# ---- mem_bus_arbiter ----
**mem_bus_arbiter: the metal 1 layer**

The bar under the picture is 20 µm long.
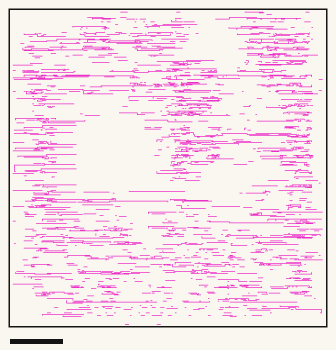

<file path="src/rtl/mem_bus_arbiter.sv">
// mem_bus_arbiter: one memory port shared by instruction fetch and data access.
// Data wins ties, a starvation counter bounds fetch delay, a watchdog ends hung accesses.
module mem_bus_arbiter #(
    parameter int FETCH_AFTER = 4,
    parameter int TIMEOUT     = 255,
    parameter int CNT_W       = 8
) (
    input  logic        clock,
    input  logic        reset,
    input  logic        ifetch_req,
    input  logic [31:0] ifetch_address,
    output logic [31:0] ifetch_rdata,
    output logic        ifetch_ready,
    input  logic [31:0] d_address,
    input  logic [1:0]  d_width,
    input  logic [31:0] d_wdata,
    input  logic        d_read,
    input  logic        d_write,
    output logic [31:0] d_rdata,
    output logic        d_ready,
    output logic [31:0] mem_address,
    output logic [1:0]  mem_width,
    output logic [31:0] mem_wdata,
    output logic        mem_read,
    output logic        mem_write,
    input  logic [31:0] mem_rdata,
    input  logic        mem_ready,
    output logic        bus_error,
    output logic [1:0]  grant_owner
);

    localparam int SW = $clog2(FETCH_AFTER + 1);

    typedef enum logic [1:0] {
        IDLE  = 2'd0,
        DATA  = 2'd1,
        FETCH = 2'd2
    } state_t;

    state_t state, next_state;

    logic [SW-1:0]    starve_cnt;
    logic [CNT_W-1:0] tmo_cnt;
    logic             d_req;
    logic             grant_data;
    logic             grant_fetch;
    logic             busy;
    logic             expired;
    logic             done;
    logic [31:0]      rdata_mux;

    assign d_req       = d_read | d_write;
    assign grant_data  = d_req && (!ifetch_req || starve_cnt < SW'(FETCH_AFTER));
    assign grant_fetch = ifetch_req && !grant_data;
    assign busy        = (state != IDLE);
    assign expired     = (TIMEOUT > 0) && (tmo_cnt == CNT_W'(TIMEOUT));
    assign done        = busy && (mem_ready || expired);

    // A watchdog abort returns zero data; a real completion always wins.
    assign rdata_mux    = mem_ready ? mem_rdata : 32'd0;
    assign d_ready      = (state == DATA) && done;
    assign ifetch_ready = (state == FETCH) && done;
    assign d_rdata      = d_ready ? rdata_mux : 32'd0;
    assign ifetch_rdata = ifetch_ready ? rdata_mux : 32'd0;
    assign bus_error    = busy && expired && !mem_ready;
    assign grant_owner  = state;

    always_ff @(posedge clock or posedge reset) begin
        if (reset) begin
            state <= IDLE;
        end else begin
            state <= next_state;
        end
    end

    always_comb begin
        next_state = state;
        unique case (state)
            IDLE: begin
                if (grant_data) begin
                    next_state = DATA;
                end else if (grant_fetch) begin
                    next_state = FETCH;
                end
            end
            DATA, FETCH: begin
                if (done) begin
                    next_state = IDLE;
                end
            end
            default: next_state = IDLE;
        endcase
    end

    always_ff @(posedge clock or posedge reset) begin
        if (reset) begin
            mem_address <= '0;
            mem_width   <= '0;
            mem_wdata   <= '0;
            mem_read    <= 1'b0;
            mem_write   <= 1'b0;
            starve_cnt  <= '0;
            tmo_cnt     <= '0;
        end else if (state == IDLE) begin
            tmo_cnt <= '0;
            if (grant_data) begin
                mem_address <= d_address;
                mem_width   <= d_width;
                mem_wdata   <= d_wdata;
                mem_read    <= d_read & ~d_write;
                mem_write   <= d_write;
                // Only data wins taken over a waiting fetch count as starvation.
                if (!ifetch_req) begin
                    starve_cnt <= '0;
                end else if (starve_cnt != SW'(FETCH_AFTER)) begin
                    starve_cnt <= starve_cnt + 1'b1;
                end
            end else if (grant_fetch) begin
                mem_address <= ifetch_address;
                mem_width   <= 2'd2;
                mem_wdata   <= '0;
                mem_read    <= 1'b1;
                mem_write   <= 1'b0;
                starve_cnt  <= '0;
            end
        end else if (done) begin
            mem_read  <= 1'b0;
            mem_write <= 1'b0;
        end else begin
            tmo_cnt <= tmo_cnt + 1'b1;
        end
    end

endmodule

</file>
<file path="config.mk">
export PLATFORM = sky130hd
export DESIGN_NAME = mem_bus_arbiter
export DESIGN_NICKNAME = d
export VERILOG_FILES = /design/src/rtl/mem_bus_arbiter.sv
export SDC_FILE = /design/constraint.sdc
export NUM_CORES = 1
export LEC_CHECK = 0
export CAP_MARGIN = 20
export CORE_MARGIN = 1.5
export CORE_UTILIZATION = 30
export CTS_CLUSTER_SIZE = 8
export DETAILED_ROUTE_END_ITERATION = 8
export PLACE_DENSITY = 0.67
export SLEW_MARGIN = 30
export SYNTH_ARGS = -nofsm -noshare
export SYNTH_HDL_FRONTEND = slang
export SYNTH_SLANG_ARGS = --single-unit
</file>
<file path="constraint.sdc">
create_clock -name clock -period 3.5 [get_ports clock]
set_input_delay 0.875 -clock clock [delete_from_list [all_inputs] [get_ports clock]]
set_output_delay 0.875 -clock clock [all_outputs]
set_load 0.02 [all_outputs]
</file>
# ---- rf_writeback_queue_flat ----
==> src/rtl/rf_writeback_queue_if.sv <==
// Writeback request and register-unit write port bundle for rf_writeback_queue.
// The master side produces ALU/memory writeback requests and observes the
// retire port; the slave side is the queue itself.
interface rf_writeback_queue_if #(
  parameter int XLEN = 32
);
  // ALU path: single-cycle, never stalled
  logic            alu_valid;
  logic [4:0]      alu_rd;
  logic [XLEN-1:0] alu_data;

  // Memory/load path: accepted when mem_valid && mem_ready
  logic            mem_valid;
  logic [4:0]      mem_rd;
  logic [XLEN-1:0] mem_data;
  logic            mem_ready;

  // Register unit write port, one retire per cycle
  logic            RUWr;
  logic [4:0]      rd;
  logic [XLEN-1:0] RUDataWr;

  modport master (
    output alu_valid, alu_rd, alu_data,
    output mem_valid, mem_rd, mem_data,
    input  mem_ready,
    input  RUWr, rd, RUDataWr
  );

  modport slave (
    input  alu_valid, alu_rd, alu_data,
    input  mem_valid, mem_rd, mem_data,
    output mem_ready,
    output RUWr, rd, RUDataWr
  );
endinterface

==> src/rtl/rf_writeback_queue.sv <==
// In-order writeback queue in front of the register unit write port.
// Accepts up to two writes per cycle (ALU first, then memory), drops writes
// to x0, retires the head entry every cycle it is non-empty, and forwards the
// youngest pending value for rs1/rs2 to decode.
module rf_writeback_queue #(
  parameter int DEPTH = 4,
  parameter int XLEN  = 32
) (
  input  logic                   clk,
  input  logic                   rst_n,
  rf_writeback_queue_if.slave    wb,
  input  logic [4:0]             rs1,
  input  logic [4:0]             rs2,
  output logic                   fwd1_hit,
  output logic                   fwd2_hit,
  output logic [XLEN-1:0]        fwd1_data,
  output logic [XLEN-1:0]        fwd2_data,
  output logic [$clog2(DEPTH):0] count,
  output logic                   empty,
  output logic                   full
);

  localparam int PW = $clog2(DEPTH);
  localparam int CW = PW + 1;

  typedef struct packed {
    logic [4:0]      rd;
    logic [XLEN-1:0] data;
  } entry_t;

  entry_t          entries [DEPTH];
  logic [PW-1:0]   head_q;
  logic [PW-1:0]   tail_q;
  logic [CW-1:0]   count_q;

  logic            pop;
  logic            push_alu;
  logic            push_mem;
  logic            mem_ready_c;
  logic [CW:0]     free;
  logic [PW-1:0]   tail_p1;
  logic [PW-1:0]   mem_slot;
  logic [PW-1:0]   fwd_idx;

  // Push/pop decisions and the memory-path acceptance check.
  // NOTE: every signal driven here gets a default at the top, so no path
  // through the block leaves a value held and no latch is inferred.
  always_comb begin
    pop         = (count_q != '0);
    push_alu    = wb.alu_valid && (wb.alu_rd != 5'd0);
    // The head slot frees up this same cycle whenever something retires.
    free        = (CW+1)'(DEPTH) - {1'b0, count_q} + {{CW{1'b0}}, pop};
    mem_ready_c = !rst_n || (free >= ({{CW{1'b0}}, push_alu} + (CW+1)'(1)));
    push_mem    = wb.mem_valid && mem_ready_c && (wb.mem_rd != 5'd0);
    tail_p1     = tail_q + PW'(1);
    // ALU is older, so it takes the tail slot and memory goes right behind.
    mem_slot    = push_alu ? tail_p1 : tail_q;
  end

  assign wb.mem_ready = mem_ready_c;

  // Pointer and occupancy registers, cleared by synchronous reset.
  // NOTE: state uses non-blocking assignments so every register samples the
  // pre-edge values and ordering between always blocks cannot matter.
  always_ff @(posedge clk) begin
    if (!rst_n) begin
      head_q  <= '0;
      tail_q  <= '0;
      count_q <= '0;
    end else begin
      head_q  <= head_q + PW'(pop);
      tail_q  <= tail_q + PW'(push_alu) + PW'(push_mem);
      count_q <= count_q + CW'(push_alu) + CW'(push_mem) - CW'(pop);
    end
  end

  // Entry storage; writes are suppressed while reset is asserted.
  // NOTE: the storage array has no reset; count_q gates every read of it, so
  // stale contents are never observable and the RAM stays reset-free.
  always_ff @(posedge clk) begin
    if (rst_n) begin
      if (push_alu) entries[tail_q]   <= '{rd: wb.alu_rd, data: wb.alu_data};
      if (push_mem) entries[mem_slot] <= '{rd: wb.mem_rd, data: wb.mem_data};
    end
  end

  // Retire port: head entry whenever the queue holds something.
  always_comb begin
    wb.RUWr     = rst_n && pop;
    wb.rd       = 5'd0;
    wb.RUDataWr = '0;
    if (wb.RUWr) begin
      wb.rd       = entries[head_q].rd;
      wb.RUDataWr = entries[head_q].data;
    end
  end

  // Forwarding: walk oldest to youngest so the youngest match wins.
  always_comb begin
    fwd1_hit  = 1'b0;
    fwd1_data = '0;
    fwd2_hit  = 1'b0;
    fwd2_data = '0;
    fwd_idx   = '0;
    for (int i = 0; i < DEPTH; i++) begin
      fwd_idx = head_q + PW'(i);
      if (CW'(i) < count_q) begin
        if ((rs1 != 5'd0) && (entries[fwd_idx].rd == rs1)) begin
          fwd1_hit  = 1'b1;
          fwd1_data = entries[fwd_idx].data;
        end
        if ((rs2 != 5'd0) && (entries[fwd_idx].rd == rs2)) begin
          fwd2_hit  = 1'b1;
          fwd2_data = entries[fwd_idx].data;
        end
      end
    end
  end

  assign count = count_q;
  assign empty = (count_q == '0);
  assign full  = (count_q == CW'(DEPTH));

  // The retire port must never target x0, and occupancy never exceeds DEPTH.
  a_no_x0_write: assert property (@(posedge clk) disable iff (!rst_n)
    wb.RUWr |-> (wb.rd != 5'd0));
  a_count_bound: assert property (@(posedge clk) disable iff (!rst_n)
    count_q <= CW'(DEPTH));

endmodule
==> src/flat_wrapper.sv <==
// flat-port wrapper written by rule: the top's interface ports become plain ports
module rf_writeback_queue_flat 
#(
  parameter int DEPTH = 4,
  parameter int XLEN  = 32
)
  (clk, rst_n, rs1, rs2, fwd1_hit, fwd2_hit, fwd1_data, fwd2_data, count, empty, full, wb_alu_valid, wb_alu_rd, wb_alu_data, wb_mem_valid, wb_mem_rd, wb_mem_data, wb_mem_ready, wb_RUWr, wb_rd, wb_RUDataWr);
  rf_writeback_queue_if #(.XLEN(XLEN)) wb_i ();
  input  logic clk;
  input  logic rst_n;
  input  logic [4:0] rs1;
  input  logic [4:0] rs2;
  output logic fwd1_hit;
  output logic fwd2_hit;
  output logic [XLEN-1:0] fwd1_data;
  output logic [XLEN-1:0] fwd2_data;
  output logic [$clog2(DEPTH):0] count;
  output logic empty;
  output logic full;
  input wire logic [$bits(wb_i.alu_valid)-1:0] wb_alu_valid;
  input wire logic [$bits(wb_i.alu_rd)-1:0] wb_alu_rd;
  input wire logic [$bits(wb_i.alu_data)-1:0] wb_alu_data;
  input wire logic [$bits(wb_i.mem_valid)-1:0] wb_mem_valid;
  input wire logic [$bits(wb_i.mem_rd)-1:0] wb_mem_rd;
  input wire logic [$bits(wb_i.mem_data)-1:0] wb_mem_data;
  output wire logic [$bits(wb_i.mem_ready)-1:0] wb_mem_ready;
  output wire logic [$bits(wb_i.RUWr)-1:0] wb_RUWr;
  output wire logic [$bits(wb_i.rd)-1:0] wb_rd;
  output wire logic [$bits(wb_i.RUDataWr)-1:0] wb_RUDataWr;
  assign wb_i.alu_valid = wb_alu_valid;
  assign wb_i.alu_rd = wb_alu_rd;
  assign wb_i.alu_data = wb_alu_data;
  assign wb_i.mem_valid = wb_mem_valid;
  assign wb_i.mem_rd = wb_mem_rd;
  assign wb_i.mem_data = wb_mem_data;
  assign wb_mem_ready = wb_i.mem_ready;
  assign wb_RUWr = wb_i.RUWr;
  assign wb_rd = wb_i.rd;
  assign wb_RUDataWr = wb_i.RUDataWr;
  rf_writeback_queue #(.DEPTH(DEPTH), .XLEN(XLEN)) u_core (.clk(clk), .rst_n(rst_n), .wb(wb_i), .rs1(rs1), .rs2(rs2), .fwd1_hit(fwd1_hit), .fwd2_hit(fwd2_hit), .fwd1_data(fwd1_data), .fwd2_data(fwd2_data), .count(count), .empty(empty), .full(full));
endmodule
==> config.mk <==
export PLATFORM = sky130hd
export DESIGN_NAME = rf_writeback_queue_flat
export DESIGN_NICKNAME = d
export VERILOG_FILES = /design/src/rtl/rf_writeback_queue_if.sv /design/src/rtl/rf_writeback_queue.sv /design/src/flat_wrapper.sv
export SDC_FILE = /design/constraint.sdc
export NUM_CORES = 1
export LEC_CHECK = 0
export CORE_AREA = 2 2 237 122
export DETAILED_ROUTE_END_ITERATION = 10
export DIE_AREA = 0 0 239 124
export PLACE_DENSITY = 0.74
export SYNTH_ARGS = -nofsm -noshare
export SYNTH_HDL_FRONTEND = slang
export SYNTH_SLANG_ARGS = --single-unit
==> constraint.sdc <==
create_clock -name clk -period 7.08 [get_ports clk]
set_clock_uncertainty 0.2 [all_clocks]
set_input_delay 1.77 -clock clk [delete_from_list [all_inputs] [get_ports clk]]
set_output_delay 1.77 -clock clk [all_outputs]
set_load 0.005 [all_outputs]
# ---- cache_write_buffer_flat ----
**src/rtl/cache_write_buffer_pkg.sv**
```systemverilog
// cache_write_buffer_pkg: shared types for the posted-write buffer
package cache_write_buffer_pkg;
    typedef enum logic [2:0] {IDLE, WR_REQ, WR_WAIT, RD_REQ, RD_WAIT} wb_state_t;
    typedef struct packed {
        logic [31:0] addr;
        logic [31:0] wdata;
        logic [3:0]  be;
    } wb_entry_t;
endpackage

```
**src/rtl/cache_write_buffer_if.sv**
```systemverilog
// cache_write_buffer_if: req/gnt/rvalid bus shared by the upstream and memory ports
interface cache_write_buffer_if;
    logic        req;
    logic        gnt;
    logic        we;
    logic        rvalid;
    logic        error;
    logic [31:0] addr;
    logic [31:0] wdata;
    logic [31:0] rdata;
    logic [3:0]  be;
    modport master (output req, addr, wdata, we, be, input gnt, rvalid, rdata, error);
    modport slave (input req, addr, wdata, we, be, output gnt, rvalid, rdata, error);
endinterface

```
**src/rtl/wb_fifo.sv**
```systemverilog
// wb_fifo: circular write-entry FIFO with registered occupancy count
module wb_fifo
    import cache_write_buffer_pkg::*;
#(
    parameter int DEPTH = 4
) (
    input  logic                         clk,
    input  logic                         reset,
    input  logic                         push,
    input  logic                         pop,
    input  wb_entry_t                    din,
    output wb_entry_t                    head,
    output logic [$clog2(DEPTH+1)-1:0]   count,
    output logic                         full,
    output logic                         empty
);
    localparam int AW = $clog2(DEPTH);
    localparam int CW = $clog2(DEPTH + 1);
    wb_entry_t ram [DEPTH];
    logic [AW-1:0] wr_ptr, rd_ptr;
    assign head  = ram[rd_ptr];
    assign full  = count == CW'(DEPTH);
    assign empty = count == '0;
    always_ff @(posedge clk) begin
        if (push) ram[wr_ptr] <= din;
        if (reset) begin
            wr_ptr <= '0;
            rd_ptr <= '0;
            count  <= '0;
        end else begin
            if (push) wr_ptr <= wr_ptr + AW'(1);
            if (pop) rd_ptr <= rd_ptr + AW'(1);
            count <= count + CW'(push) - CW'(pop);
        end
    end
endmodule

```
**src/rtl/cache_write_buffer.sv**
```systemverilog
// cache_write_buffer: posts cache writes into a FIFO, drains them in order, holds reads until empty
module cache_write_buffer
    import cache_write_buffer_pkg::*;
#(
    parameter int DEPTH = 4
) (
    input  logic                 clk,
    input  logic                 reset,
    cache_write_buffer_if.slave  up,
    cache_write_buffer_if.master mem,
    output logic                 wr_error
);
    wb_state_t state, state_nxt;
    wb_entry_t head, push_entry;
    logic full, empty, rd_pending, wr_acc, rd_acc, pop, rd_done;
    logic [31:0] rd_addr;
    logic [$clog2(DEPTH+1)-1:0] count;
    assign push_entry = '{addr: up.addr, wdata: up.wdata, be: up.be};
    assign wr_acc  = up.req & up.we & ~full & ~rd_pending;
    assign rd_acc  = up.req & ~up.we & empty & (state == IDLE) & ~rd_pending;
    assign up.gnt  = wr_acc | rd_acc;
    assign pop     = (state == WR_WAIT) & mem.rvalid;
    assign rd_done = (state == RD_WAIT) & mem.rvalid;
    wb_fifo #(.DEPTH(DEPTH)) u_fifo (
        .clk   (clk),
        .reset (reset),
        .push  (wr_acc),
        .pop   (pop),
        .din   (push_entry),
        .head  (head),
        .count (count),
        .full  (full),
        .empty (empty)
    );
    always_ff @(posedge clk) begin
        if (reset) state <= IDLE;
        else state <= state_nxt;
    end
    // A read accepted in IDLE goes straight to RD_REQ so memory sees it the next cycle
    always_comb begin
        state_nxt = state;
        case (state)
            IDLE:    state_nxt = (count != '0) ? WR_REQ : (rd_pending | rd_acc) ? RD_REQ : IDLE;
            WR_REQ:  state_nxt = mem.gnt ? WR_WAIT : WR_REQ;
            WR_WAIT: state_nxt = mem.rvalid ? IDLE : WR_WAIT;
            RD_REQ:  state_nxt = mem.gnt ? RD_WAIT : RD_REQ;
            RD_WAIT: state_nxt = mem.rvalid ? IDLE : RD_WAIT;
            default: state_nxt = IDLE;
        endcase
        mem.req   = (state == WR_REQ) | (state == RD_REQ);
        mem.we    = state == WR_REQ;
        mem.addr  = (state == WR_REQ) ? head.addr : (state == RD_REQ) ? rd_addr : '0;
        mem.wdata = (state == WR_REQ) ? head.wdata : '0;
        mem.be    = (state == WR_REQ) ? head.be : (state == RD_REQ) ? 4'hf : '0;
    end
    always_ff @(posedge clk) begin
        if (reset) begin
            rd_pending <= 1'b0;
            rd_addr    <= '0;
            up.rvalid  <= 1'b0;
            up.rdata   <= '0;
            up.error   <= 1'b0;
            wr_error   <= 1'b0;
        end else begin
            up.rvalid <= wr_acc | rd_done;
            if (rd_acc) begin
                rd_pending <= 1'b1;
                rd_addr    <= up.addr;
            end else if (rd_done) begin
                rd_pending <= 1'b0;
            end
            if (wr_acc) begin
                up.rdata <= '0;
                up.error <= 1'b0;
            end else if (rd_done) begin
                up.rdata <= mem.rdata;
                up.error <= mem.error;
            end
            if (pop & mem.error) wr_error <= 1'b1;
        end
    end
endmodule
```
**src/flat_wrapper.sv**
```systemverilog
// flat-port wrapper written by rule: the top's interface ports become plain ports
module cache_write_buffer_flat import cache_write_buffer_pkg::*;
#(
    parameter int DEPTH = 4
)
  (clk, reset, wr_error, up_req, up_addr, up_wdata, up_we, up_be, up_gnt, up_rvalid, up_rdata, up_error, mem_req, mem_addr, mem_wdata, mem_we, mem_be, mem_gnt, mem_rvalid, mem_rdata, mem_error);
  cache_write_buffer_if up_i ();
  cache_write_buffer_if mem_i ();
  input  logic clk;
  input  logic reset;
  output logic wr_error;
  input wire logic [$bits(up_i.req)-1:0] up_req;
  input wire logic [$bits(up_i.addr)-1:0] up_addr;
  input wire logic [$bits(up_i.wdata)-1:0] up_wdata;
  input wire logic [$bits(up_i.we)-1:0] up_we;
  input wire logic [$bits(up_i.be)-1:0] up_be;
  output wire logic [$bits(up_i.gnt)-1:0] up_gnt;
  output wire logic [$bits(up_i.rvalid)-1:0] up_rvalid;
  output wire logic [$bits(up_i.rdata)-1:0] up_rdata;
  output wire logic [$bits(up_i.error)-1:0] up_error;
  output wire logic [$bits(mem_i.req)-1:0] mem_req;
  output wire logic [$bits(mem_i.addr)-1:0] mem_addr;
  output wire logic [$bits(mem_i.wdata)-1:0] mem_wdata;
  output wire logic [$bits(mem_i.we)-1:0] mem_we;
  output wire logic [$bits(mem_i.be)-1:0] mem_be;
  input wire logic [$bits(mem_i.gnt)-1:0] mem_gnt;
  input wire logic [$bits(mem_i.rvalid)-1:0] mem_rvalid;
  input wire logic [$bits(mem_i.rdata)-1:0] mem_rdata;
  input wire logic [$bits(mem_i.error)-1:0] mem_error;
  assign up_i.req = up_req;
  assign up_i.addr = up_addr;
  assign up_i.wdata = up_wdata;
  assign up_i.we = up_we;
  assign up_i.be = up_be;
  assign up_gnt = up_i.gnt;
  assign up_rvalid = up_i.rvalid;
  assign up_rdata = up_i.rdata;
  assign up_error = up_i.error;
  assign mem_req = mem_i.req;
  assign mem_addr = mem_i.addr;
  assign mem_wdata = mem_i.wdata;
  assign mem_we = mem_i.we;
  assign mem_be = mem_i.be;
  assign mem_i.gnt = mem_gnt;
  assign mem_i.rvalid = mem_rvalid;
  assign mem_i.rdata = mem_rdata;
  assign mem_i.error = mem_error;
  cache_write_buffer #(.DEPTH(DEPTH)) u_core (.clk(clk), .reset(reset), .up(up_i), .mem(mem_i), .wr_error(wr_error));
endmodule
```
**config.mk**
```make
export PLATFORM = sky130hd
export DESIGN_NAME = cache_write_buffer_flat
export DESIGN_NICKNAME = d
export VERILOG_FILES = /design/src/rtl/cache_write_buffer_pkg.sv /design/src/rtl/cache_write_buffer_if.sv /design/src/rtl/wb_fifo.sv /design/src/rtl/cache_write_buffer.sv /design/src/flat_wrapper.sv
export SDC_FILE = /design/constraint.sdc
export NUM_CORES = 1
export LEC_CHECK = 0
export CORE_MARGIN = 4
export CORE_UTILIZATION = 45
export CTS_BUF_LIST = sky130_fd_sc_hd__clkbuf_4
export CTS_CLUSTER_SIZE = 24
export DETAILED_ROUTE_END_ITERATION = 10
export DONT_BUFFER_PORTS = 1
export PLACE_DENSITY_LB_ADDON = 0.05
export SLEW_MARGIN = 20
export SYNTH_ARGS = -nofsm -noshare
export SYNTH_HDL_FRONTEND = slang
export SYNTH_SLANG_ARGS = --single-unit
```
**constraint.sdc**
```tcl
create_clock -name clk -period 4.8 [get_ports clk]
set_clock_uncertainty 0.2 [all_clocks]
set_input_delay 0.48 -clock clk [delete_from_list [all_inputs] [get_ports clk]]
set_output_delay 0.48 -clock clk [all_outputs]
set_load 0.02 [all_outputs]
```

==> notes/layouts.md <==
Pictures saved along the way, in no particular order.

Sequential cells coloured by netlist name.
Plate I
The bar under the picture is 50 µm long. Other sequential cells in the stronger grey, the rest of the logic in the fainter grey.
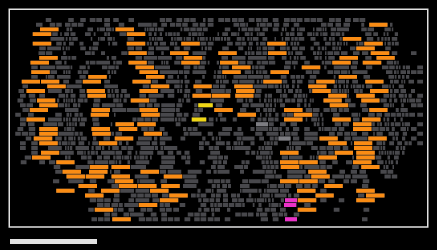
Plate II
The bar under the picture is 20 µm long. Other sequential cells in the stronger grey, the rest of the logic in the fainter grey.
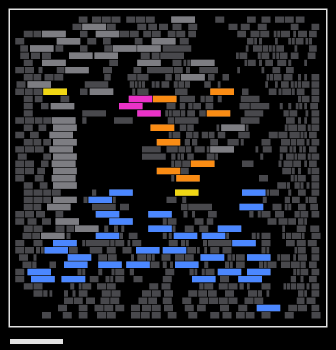
Plate III
The bar under the picture is 50 µm long. Other sequential cells in the stronger grey, the rest of the logic in the fainter grey.
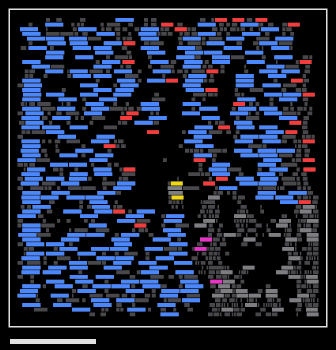
For mem_bus_arbiter, see Plate II.
For cache_write_buffer_flat, see Plate III.
For rf_writeback_queue_flat, see Plate I.
- smallest die: Plate II
- fewest sequential cells: Plate II

**mem_bus_arbiter: layout detail**

The bar under the picture is 20 µm long. Region (35, 58) to (85, 108) µm. Cells in grey, sequential cells in the stronger grey; small squares are vias.
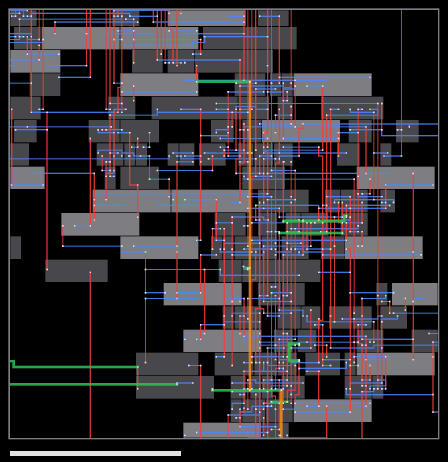
legend:
  met1:
    colour: blue
  met2:
    colour: red
  met3:
    colour: green
  met4:
    colour: orange
netlist names of flops here include: tmo_cnt (7), mem_wdata (5), starve_cnt (3)
cells with their middle in the window: 108
most frequent: dfrtp_1 (19), buf_4 (8)
sequential cells in the window: 19

## Picture notes: 'the metal 1 layer' of mem_bus_arbiter
longest straight run: 31.7 µm
share of all routed wire: 38%
nets with wire on the layer: 694
wire length on this layer: 5230 µm
main direction: horizontal
total wirelength of the detailed-routed design: 13.6 mm
met1 GRT Util: 0.214
vias after detailed routing: 4009

==> summary.txt, mem_bus_arbiter <==
From the run reports.

- The net count of the mapped netlist reads 556.
- Per the final timing report, the hold violations number 0.
- For this run, the script counts the antenna cells in the layout as 2.
- The non-clock inverter total of the final layout is 10.
- Across the VDD grid, the largest voltage drop is 438 µV.
- The fraction of layout cells with a size suffix above 1 is 0.0784.
- The internal portion of total power reads 0.00322 W.
- The critical path's slowest cell is sky130_fd_sc_hd__clkdlybuf4s50_1.
- Detailed placement finished with a half-perimeter wire length of 10.7 mm.
- The area of the synthesized netlist per yosys stat reads 4050 µm².
- The fraction of standard cell area that is sequential reads 0.280.
- The horizontal die size is 119 µm.
- The switching power reads 0.00204 W.
- The initial antenna violation count is 2.
- The region available for standard cell placement spans 13200 µm².
- The headroom to the max-slew limit reads 0.479.
- The pin slew with the least headroom to its limit is 0.780 ns.
- The run finished with clean final reports.
- The growth of design area from synthesis to finish is 78.6%.
- The I/O pin count reads 273.
- The number of clock sinks is 81.
- Yosys reported a register bit count of 81.
==> mem_bus_arbiter: layer usage <==
| metal | vias up | GRT usage | wire length [µm] |
|---|---|---|---|
| met2 | 176 | 0.351 | 7060 |
| met4 | 0 | 0.0896 | 312 |
| met5 | - | 0 | 0 |
| met1 | 1863 | 0.214 | 5230 |
| li1 | 1949 | - | - |
| met3 | 21 | 0.0460 | 1040 |
==> mem_bus_arbiter: power by group through the flow <==
| stage | Sequential, W | Combinational, W | Clock (W) |
|---|---|---|---|
| after floorplan | 0.00207 | 0.00100 | 0 |
| after global placement | 0.00160 | 0.00269 | 0 |
| after detailed placement | 0.00160 | 0.00274 | 0 |
| after CTS | 0.00161 | 0.00277 | 0.000955 |
| after global routing | 0.00166 | 0.00293 | 0.000990 |
| final | 0.00160 | 0.00273 | 0.000931 |
==> mem_bus_arbiter: flip-flops by register name, summed over array words and instances (netlist names) <==
name         cells
mem_wdata       32
tmo_cnt          8
starve_cnt       3
mem_address     32
mem_width        2
mem_read         1
grant_owner      2
mem_write        1
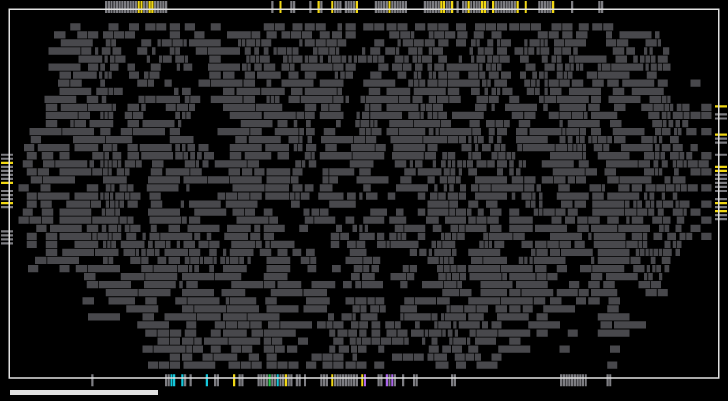
**Above:** rf_writeback_queue_flat (I/O pins on the die edge).
The bar under the picture is 50 µm long. Pins as bars across the die edge, other pins in grey.
legend:
  count:
    colour: purple
    pins: 3
    direction: output
    edge: bottom
  fwd2_data:
    colour: yellow
    pins: 32
    direction: output
    edge: 19 top, 6 right, 4 bottom, 3 left
  wb_mem_valid:
    colour: green
    pins: 1
    direction: input
    edge: bottom
  wb_mem_rd:
    colour: cyan
    pins: 5
    direction: input
    edge: bottom
all pins by edge: 93 top, 68 bottom, 20 right, 17 left

==> summary.txt, rf_writeback_queue_flat <==
From the run reports.

- 198 I/O pins were placed.
- The worst setup path is of the in -> out kind.
- The wire length per cell is 26.9 µm.
- The sequential fraction of the synthesis area reads 0.336.
- The yosys synthesis warning count reads 0.
- The maximum achievable frequency reads 0.148 GHz.
- The count of antenna-violating nets left after detailed routing is 0.
- The reported combinational group power reads 0.00318 W.
- The final timing summary puts the cycle share of the worst path at 0.957.
- The origin of the worst setup path is rs1[0].
- The via count normalized by instance count reads 6.79.
- For reference, the critical path cell chain is clkdlybuf4s50_1 -> nor3_1 -> and2_1 -> nand4bb_2 -> buf_4 -> o21ai_0 -> o21ai_1 -> clkdlybuf4s50_1.
- By area the synthesized netlist is led by sky130_fd_sc_hd__edfxtp_1 33%, sky130_fd_sc_hd__mux4_2 9.9%, sky130_fd_sc_hd__mux2_2 9.3%.
- The worst setup path is captured at a primary output.
- Setup repair after global routing left no endpoint under its margin.
- The capture instance of the worst register-to-register path is u_core.entries[0][16]$_DFFE_PP_.
- In this run the power spent charging and discharging nets is 0.00235 W.
- The root buffer cell is sky130_fd_sc_hd__clkbuf_16.
- Per the run report, area growth between synthesis and finish was 21.4%.
- The placer's final routability congestion estimate is 0.922.
- The flow ran to the end, and the final reports show no timing, DRC or antenna violations.
- The number of cell instances after yosys synthesis reads 1291.
- After layout, the design draws a total of 0.00545 W.
- The maximum VDD drop reads 176 µV.
rf_writeback_queue_flat: layer usage:
| metal | up-vias | part of all wire | track usage |
|---|---|---|---|
| met2 | 797 | 0.48 | 0.546 |
| met4 | 0 | 0.037 | 0.160 |
| met5 | - | 0 | 0 |
| met1 | 6010 | 0.38 | 0.393 |
| met3 | 164 | 0.10 | 0.0844 |
| li1 | 5190 | - | - |
rf_writeback_queue_flat: flip-flops by register name, indices dropped and copies added (netlist names):
signal and flops:
u_core.entries 148, u_core.tail_q 2, u_core.head_q 2, u_core.count 3
rf_writeback_queue_flat: metrics by stage:
step                 util  cell area (µm²)  setup slack, ns  hold WS [ns]
CTS                 0.603            16600            0.436         0.492
detailed placement  0.583            16000            0.448         0.470
global placement    0.583            16000            0.489         0.462
global route        0.603            16600            0.190         0.523
floorplan               -            13600             1.52         0.368
finish              0.603            16600            0.306         0.510
rf_writeback_queue_flat: area by class of cell:
class,count,area (µm²),share of cell area
inverter,47,176,0.0107
multi-input combinational,957,8340,0.504
clock inverter,11,126,0.00764
timing repair buffer,239,2420,0.147
clock buffer,21,440,0.0266
sequential,155,4590,0.277
tap,360,450,0.0272
**cache_write_buffer_flat: layout detail**

The bar under the picture is 20 µm long. Region (67, 104) to (117, 154) µm. Cells in grey, sequential cells in the stronger grey; small squares are vias.
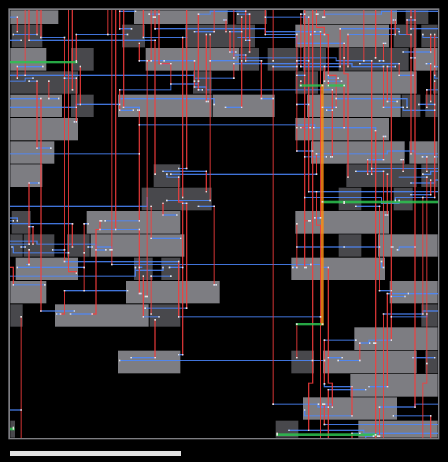
legend:
  met3:
    colour: green
  met1:
    colour: blue
  met2:
    colour: red
  met4:
    colour: orange
sequential cells in the window: 29
cells with their middle in the window: 63
most frequent: edfxtp_1 (24), clkbuf_4 (11), nand2b_1 (9)
netlist names of flops here include: u_core.u_fifo.ram (24), u_core.rd_addr (5)

==> summary.txt, cache_write_buffer_flat <==
From the run reports.

- The number of cell instances after yosys synthesis reads 817.
- Per STA, the highest per-stage delay on the worst path measures 0.70 ns.
- The switching portion of total power is 0.273.
- The source-to-sink clock delay at the later pin of the worst-skew pair reads 0.69 ns.
- In this run the remaining antenna-violating nets after routing total 0.
- The slack of the worst reg-to-reg path is 2.14 ns.
- The run finished with clean final reports.
- Hold is met by 0.116 ns.
- The mux contribution to synthesized area reads 0.133.
- The post-synthesis adder-cell area fraction reads 0.00593.
- The switching power reads 0.00199 W.
- Looking at the clock tree report, the maximum root-to-sink buffer count equals 3.
- The number of distinct library cell variants in the gate-level netlist after synthesis is 46.
- In the final layout, the fill cell count is 2483.
- The number of detailed-routing iterations run before antenna repair is 5.
- Entering global routing, the biggest net connects 80 pins.
- The routing layer with the top usage in global route reads met2.
-- cache_write_buffer_flat: cells in the mapped netlist, drive strengths merged --
cell,number
edfxtp,272
dfxtp,80
mux4,68
nand2,68
nand2b,65
a21oi,41
buf,37
and2,33
a22o,32
mux2i,32
clkbuf,19
nor2,17
inv,6
and3,5
ha,5
o21ai,4
nor2b,3
a211oi,2
and3b,2
nand3,2
nand4bb,2
nor3,2
nor3b,2
nor4bb,2
xor2,2
a2111oi,1
a21o,1
a22oi,1
a31oi,1
a32oi,1
and4b,1
fa,1
nand3b,1
o211ai,1
o31a,1
or2,1
or3,1
or3b,1
xnor2,1
-- cache_write_buffer_flat: per-layer routing --
layer,share of wire,routed length (µm)
met1,0.41,12400
met2,0.50,15100
met3,0.079,2400
met4,0.020,594
met5,0,0
-- cache_write_buffer_flat: area by class of cell --
class / instances / area [µm²] / area share
Multi-Input combinational cell: 403 / 3820 / 0.231
Inverter: 6 / 22.5 / 0.00136
Clock buffer: 144 / 1080 / 0.0654
Timing Repair Buffer: 119 / 1220 / 0.0736
Clock inverter: 24 / 95.1 / 0.00576
Antenna cell: 3 / 7.51 / 0.000454
Sequential cell: 352 / 9780 / 0.592
Tap cell: 396 / 495 / 0.0300

# ---- skintone_detector ----
### src/rtl/skintone_pkg.sv
// Shared constants and widths for the YCbCr skin-tone scorer.
// The default ellipse model is centred at (Cb, Cr) = (110, 155) and rotated by theta = 2.53 rad.
package skintone_pkg;

  localparam int CHROMA_W = 10;  // signed width of centred chroma and of rotated coordinates
  localparam int DIST_W   = 25;  // unsigned width of the weighted squared distance

  localparam int CB_CENTER = 110;
  localparam int CR_CENTER = 155;
  localparam int Y_MIN     = 40;
  localparam int Y_MAX     = 235;
  localparam int COS_Q8    = -210;
  localparam int SIN_Q8    = 147;
  localparam int KX        = 102;
  localparam int KY        = 333;

endpackage

### src/rtl/skintone_rotate.sv
// Rotates centred chroma into the ellipse frame. Inputs are Q0 and coefficients are Q8.
// Each result is floored back to Q0 by an arithmetic shift.
module skintone_rotate
  import skintone_pkg::*;
#(
  parameter int P_COS_Q8 = COS_Q8,
  parameter int P_SIN_Q8 = SIN_Q8
) (
  input  logic signed [CHROMA_W-1:0] i_tcb,
  input  logic signed [CHROMA_W-1:0] i_tcr,
  output logic signed [CHROMA_W-1:0] o_xx,
  output logic signed [CHROMA_W-1:0] o_yy
);

  localparam int PW = 2 * CHROMA_W;
  localparam logic signed [PW-1:0] L_COS  = PW'(P_COS_Q8);
  localparam logic signed [PW-1:0] L_SIN  = PW'(P_SIN_Q8);
  localparam logic signed [PW-1:0] L_NSIN = PW'(-P_SIN_Q8);

  logic signed [PW-1:0] w_tcb;
  logic signed [PW-1:0] w_tcr;
  logic signed [PW-1:0] w_xsum;
  logic signed [PW-1:0] w_ysum;

  assign w_tcb  = {{CHROMA_W{i_tcb[CHROMA_W-1]}}, i_tcb};
  assign w_tcr  = {{CHROMA_W{i_tcr[CHROMA_W-1]}}, i_tcr};
  assign w_xsum = L_COS * w_tcb + L_SIN * w_tcr;
  assign w_ysum = L_NSIN * w_tcb + L_COS * w_tcr;

  // The rotated magnitude never exceeds about 210, so the truncation back to CHROMA_W bits is lossless.
  assign o_xx = CHROMA_W'(w_xsum >>> 8);
  assign o_yy = CHROMA_W'(w_ysum >>> 8);

endmodule

### src/rtl/skintone_detector.sv
// Four-stage per-pixel skin-likelihood scorer: centre, rotate, weighted distance, score.
// The output score is 255 at the ellipse centre and 0 outside the model or the luma window.
module skintone_detector
  import skintone_pkg::*;
#(
  parameter int P_CB_CENTER = CB_CENTER,
  parameter int P_CR_CENTER = CR_CENTER,
  parameter int P_Y_MIN     = Y_MIN,
  parameter int P_Y_MAX     = Y_MAX,
  parameter int P_COS_Q8    = COS_Q8,
  parameter int P_SIN_Q8    = SIN_Q8,
  parameter int P_KX        = KX,
  parameter int P_KY        = KY
) (
  input  logic       clk,
  input  logic       rst,
  input  logic       valid_in,
  input  logic [7:0] Y,
  input  logic [7:0] Cb,
  input  logic [7:0] Cr,
  output logic       valid_out,
  output logic [7:0] skinScore
);

  logic signed [CHROMA_W-1:0] w_tcb, w_tcr, w_xx, w_yy;
  logic                       w_luma_ok;
  logic [CHROMA_W-1:0]        w_xabs, w_yabs;
  logic [DIST_W-1:0]          w_pre;

  logic                       r_v1, r_v2, r_v3;
  logic                       r_luma1, r_luma2, r_luma3;
  logic signed [CHROMA_W-1:0] r_tcb, r_tcr, r_xx, r_yy;
  logic [DIST_W-1:0]          r_pre;

  // S1: centre the chroma and apply the luma window.
  assign w_tcb     = $signed({2'b00, Cb}) - $signed(CHROMA_W'(P_CB_CENTER));
  assign w_tcr     = $signed({2'b00, Cr}) - $signed(CHROMA_W'(P_CR_CENTER));
  assign w_luma_ok = (Y >= 8'(P_Y_MIN)) && (Y <= 8'(P_Y_MAX));

  skintone_rotate #(
    .P_COS_Q8(P_COS_Q8),
    .P_SIN_Q8(P_SIN_Q8)
  ) u_rotate (
    .i_tcb(r_tcb),
    .i_tcr(r_tcr),
    .o_xx (w_xx),
    .o_yy (w_yy)
  );

  // S3: squares use magnitudes, so the weighted sum stays unsigned and fits in DIST_W bits.
  assign w_xabs = r_xx[CHROMA_W-1] ? CHROMA_W'(-r_xx) : CHROMA_W'(r_xx);
  assign w_yabs = r_yy[CHROMA_W-1] ? CHROMA_W'(-r_yy) : CHROMA_W'(r_yy);
  assign w_pre  = DIST_W'(w_xabs) * DIST_W'(w_xabs) * DIST_W'(P_KX)
                + DIST_W'(w_yabs) * DIST_W'(w_yabs) * DIST_W'(P_KY);

  // NOTE: data registers carry no reset; only the valid bits and the output are cleared,
  // so a stale data value can never be observed as a result.
  always_ff @(posedge clk) begin
    r_tcb   <= w_tcb;
    r_tcr   <= w_tcr;
    r_luma1 <= w_luma_ok;
    r_xx    <= w_xx;
    r_yy    <= w_yy;
    r_luma2 <= r_luma1;
    r_pre   <= w_pre;
    r_luma3 <= r_luma2;
  end

  always_ff @(posedge clk) begin
    if (rst) begin
      r_v1      <= 1'b0;
      r_v2      <= 1'b0;
      r_v3      <= 1'b0;
      valid_out <= 1'b0;
      skinScore <= 8'd0;
    end else begin
      r_v1      <= valid_in;
      r_v2      <= r_v1;
      r_v3      <= r_v2;
      valid_out <= r_v3;
      if (r_v3) begin
        // S4: any distance at or beyond 65536 lies outside the ellipse.
        if (!r_luma3 || (|r_pre[DIST_W-1:16]))
          skinScore <= 8'd0;
        else
          skinScore <= 8'd255 - r_pre[15:8];
      end
    end
  end

endmodule

### config.mk
export PLATFORM = sky130hd
export DESIGN_NAME = skintone_detector
export DESIGN_NICKNAME = d
export VERILOG_FILES = /design/src/rtl/skintone_pkg.sv /design/src/rtl/skintone_rotate.sv /design/src/rtl/skintone_detector.sv
export SDC_FILE = /design/constraint.sdc
export NUM_CORES = 1
export LEC_CHECK = 0
export ABC_CLOCK_PERIOD_IN_PS = 11700
export CAP_MARGIN = 30
export CORE_MARGIN = 10
export CORE_UTILIZATION = 54
export DETAILED_ROUTE_END_ITERATION = 12
export GPL_TIMING_DRIVEN = 0
export PLACE_DENSITY_LB_ADDON = 0.1
export SYNTH_ARGS = -nofsm -noshare
export SYNTH_HDL_FRONTEND = slang
export SYNTH_SLANG_ARGS = --single-unit
### constraint.sdc
create_clock -name clk -period 11.7 [get_ports clk]
set_input_delay 1.17 -clock clk [delete_from_list [all_inputs] [get_ports clk]]
set_output_delay 1.17 -clock clk [all_outputs]
set_load 0.01 [all_outputs]
# ---- tcpc_tx_protocol ----
`src/rtl/tcpc_pkg.sv`:
```
// Shared encodings for the TCPC protocol-layer transmit path: FSM states,
// SOP type codes and the MessageID width.
package tcpc_pkg;

    localparam int MSGID_W = 3;
    localparam int SOP_W   = 3;

    localparam logic [SOP_W-1:0] SOP_SOP        = 3'd0;
    localparam logic [SOP_W-1:0] SOP_PRIME      = 3'd1;
    localparam logic [SOP_W-1:0] SOP_DPRIME     = 3'd2;
    localparam logic [SOP_W-1:0] SOP_DBG_PRIME  = 3'd3;
    localparam logic [SOP_W-1:0] SOP_DBG_DPRIME = 3'd4;

    typedef enum logic [2:0] {
        S_IDLE,
        S_CONSTRUCT,
        S_WAIT_CRC,
        S_MATCH,
        S_CHECK_RETRY,
        S_REPORT_SUCCESS,
        S_REPORT_FAIL,
        S_REPORT_DISCARD
    } tx_state_e;

    typedef struct packed {
        logic [SOP_W-1:0]   sop;
        logic [MSGID_W-1:0] msgid;
    } goodcrc_t;

endpackage

```
`src/rtl/tcpc_crc_timer.sv`:
```
// CRCReceive timer: counts while enabled, returns to zero while cleared and
// flags the last cycle of the allowed GoodCRC window.
module tcpc_crc_timer #(
    parameter int TIMER_W     = 16,
    parameter int CRC_TIMEOUT = 900
) (
    input  logic clk_i,
    input  logic reset_i,
    input  logic clear_i,
    input  logic en_i,
    output logic timeout_o
);

    logic [TIMER_W-1:0] cnt_q;
    logic [TIMER_W-1:0] cnt_d;

    always_comb begin
        cnt_d = cnt_q;
        if (clear_i) begin
            cnt_d = '0;
        end else if (en_i) begin
            cnt_d = cnt_q + TIMER_W'(1);
        end
    end

    // NOTE: state registers use non-blocking assignments so every flop samples
    // pre-edge values regardless of process ordering.
    always_ff @(posedge clk_i or posedge reset_i) begin
        if (reset_i) begin
            cnt_q <= '0;
        end else begin
            cnt_q <= cnt_d;
        end
    end

    assign timeout_o = en_i && (cnt_q == TIMER_W'(CRC_TIMEOUT - 1));

endmodule

```
`src/rtl/tcpc_tx_protocol.sv`:
```
// USB-PD protocol-layer transmit engine: runs one TRANSMIT request through
// PHY send, GoodCRC wait/match and retries, and keeps per-SOP MessageIDCounters.
module tcpc_tx_protocol
    import tcpc_pkg::*;
#(
    parameter int N_SOP       = 3,
    parameter int MAX_RETRY   = 3,
    parameter int TIMER_W     = 16,
    parameter int CRC_TIMEOUT = 900
) (
    input  logic               clk_i,
    input  logic               reset_i,
    input  logic               tx_req_i,
    input  logic [SOP_W-1:0]   tx_sop_i,
    input  logic [1:0]         tx_retry_i,
    input  logic               msgid_clr_i,
    input  logic               phy_sent_i,
    input  logic               phy_discarded_i,
    input  logic               rx_goodcrc_vld_i,
    input  logic [SOP_W-1:0]   rx_goodcrc_sop_i,
    input  logic [MSGID_W-1:0] rx_goodcrc_msgid_i,
    output logic               pass_bytes_o,
    output logic [MSGID_W-1:0] tx_msgid_o,
    output logic               tx_busy_o,
    output logic               alert_success_o,
    output logic               alert_failed_o,
    output logic               alert_discarded_o
);

    localparam int RETRY_W = (MAX_RETRY < 2) ? 1 : $clog2(MAX_RETRY + 1);

    tx_state_e           state_q, state_d;
    logic [SOP_W-1:0]    sop_q, sop_d;
    logic [RETRY_W-1:0]  retry_q, retry_d;
    logic [RETRY_W-1:0]  retry_cnt_q, retry_cnt_d;
    logic [MSGID_W-1:0]  msgid_q, msgid_d;
    goodcrc_t            crc_q, crc_d;
    logic                alert_success_q, alert_failed_q, alert_discarded_q;

    logic [MSGID_W-1:0]  msgid_cnt_q [N_SOP];
    logic [MSGID_W-1:0]  msgid_sel;
    logic [RETRY_W-1:0]  retry_clamped;
    logic                req_sop_valid;
    logic                latched_sop_valid;
    logic                msgid_inc;
    logic                crc_timeout;

    assign req_sop_valid     = int'(tx_sop_i) < N_SOP;
    assign latched_sop_valid = int'(sop_q) < N_SOP;

    always_comb begin
        retry_clamped = RETRY_W'(tx_retry_i);
        if (int'(tx_retry_i) > MAX_RETRY) begin
            retry_clamped = RETRY_W'(MAX_RETRY);
        end
    end

    always_comb begin
        msgid_sel = '0;
        for (int i = 0; i < N_SOP; i++) begin
            if (tx_sop_i == SOP_W'(i)) begin
                msgid_sel = msgid_cnt_q[i];
            end
        end
    end

    tcpc_crc_timer #(
        .TIMER_W     (TIMER_W),
        .CRC_TIMEOUT (CRC_TIMEOUT)
    ) u_crc_timer (
        .clk_i     (clk_i),
        .reset_i   (reset_i),
        .clear_i   (state_q != S_WAIT_CRC),
        .en_i      (state_q == S_WAIT_CRC),
        .timeout_o (crc_timeout)
    );

    // NOTE: every variable gets its hold value before the case statement, so no
    // path through the decode can infer a latch.
    always_comb begin
        state_d     = state_q;
        sop_d       = sop_q;
        retry_d     = retry_q;
        retry_cnt_d = retry_cnt_q;
        msgid_d     = msgid_q;
        crc_d       = crc_q;
        unique case (state_q)
            S_IDLE: begin
                if (tx_req_i) begin
                    sop_d       = tx_sop_i;
                    retry_d     = retry_clamped;
                    retry_cnt_d = '0;
                    msgid_d     = req_sop_valid ? msgid_sel : '0;
                    state_d     = req_sop_valid ? S_CONSTRUCT : S_REPORT_FAIL;
                end
            end
            S_CONSTRUCT: begin
                if (phy_discarded_i) begin
                    state_d = S_REPORT_DISCARD;
                end else if (phy_sent_i) begin
                    state_d = S_WAIT_CRC;
                end
            end
            S_WAIT_CRC: begin
                // A GoodCRC arriving on the timeout cycle still counts.
                if (rx_goodcrc_vld_i) begin
                    crc_d   = '{sop: rx_goodcrc_sop_i, msgid: rx_goodcrc_msgid_i};
                    state_d = S_MATCH;
                end else if (crc_timeout || phy_discarded_i) begin
                    state_d = S_CHECK_RETRY;
                end
            end
            S_MATCH: begin
                if ((crc_q.sop == sop_q) && (crc_q.msgid == msgid_q)) begin
                    state_d = S_REPORT_SUCCESS;
                end else begin
                    state_d = S_CHECK_RETRY;
                end
            end
            S_CHECK_RETRY: begin
                if (retry_cnt_q == retry_q) begin
                    state_d = S_REPORT_FAIL;
                end else begin
                    retry_cnt_d = retry_cnt_q + RETRY_W'(1);
                    state_d     = S_CONSTRUCT;
                end
            end
            S_REPORT_SUCCESS, S_REPORT_FAIL, S_REPORT_DISCARD: begin
                state_d = S_IDLE;
            end
            default: begin
                state_d = S_IDLE;
            end
        endcase
    end

    always_ff @(posedge clk_i or posedge reset_i) begin
        if (reset_i) begin
            state_q           <= S_IDLE;
            sop_q             <= '0;
            retry_q           <= '0;
            retry_cnt_q       <= '0;
            msgid_q           <= '0;
            crc_q             <= '0;
            alert_success_q   <= 1'b0;
            alert_failed_q    <= 1'b0;
            alert_discarded_q <= 1'b0;
        end else begin
            state_q           <= state_d;
            sop_q             <= sop_d;
            retry_q           <= retry_d;
            retry_cnt_q       <= retry_cnt_d;
            msgid_q           <= msgid_d;
            crc_q             <= crc_d;
            alert_success_q   <= (state_d == S_REPORT_SUCCESS);
            alert_failed_q    <= (state_d == S_REPORT_FAIL);
            alert_discarded_q <= (state_d == S_REPORT_DISCARD);
        end
    end

    // Rejected SOP codes have no counter, so a failed report for them bumps nothing.
    assign msgid_inc = latched_sop_valid &&
                       ((state_q == S_REPORT_SUCCESS) || (state_q == S_REPORT_FAIL));

    // NOTE: the counter array is architecturally visible and must start at zero,
    // so unlike a data buffer it is reset.
    always_ff @(posedge clk_i or posedge reset_i) begin
        if (reset_i) begin
            for (int i = 0; i < N_SOP; i++) begin
                msgid_cnt_q[i] <= '0;
            end
        end else begin
            for (int i = 0; i < N_SOP; i++) begin
                if (msgid_clr_i) begin
                    msgid_cnt_q[i] <= '0;
                end else if (msgid_inc && (sop_q == SOP_W'(i))) begin
                    msgid_cnt_q[i] <= msgid_cnt_q[i] + MSGID_W'(1);
                end
            end
        end
    end

    assign pass_bytes_o      = (state_q == S_CONSTRUCT);
    assign tx_busy_o         = (state_q != S_IDLE);
    assign tx_msgid_o        = msgid_q;
    assign alert_success_o   = alert_success_q;
    assign alert_failed_o    = alert_failed_q;
    assign alert_discarded_o = alert_discarded_q;

endmodule
```
`config.mk`:
```
export PLATFORM = sky130hd
export DESIGN_NAME = tcpc_tx_protocol
export DESIGN_NICKNAME = d
export VERILOG_FILES = /design/src/rtl/tcpc_pkg.sv /design/src/rtl/tcpc_crc_timer.sv /design/src/rtl/tcpc_tx_protocol.sv
export SDC_FILE = /design/constraint.sdc
export NUM_CORES = 1
export LEC_CHECK = 0
export ABC_AREA = 1
export CORE_MARGIN = 8
export CORE_UTILIZATION = 55
export CTS_CLUSTER_DIAMETER = 200
export CTS_CLUSTER_SIZE = 8
export DETAILED_ROUTE_END_ITERATION = 8
export PLACE_DENSITY_LB_ADDON = 0.12
export SYNTH_ARGS = -nofsm -noshare
export SYNTH_HDL_FRONTEND = slang
export SYNTH_SLANG_ARGS = --single-unit
export TNS_END_PERCENT = 100
```
`constraint.sdc`:
```
create_clock -name clk_i -period 1.84 [get_ports clk_i]
set_input_delay 0.276 -clock clk_i [delete_from_list [all_inputs] [get_ports clk_i]]
set_output_delay 0.276 -clock clk_i [all_outputs]
set_load 0.01 [all_outputs]
```
# ---- result_drain_sink ----
--- src/rtl/result_drain_sink.sv ---
// result_drain_sink
//   Consumer end of the accelerator output path. Reads one status word from the
//   status FIFO and, when that status is OK, one result word from the result
//   FIFO. The pair is then presented downstream on a valid/ready handshake.
//   Delivered pairs update the counters and the running checksum. A sticky
//   timeout flag records any OK status whose result did not arrive in time.
//
// Ports
//   clock, reset              rising-edge clock; asynchronous active-high reset
//   status_empty/data/r_en    status FIFO read side (data valid cycle after r_en)
//   result_empty/data/r_en    result FIFO read side (data valid cycle after r_en)
//   sink_ready                downstream accepts the presented pair
//   out_valid/result/status   presented pair
//   result_count/error_count  OK / non-OK pairs delivered (wrap)
//   checksum                  running sum of delivered out_result (wrap)
//   timeout                   sticky result-wait timeout flag
module result_drain_sink #(
    parameter int unsigned RESULT_WIDTH   = 32,
    parameter int unsigned STATUS_WIDTH   = 4,
    parameter int unsigned STATUS_OK      = 0,
    parameter int unsigned COUNT_WIDTH    = 16,
    parameter int unsigned TIMEOUT_CYCLES = 64
) (
    input  logic                    clock,
    input  logic                    reset,
    input  logic                    status_empty,
    input  logic [STATUS_WIDTH-1:0] status_data,
    output logic                    status_r_en,
    input  logic                    result_empty,
    input  logic [RESULT_WIDTH-1:0] result_data,
    output logic                    result_r_en,
    input  logic                    sink_ready,
    output logic                    out_valid,
    output logic [RESULT_WIDTH-1:0] out_result,
    output logic [STATUS_WIDTH-1:0] out_status,
    output logic [COUNT_WIDTH-1:0]  result_count,
    output logic [COUNT_WIDTH-1:0]  error_count,
    output logic [RESULT_WIDTH-1:0] checksum,
    output logic                    timeout
);

    localparam int unsigned WAIT_WIDTH = $clog2(TIMEOUT_CYCLES + 1);

    typedef enum logic [2:0] {
        StIdle,
        StSWait,
        StRReq,
        StRWait,
        StPresent
    } state_e;

    state_e                  state_q, state_d;
    logic [RESULT_WIDTH-1:0] out_result_q, out_result_d;
    logic [STATUS_WIDTH-1:0] out_status_q, out_status_d;
    logic [WAIT_WIDTH-1:0]   wait_q, wait_d;
    logic                    pair_to_q, pair_to_d;  // current pair ended by timeout
    logic                    timeout_q, timeout_d;
    logic [COUNT_WIDTH-1:0]  result_count_q, result_count_d;
    logic [COUNT_WIDTH-1:0]  error_count_q, error_count_d;
    logic [RESULT_WIDTH-1:0] checksum_q, checksum_d;
    logic                    status_rd, result_rd;

    always_comb begin
        state_d        = state_q;
        out_result_d   = out_result_q;
        out_status_d   = out_status_q;
        wait_d         = wait_q;
        pair_to_d      = pair_to_q;
        timeout_d      = timeout_q;
        result_count_d = result_count_q;
        error_count_d  = error_count_q;
        checksum_d     = checksum_q;
        status_rd      = 1'b0;
        result_rd      = 1'b0;

        unique case (state_q)
            StIdle: begin
                if (!status_empty) begin
                    status_rd = 1'b1;
                    state_d   = StSWait;
                end
            end
            StSWait: begin
                out_status_d = status_data;
                pair_to_d    = 1'b0;
                if (status_data == STATUS_WIDTH'(STATUS_OK)) begin
                    wait_d  = '0;
                    state_d = StRReq;
                end else begin
                    out_result_d = '0;
                    state_d      = StPresent;
                end
            end
            StRReq: begin
                if (!result_empty) begin
                    result_rd = 1'b1;
                    state_d   = StRWait;
                end else begin
                    wait_d = wait_q + 1'b1;
                    // The increment made this cycle brings the count to TIMEOUT_CYCLES.
                    if (wait_q == WAIT_WIDTH'(TIMEOUT_CYCLES - 1)) begin
                        timeout_d    = 1'b1;
                        pair_to_d    = 1'b1;
                        out_result_d = '0;
                        state_d      = StPresent;
                    end
                end
            end
            StRWait: begin
                out_result_d = result_data;
                state_d      = StPresent;
            end
            StPresent: begin
                if (sink_ready) begin
                    checksum_d = checksum_q + out_result_q;
                    if (out_status_q == STATUS_WIDTH'(STATUS_OK) && !pair_to_q) begin
                        result_count_d = result_count_q + 1'b1;
                    end else begin
                        error_count_d = error_count_q + 1'b1;
                    end
                    state_d = StIdle;
                end
            end
            default: state_d = StIdle;
        endcase
    end

    always_ff @(posedge clock or posedge reset) begin
        if (reset) begin
            state_q        <= StIdle;
            out_result_q   <= '0;
            out_status_q   <= '0;
            wait_q         <= '0;
            pair_to_q      <= 1'b0;
            timeout_q      <= 1'b0;
            result_count_q <= '0;
            error_count_q  <= '0;
            checksum_q     <= '0;
        end else begin
            state_q        <= state_d;
            out_result_q   <= out_result_d;
            out_status_q   <= out_status_d;
            wait_q         <= wait_d;
            pair_to_q      <= pair_to_d;
            timeout_q      <= timeout_d;
            result_count_q <= result_count_d;
            error_count_q  <= error_count_d;
            checksum_q     <= checksum_d;
        end
    end

    // Read enables are decoded from state; masking with reset keeps them low
    // while reset is held even if a FIFO reports data.
    assign status_r_en  = status_rd & ~reset;
    assign result_r_en  = result_rd & ~reset;
    assign out_valid    = (state_q == StPresent);
    assign out_result   = out_result_q;
    assign out_status   = out_status_q;
    assign result_count = result_count_q;
    assign error_count  = error_count_q;
    assign checksum     = checksum_q;
    assign timeout      = timeout_q;

endmodule

--- config.mk ---
export PLATFORM = sky130hd
export DESIGN_NAME = result_drain_sink
export DESIGN_NICKNAME = d
export VERILOG_FILES = /design/src/rtl/result_drain_sink.sv
export SDC_FILE = /design/constraint.sdc
export NUM_CORES = 1
export LEC_CHECK = 0
export CAP_MARGIN = 20
export CORE_UTILIZATION = 36
export CTS_BUF_LIST = sky130_fd_sc_hd__clkbuf_8
export DETAILED_ROUTE_END_ITERATION = 8
export PLACE_DENSITY_LB_ADDON = 0.15
export SYNTH_ARGS = -nofsm -noshare
export SYNTH_HDL_FRONTEND = slang
export SYNTH_SLANG_ARGS = --single-unit
--- constraint.sdc ---
create_clock -name clock -period 9.75 [get_ports clock]
set_input_delay 1.4625 -clock clock [delete_from_list [all_inputs] [get_ports clock]]
set_output_delay 1.4625 -clock clock [all_outputs]
set_load 0.02 [all_outputs]
# ---- csr_trap_ctrl ----
**config.mk**
```make
export PLATFORM = sky130hd
export DESIGN_NAME = csr_trap_ctrl
export DESIGN_NICKNAME = d
export VERILOG_FILES = /design/src/rtl/csr_trap_ctrl_pkg.sv /design/src/rtl/csr_rmw_alu.sv /design/src/rtl/csr_trap_ctrl.sv
export SDC_FILE = /design/constraint.sdc
export NUM_CORES = 1
export LEC_CHECK = 0
export ABC_AREA = 1
export CELL_PAD_IN_SITES_DETAIL_PLACEMENT = 1
export CELL_PAD_IN_SITES_GLOBAL_PLACEMENT = 1
export CORE_MARGIN = 8
export CORE_UTILIZATION = 30
export CTS_CLUSTER_DIAMETER = 30
export DETAILED_ROUTE_END_ITERATION = 7
export PLACE_DENSITY_LB_ADDON = 0.1
export RECOVER_POWER = 100
export SETUP_SLACK_MARGIN = 0.3
export SLEW_MARGIN = 20
export SYNTH_ARGS = -nofsm -noshare
export SYNTH_HDL_FRONTEND = slang
export SYNTH_SLANG_ARGS = --single-unit
```
**constraint.sdc**
```tcl
create_clock -name clk -period 5.2 [get_ports clk]
set_clock_uncertainty 0.05 [all_clocks]
set_input_delay 0.78 -clock clk [delete_from_list [all_inputs] [get_ports clk]]
set_output_delay 0.78 -clock clk [all_outputs]
set_load 0.05 [all_outputs]
```
**src/rtl/csr_trap_ctrl_pkg.sv**
```systemverilog
// Shared constants for the machine-mode CSR sequencer: addresses, MSTATUS fields,
// instruction op encodings and FSM states.
package csr_trap_ctrl_pkg;

  localparam logic [11:0] CSR_MSTATUS  = 12'h300;
  localparam logic [11:0] CSR_MIE      = 12'h304;
  localparam logic [11:0] CSR_MTVEC    = 12'h305;
  localparam logic [11:0] CSR_MSCRATCH = 12'h340;
  localparam logic [11:0] CSR_MEPC     = 12'h341;
  localparam logic [11:0] CSR_MCAUSE   = 12'h342;
  localparam logic [11:0] CSR_MTVAL    = 12'h343;
  localparam logic [11:0] CSR_MIP      = 12'h344;

  localparam int MIE_BIT  = 3;
  localparam int MPIE_BIT = 7;
  localparam int MPP_HI   = 12;
  localparam int MPP_LO   = 11;

  typedef enum logic [1:0] {
    OP_RO = 2'b00,
    OP_RW = 2'b01,
    OP_RS = 2'b10,
    OP_RC = 2'b11
  } csr_op_e;

  typedef enum logic [2:0] {
    S_IDLE, S_T_EPC, S_T_CAUSE, S_T_TVAL, S_T_STAT, S_T_VEC, S_M_STAT, S_M_EPC
  } state_e;

  function automatic logic csr_implemented(input logic [11:0] addr);
    case (addr)
      CSR_MSTATUS, CSR_MIE, CSR_MTVEC, CSR_MSCRATCH,
      CSR_MEPC, CSR_MCAUSE, CSR_MTVAL, CSR_MIP: return 1'b1;
      default: return 1'b0;
    endcase
  endfunction

endpackage

```
**src/rtl/csr_rmw_alu.sv**
```systemverilog
// Combinational read-modify-write for CSR instructions plus the MSTATUS
// updates applied on trap entry and MRET.
module csr_rmw_alu
  import csr_trap_ctrl_pkg::*;
#(
  parameter int XLEN = 32
) (
  input  logic [1:0]      op,
  input  logic [XLEN-1:0] old,
  input  logic [XLEN-1:0] operand,
  output logic [XLEN-1:0] inst_val,
  output logic [XLEN-1:0] trap_stat,
  output logic [XLEN-1:0] mret_stat
);

  always_comb begin
    case (csr_op_e'(op))
      OP_RW:   inst_val = operand;
      OP_RS:   inst_val = old | operand;
      OP_RC:   inst_val = old & ~operand;
      default: inst_val = old;
    endcase

    trap_stat                = old;
    trap_stat[MPIE_BIT]      = old[MIE_BIT];
    trap_stat[MIE_BIT]       = 1'b0;
    trap_stat[MPP_HI:MPP_LO] = 2'b11;

    mret_stat                = old;
    mret_stat[MIE_BIT]       = old[MPIE_BIT];
    mret_stat[MPIE_BIT]      = 1'b1;
    mret_stat[MPP_HI:MPP_LO] = 2'b11;
  end

endmodule

```
**src/rtl/csr_trap_ctrl.sv**
```systemverilog
// Arbiter/sequencer for the single-port M-mode CSR file: CSR instructions,
// multi-cycle trap entry and MRET, each sequence ending in a fetch redirect.
module csr_trap_ctrl
  import csr_trap_ctrl_pkg::*;
#(
  parameter int XLEN = 32
) (
  input  logic            clk,
  input  logic            rst,
  input  logic            inst_valid,
  output logic            inst_ready,
  input  logic [1:0]      inst_op,
  input  logic [11:0]     inst_addr,
  input  logic [XLEN-1:0] inst_wdata,
  input  logic            inst_wen,
  output logic [XLEN-1:0] inst_rdata,
  output logic            inst_illegal,
  input  logic            trap_req,
  output logic            trap_ready,
  input  logic            trap_irq,
  input  logic [4:0]      trap_cause,
  input  logic [XLEN-1:0] trap_pc,
  input  logic [XLEN-1:0] trap_tval,
  input  logic            mret_req,
  output logic            mret_ready,
  output logic            redirect_valid,
  output logic [XLEN-1:0] redirect_pc,
  output logic            busy,
  output logic [11:0]     csr_addr,
  output logic [XLEN-1:0] csr_wdata,
  output logic            csr_we,
  input  logic [XLEN-1:0] csr_rdata
);

  state_e          state, state_nxt;
  logic            irq_q;
  logic [4:0]      cause_q;
  logic [XLEN-1:0] pc_q, tval_q;
  logic [XLEN-1:0] inst_val, trap_stat, mret_stat, vec_off;
  logic            inst_impl;

  csr_rmw_alu #(.XLEN(XLEN)) u_alu (
    .op        (inst_op),
    .old       (csr_rdata),
    .operand   (inst_wdata),
    .inst_val  (inst_val),
    .trap_stat (trap_stat),
    .mret_stat (mret_stat)
  );

  assign inst_impl = csr_implemented(inst_addr);
  assign vec_off   = {{(XLEN-7){1'b0}}, cause_q, 2'b00};

  always_ff @(posedge clk) begin
    if (rst) state <= S_IDLE;
    else     state <= state_nxt;
  end

  // Trap operands are captured on acceptance so the requester may drop them.
  always_ff @(posedge clk) begin
    if (rst) begin
      irq_q   <= 1'b0;
      cause_q <= '0;
      pc_q    <= '0;
      tval_q  <= '0;
    end else if (state == S_IDLE && trap_req) begin
      irq_q   <= trap_irq;
      cause_q <= trap_cause;
      pc_q    <= trap_pc;
      tval_q  <= trap_tval;
    end
  end

  always_comb begin
    state_nxt = state;
    case (state)
      S_IDLE: begin
        if (trap_req)      state_nxt = S_T_EPC;
        else if (mret_req) state_nxt = S_M_STAT;
      end
      S_T_EPC:   state_nxt = S_T_CAUSE;
      S_T_CAUSE: state_nxt = S_T_TVAL;
      S_T_TVAL:  state_nxt = S_T_STAT;
      S_T_STAT:  state_nxt = S_T_VEC;
      S_M_STAT:  state_nxt = S_M_EPC;
      default:   state_nxt = S_IDLE;
    endcase
  end

  // Outputs are forced low while rst is high so nothing leaks during reset.
  always_comb begin
    inst_ready     = 1'b0;
    inst_rdata     = '0;
    inst_illegal   = 1'b0;
    trap_ready     = 1'b0;
    mret_ready     = 1'b0;
    redirect_valid = 1'b0;
    redirect_pc    = '0;
    busy           = 1'b0;
    csr_addr       = '0;
    csr_wdata      = '0;
    csr_we         = 1'b0;
    if (!rst) begin
      busy = (state != S_IDLE);
      case (state)
        S_IDLE: begin
          trap_ready = trap_req;
          mret_ready = mret_req & ~trap_req;
          inst_ready = inst_valid & ~trap_req & ~mret_req;
          if (inst_ready) begin
            csr_addr     = inst_addr;
            inst_illegal = ~inst_impl;
            inst_rdata   = inst_impl ? csr_rdata : '0;
            csr_wdata    = inst_val;
            csr_we       = inst_wen & (inst_op != OP_RO) & inst_impl;
          end
        end
        S_T_EPC: begin
          csr_addr  = CSR_MEPC;
          csr_wdata = pc_q;
          csr_we    = 1'b1;
        end
        S_T_CAUSE: begin
          csr_addr  = CSR_MCAUSE;
          csr_wdata = {irq_q, {(XLEN-6){1'b0}}, cause_q};
          csr_we    = 1'b1;
        end
        S_T_TVAL: begin
          csr_addr  = CSR_MTVAL;
          csr_wdata = tval_q;
          csr_we    = 1'b1;
        end
        S_T_STAT: begin
          csr_addr  = CSR_MSTATUS;
          csr_wdata = trap_stat;
          csr_we    = 1'b1;
        end
        S_T_VEC: begin
          // Only mode 01 vectors, and only for interrupts; 10/11 behave as direct.
          csr_addr       = CSR_MTVEC;
          redirect_valid = 1'b1;
          redirect_pc    = {csr_rdata[XLEN-1:2], 2'b00}
                         + ((csr_rdata[1:0] == 2'b01 && irq_q) ? vec_off : '0);
        end
        S_M_STAT: begin
          csr_addr  = CSR_MSTATUS;
          csr_wdata = mret_stat;
          csr_we    = 1'b1;
        end
        S_M_EPC: begin
          csr_addr       = CSR_MEPC;
          redirect_valid = 1'b1;
          redirect_pc    = {csr_rdata[XLEN-1:2], 2'b00};
        end
        default: ;
      endcase
    end
  end

endmodule

```
**skintone_detector: layout detail**

The bar under the picture is 20 µm long. Region (78, 119) to (128, 169) µm. Cells in grey, sequential cells in the stronger grey; small squares are vias.
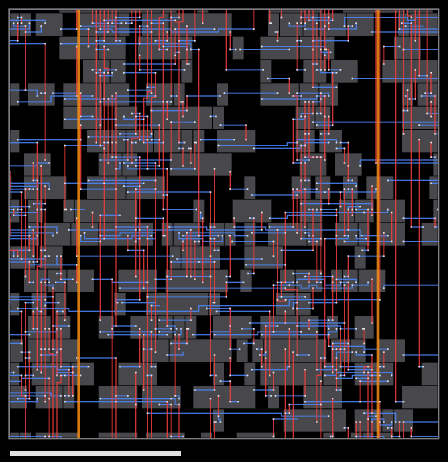
legend:
  met2:
    colour: red
  met1:
    colour: blue
  met4:
    colour: orange
sequential cells in the window: 0
cells with their middle in the window: 166
most frequent: inv_1 (35), ha_1 (24), xor2_1 (14)

==> summary.txt, skintone_detector <==
From the run reports.

- STA classifies the critical path endpoint as a flop.
- For this run, global-route usage on met1 was measured as 0.238.
- Among all stages on the critical path, the largest delay is contributed by sky130_fd_sc_hd__dfxtp_1.
- The register clock-pin slew on the reported worst setup and hold paths reads 0.07 ns.
- The depth of the CTS H-tree is 3.
- The final routed DRC violation total reads 0.
- The launch point of the worst hold path reads r_luma1$_DFF_P_.
- The total of buffers placed on input and output ports reads 33.
- Dividing the final minimum period by the clock period gives 0.943.
- The OpenROAD warning count is 51.
- The overflow left after global routing is 0.
- The startpoint of the lowest-slack register-to-register path reads r_yy[0]$_DFF_P_.
- The area of the synthesized netlist per yosys stat is 18600 µm².
- For reference, the top logic cell family by area is adder cells.
- The pin closest to its max-slew limit shows a slew of 0.923 ns.
- The row count reads 67.
- The cell type contributing the most total cell area after synthesis reads sky130_fd_sc_hd__fa_1.
- The number of detailed-routing iterations run before antenna repair reads 4.
- The sum of buffers and inverters on the critical path is 8.
- The minimum clock period after layout is 11.03 ns.
- The flow ran to the end, and the final reports show no timing, DRC or antenna violations.
- The finished layout reports a core utilization of 0.589.
- Per the detail_route report, routed wire per instance is 14.3 µm.
- The first global-routing pass estimated 63.1 mm of wire.
- The placed wire-length estimate is 31.5 mm.
- For this design, Yosys synthesis ends with a cell count of 1955.
- The synthesized-area fraction occupied by ao, oa, aoi and oai cells reads 0.0870.
## skintone_detector: cell families after synthesis
family / Yosys count
XOR/XNOR: 175
flip-flops: 70
other: 2
AND/OR/NAND/NOR: 295
multiplexers: 3
buffers and inverters: 475
AND-OR/OR-AND: 246
adder cells (fa/ha/maj): 689
## skintone_detector: cell type report
| class | instances | area, µm² | area share |
|---|---|---|---|
| buffer | 8 | 51.3 | 0.00258 |
| clock buffer | 10 | 239 | 0.0120 |
| clock inverter | 6 | 45.0 | 0.00226 |
| inverter | 467 | 1760 | 0.0883 |
| multi-input combinational | 1422 | 15500 | 0.780 |
| sequential | 70 | 1400 | 0.0705 |
| tap | 448 | 561 | 0.0282 |
| timing repair buffer | 33 | 330 | 0.0166 |
## skintone_detector: flip-flops by register name, indices dropped and copies added (netlist names)
name	flops
valid_out	1
r_tcr	9
r_yy	10
r_tcb	9
r_v2	1
r_xx	10
skinScore	8
r_v1	1
r_pre	17
r_luma2	1
r_luma3	1
r_luma1	1
r_v3	1
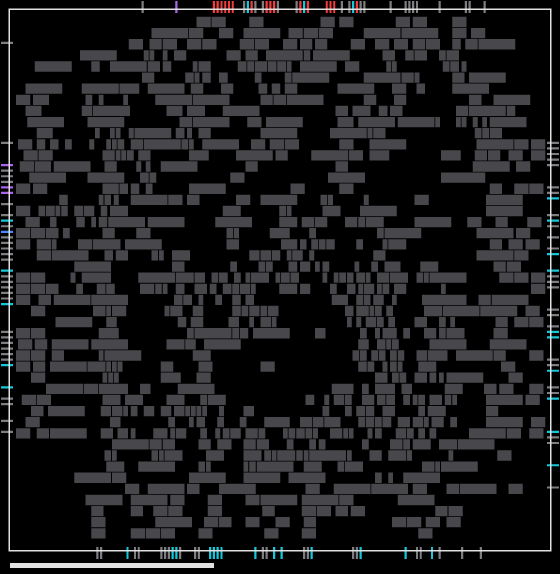
**Above:** result_drain_sink (I/O pins on the die edge).
The bar under the picture is 50 µm long. Pins as bars across the die edge, other pins in grey.
legend:
  out_status:
    colour: purple
    pins: 4
    direction: output
    edge: 3 left, 1 top
  checksum:
    colour: cyan
    pins: 32
    direction: output
    edge: 14 bottom, 10 right, 5 left, 3 top
  error_count:
    colour: red
    pins: 16
    direction: output
    edge: top
  result_r_en:
    colour: blue
    pins: 1
    direction: output
    edge: left
all pins by edge: 39 top, 37 left, 35 bottom, 34 right

==> summary.txt, result_drain_sink <==
From the run reports.

- The flow ran to the end, and the final reports show no timing, DRC or antenna violations.
- The global-route met1 utilization reads 0.250.
- The smallest setup slack after layout reads 5.43 ns.
- The non-filler instance count after layout reads 966.
- The area of the synthesized netlist per yosys stat reads 6100 µm².
- The count of antenna diodes in the layout reads 0.
- Per the synthesis report, the AND-OR/OR-AND share of the synthesized area is 0.184.
- The count of final max-slew check failures is 0.
- The total routed wirelength is 15.2 mm.
- The post-place setup slack is 5.40 ns.
- The wire length on met1 is 7.33 mm.
- Once placement finished, the instance area stood at 7710 µm².
- The startpoint of the lowest-slack register-to-register path is state_q[1]$_DFFE_PP0P_.
- The sum of buffers and inverters on the critical path is 2.
- The routing layer with the top usage in global route is met2.
- The number of stages on the worst setup path is 3.
- The report puts the hold buffer count at CTS at 0.
- The headroom to the max-slew limit is 0.348.
- On met2, the global router reports a usage of 0.285.
- For the final database, setup skew stands at 0.0153 ns.
- Yosys mapped a number of flops with a built-in enable equal to 0.
- The origin of the worst setup path reads reset.
- The final worst hold slack reads 0.483 ns.
- The I/O pin count is 145.
result_drain_sink: area by class of cell:
type                    count  area (µm²)  area share
flip-flops and latches    112        2800       0.353
multi-input cells         454        3110       0.391
well taps                 220         275      0.0347
inverters                  16        62.6     0.00788
clock inverters             7        88.8      0.0112
repair buffers            148        1480       0.187
clock buffers               9         124      0.0156
result_drain_sink: placed cells by master (no fill, tap or decap), types with 8 or more instances in the layout:
cell,Yosys,routed
sky130_fd_sc_hd__clkbuf_8,0,9
sky130_fd_sc_hd__nand2_1,64,63
sky130_fd_sc_hd__ha_1,34,34
sky130_fd_sc_hd__xor2_1,21,21
sky130_fd_sc_hd__inv_1,16,18
sky130_fd_sc_hd__nor2_1,29,29
sky130_fd_sc_hd__a22o_1,32,32
sky130_fd_sc_hd__o21ai_0,48,48
sky130_fd_sc_hd__mux2_2,8,8
sky130_fd_sc_hd__xnor2_1,38,38
sky130_fd_sc_hd__clkdlybuf4s50_1,0,144
sky130_fd_sc_hd__nand3_1,17,17
sky130_fd_sc_hd__nand4_1,19,19
sky130_fd_sc_hd__dfrtp_1,112,112
sky130_fd_sc_hd__nand2b_1,9,9
sky130_fd_sc_hd__a21oi_1,37,37
sky130_fd_sc_hd__nor3_1,9,9
**csr_trap_ctrl: sequential cells coloured by netlist name**

The bar under the picture is 50 µm long. Other sequential cells in the stronger grey, the rest of the logic in the fainter grey.
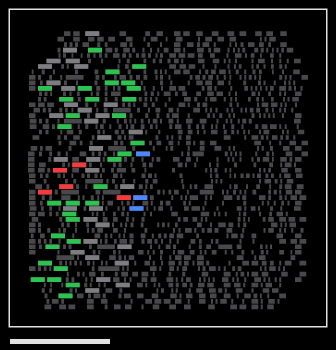
legend:
  cause_q:
    colour: red
    placed_flops: 5
    where: left middle
  pc_q:
    colour: green
    placed_flops: 32
    where: a column on the left
  state:
    colour: blue
    placed_flops: 3
not coloured: 33

==> summary.txt, csr_trap_ctrl <==
From the run reports.

- The portion of the clock cycle consumed by the worst path in the final layout reads 0.936.
- In this run the cell area of the synthesized design comes to 5990 µm².
- The required arrival time at the worst endpoint reads 4.37 ns.
- The fraction of area in multi-input gates is 0.414.
- For the worst reg-to-reg path, the endpoint reported by OpenROAD is pc_q[28]$_SDFFE_PP0P_.
- The depth of the CTS H-tree reads 3.
- The number of cell instances after yosys synthesis reads 995.
- The final cell area excluding filler cells is 8910 µm².
- The cell depth of the worst min-delay path is 2.
- The flow ran to the end, but the final reports show violations.
- The wire length per cell reads 21.0 µm.
- The data arrival at the endpoint of the critical path is 4.04 ns.
- STA lists the startpoint of the worst hold path as tval_q[18]$_SDFFE_PP0P_.
- The number of combinational gates with multiple inputs reads 724.
- The sequential fraction of the synthesis area reads 0.244.
- The total setup violations reported at the end of the flow is 0.
- The area share of the largest cell type after synthesis reads 0.244.
- The largest net degree at the start of global routing is 99.
- The layout has 14 clock buffers.
- Per the synthesis report, the XOR/XNOR share of the synthesized area is 0.00877.
- The number of maximum-capacitance violations reads 2.
- In this run, the number of DRC markers left after iteration 0 of detailed routing was 501.
- The I/O pin count is 269.
- The clock net in this run drives a total of 73 sinks.
- The final reports fail on capacitance limit, slew limit.
- The final max-slew violation count recorded for this run is 144.
-- csr_trap_ctrl: worst min-delay path, delay by kind of cell (launching register included) --
family	cells	cell delay, ns
AND-OR/OR-AND	1	0.05
flip-flops	1	0.29
buffers and inverters	1	0.06
-- csr_trap_ctrl: state kept, by name, indices dropped and copies added (netlist names) --
| name | flops |
|---|---|
| pc_q | 32 |
| state | 3 |
| cause_q | 5 |
| irq_q | 1 |
| tval_q | 32 |
-- csr_trap_ctrl: timing repair --
item / 4_1_cts / 5_1_grt
endpoints found under the setup margin: 0 / 5
buffers inserted: 0 / 0
gates resized: 0 / 4
-- csr_trap_ctrl: layer usage --
layer	global-route usage	share of wire	vias up
li1	-	-	3800
met1	0.339	0.45	3657
met2	0.393	0.46	285
met3	0.0389	0.066	37
met4	0.0834	0.022	0
met5	0	0	-
**tcpc_tx_protocol: the metal 1 layer**

The bar under the picture is 20 µm long.
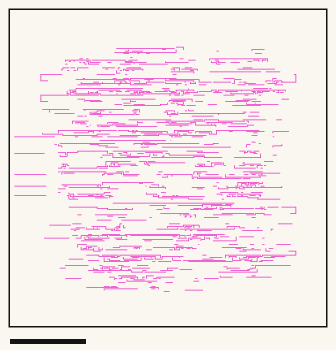
share of all routed wire: 50%
wire length on this layer: 2490 µm
nets with wire on the layer: 333
main direction: horizontal

==> summary.txt, tcpc_tx_protocol <==
From the run reports.

- In this run the deepest clock path goes through 2 buffers.
- The number of combinational gates with multiple inputs reads 227.
- The OpenROAD warning count is 26.
- The launching element type of the critical path reads a flop.
- Of the total synthesized cell area, the portion taken by XOR and XNOR cells is 0.0287.
- The count of antenna diodes in the layout is 0.
- The largest registers in the layout are u_crc_timer.cnt_q x16, msgid_cnt_q x9, crc_q x6.
- The commonest cells after synthesis are 92 x sky130_fd_sc_hd__nand2_1, 47 x sky130_fd_sc_hd__dfrtp_1, 43 x sky130_fd_sc_hd__nor2_1.
- The area of the chip reads 6830 µm².
- In the setup report, the worst path falls into the class reg -> reg.
- The most common logic cell in the routed design is sky130_fd_sc_hd__nand2_1.
- In this run, the number of DRC markers left after iteration 0 of detailed routing was 97.
- The dominant combinational cell family by area after synthesis reads simple AND/OR/NAND/NOR gates.
- After routing the design area is 2880 µm².
- The flow ran to the end, and the final reports show no timing, DRC or antenna violations.
- The area share of and/or/nand/nor cells after synthesis reads 0.297.
- The main area contributors are sky130_fd_sc_hd__dfrtp_1 48%, sky130_fd_sc_hd__nand2_1 14%, sky130_fd_sc_hd__nor2_1 6.6%.
- Per the GRT congestion report, total overflow comes to 0.
- The data arrival at the endpoint of the critical path reads 1.84 ns.
- Max fanout on the critical path was recorded as 4.
- TritonCTS built the clock tree.
==> tcpc_tx_protocol: worst paths after layout <==
| check | endpoint | depth (start not counted) | slack (ns) | start |
|---|---|---|---|---|
| worst max-delay path | u_crc_timer.cnt_q[14]$_DFF_PP0_ | 8 | 0.19 | u_crc_timer.cnt_q[0]$_DFF_PP0_ |
| worst min-delay path | u_crc_timer.cnt_q[7]$_DFF_PP0_ | 2 | 0.27 | reset_i |
| worst max register to register | u_crc_timer.cnt_q[14]$_DFF_PP0_ | 8 | 0.19 | u_crc_timer.cnt_q[0]$_DFF_PP0_ |
| worst min register to register | u_crc_timer.cnt_q[0]$_DFF_PP0_ | 1 | 0.48 | u_crc_timer.cnt_q[0]$_DFF_PP0_ |
| max in group asynchronous | state_q[0]$_DFF_PP0_ | 3 | 1.06 | reset_i |
| min in group clk_i | u_crc_timer.cnt_q[0]$_DFF_PP0_ | 1 | 0.48 | u_crc_timer.cnt_q[0]$_DFF_PP0_ |
==> tcpc_tx_protocol: routing by layer <==
metal / global-route usage / share of wire / routed length (µm)
met5: 0 / 0 / 0
met4: 0.0517 / 0.0046 / 23
met3: 0.0465 / 0.063 / 313
met2: 0.252 / 0.43 / 2150
met1: 0.226 / 0.50 / 2490


## Gallery

Layout detail.
image #1
The bar under the picture is 20 µm long. Region (94, 62) to (144, 112) µm. Cells in grey, sequential cells in the stronger grey; small squares are vias.
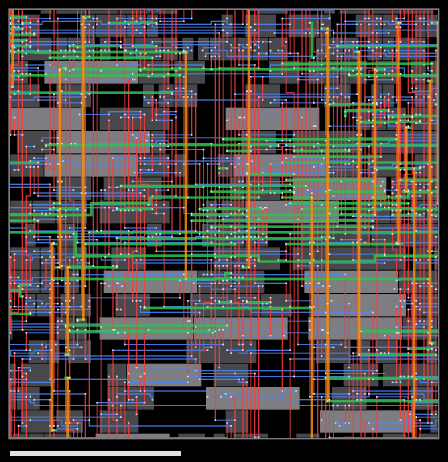
image #2
The bar under the picture is 20 µm long. Region (54, 85) to (104, 135) µm. Cells in grey, sequential cells in the stronger grey; small squares are vias.
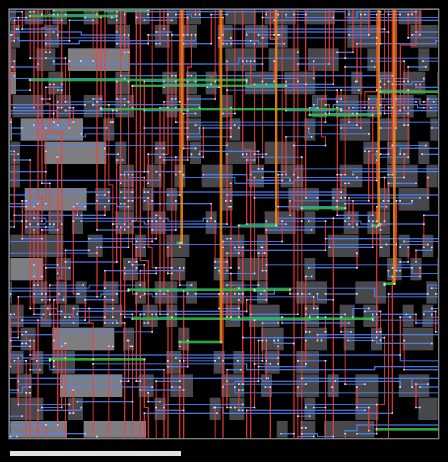
image #3
The bar under the picture is 20 µm long. Region (41, 67) to (91, 117) µm. Cells in grey, sequential cells in the stronger grey; small squares are vias.
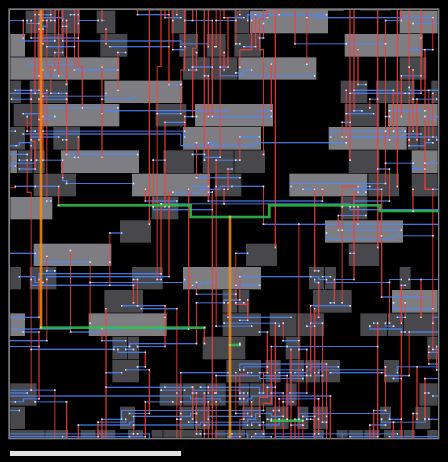
image #4
The bar under the picture is 20 µm long. Region (16, 33) to (66, 83) µm. Cells in grey, sequential cells in the stronger grey; small squares are vias.
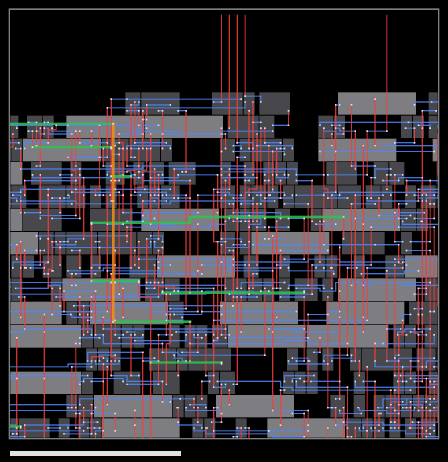
result_drain_sink -> image #3
rf_writeback_queue_flat -> image #1
csr_trap_ctrl -> image #2
tcpc_tx_protocol -> image #4
Of these, smallest die: image #4

Key to image #2:
legend:
  met1:
    colour: blue
  met3:
    colour: green
  met4:
    colour: orange
  met2:
    colour: red
netlist names of flops here include: pc_q (7)
most frequent: a21oi_1 (31), inv_1 (30), nand2_1 (20)
cells with their middle in the window: 180
sequential cells in the window: 9


==> notes/layouts.md <==
Pictures saved along the way, in no particular order.

Clock nets.
(a)
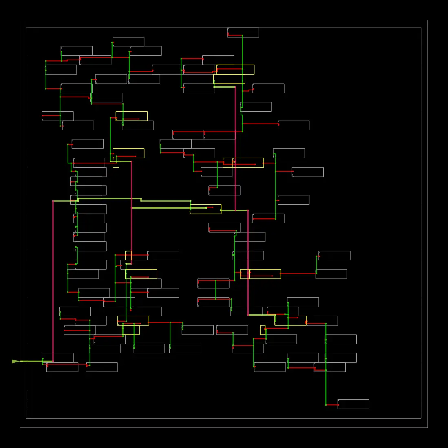
(b)
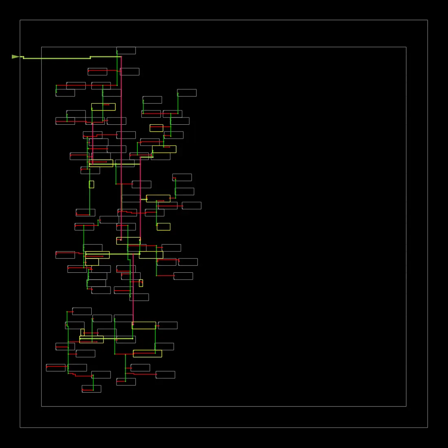
(c)
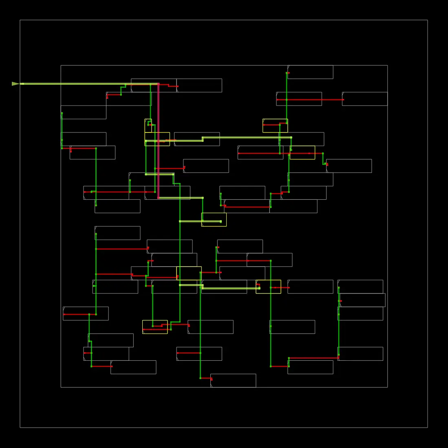
(d)
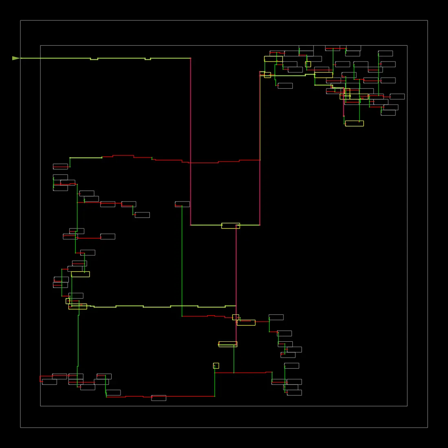
(e)
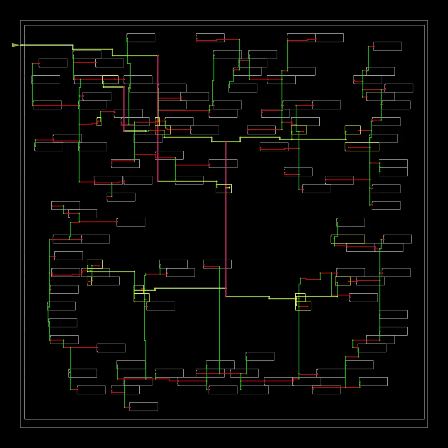
(f)
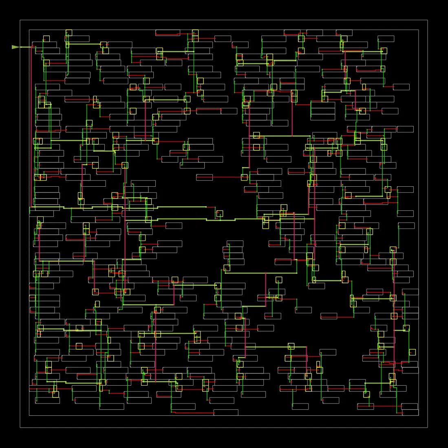
(a) is mem_bus_arbiter.
(b) is csr_trap_ctrl.
(c) is tcpc_tx_protocol.
(d) is skintone_detector.
(f) is cache_write_buffer_flat.
(e) is result_drain_sink.

No activity file was given, so power comes from the tool's default toggle rates.
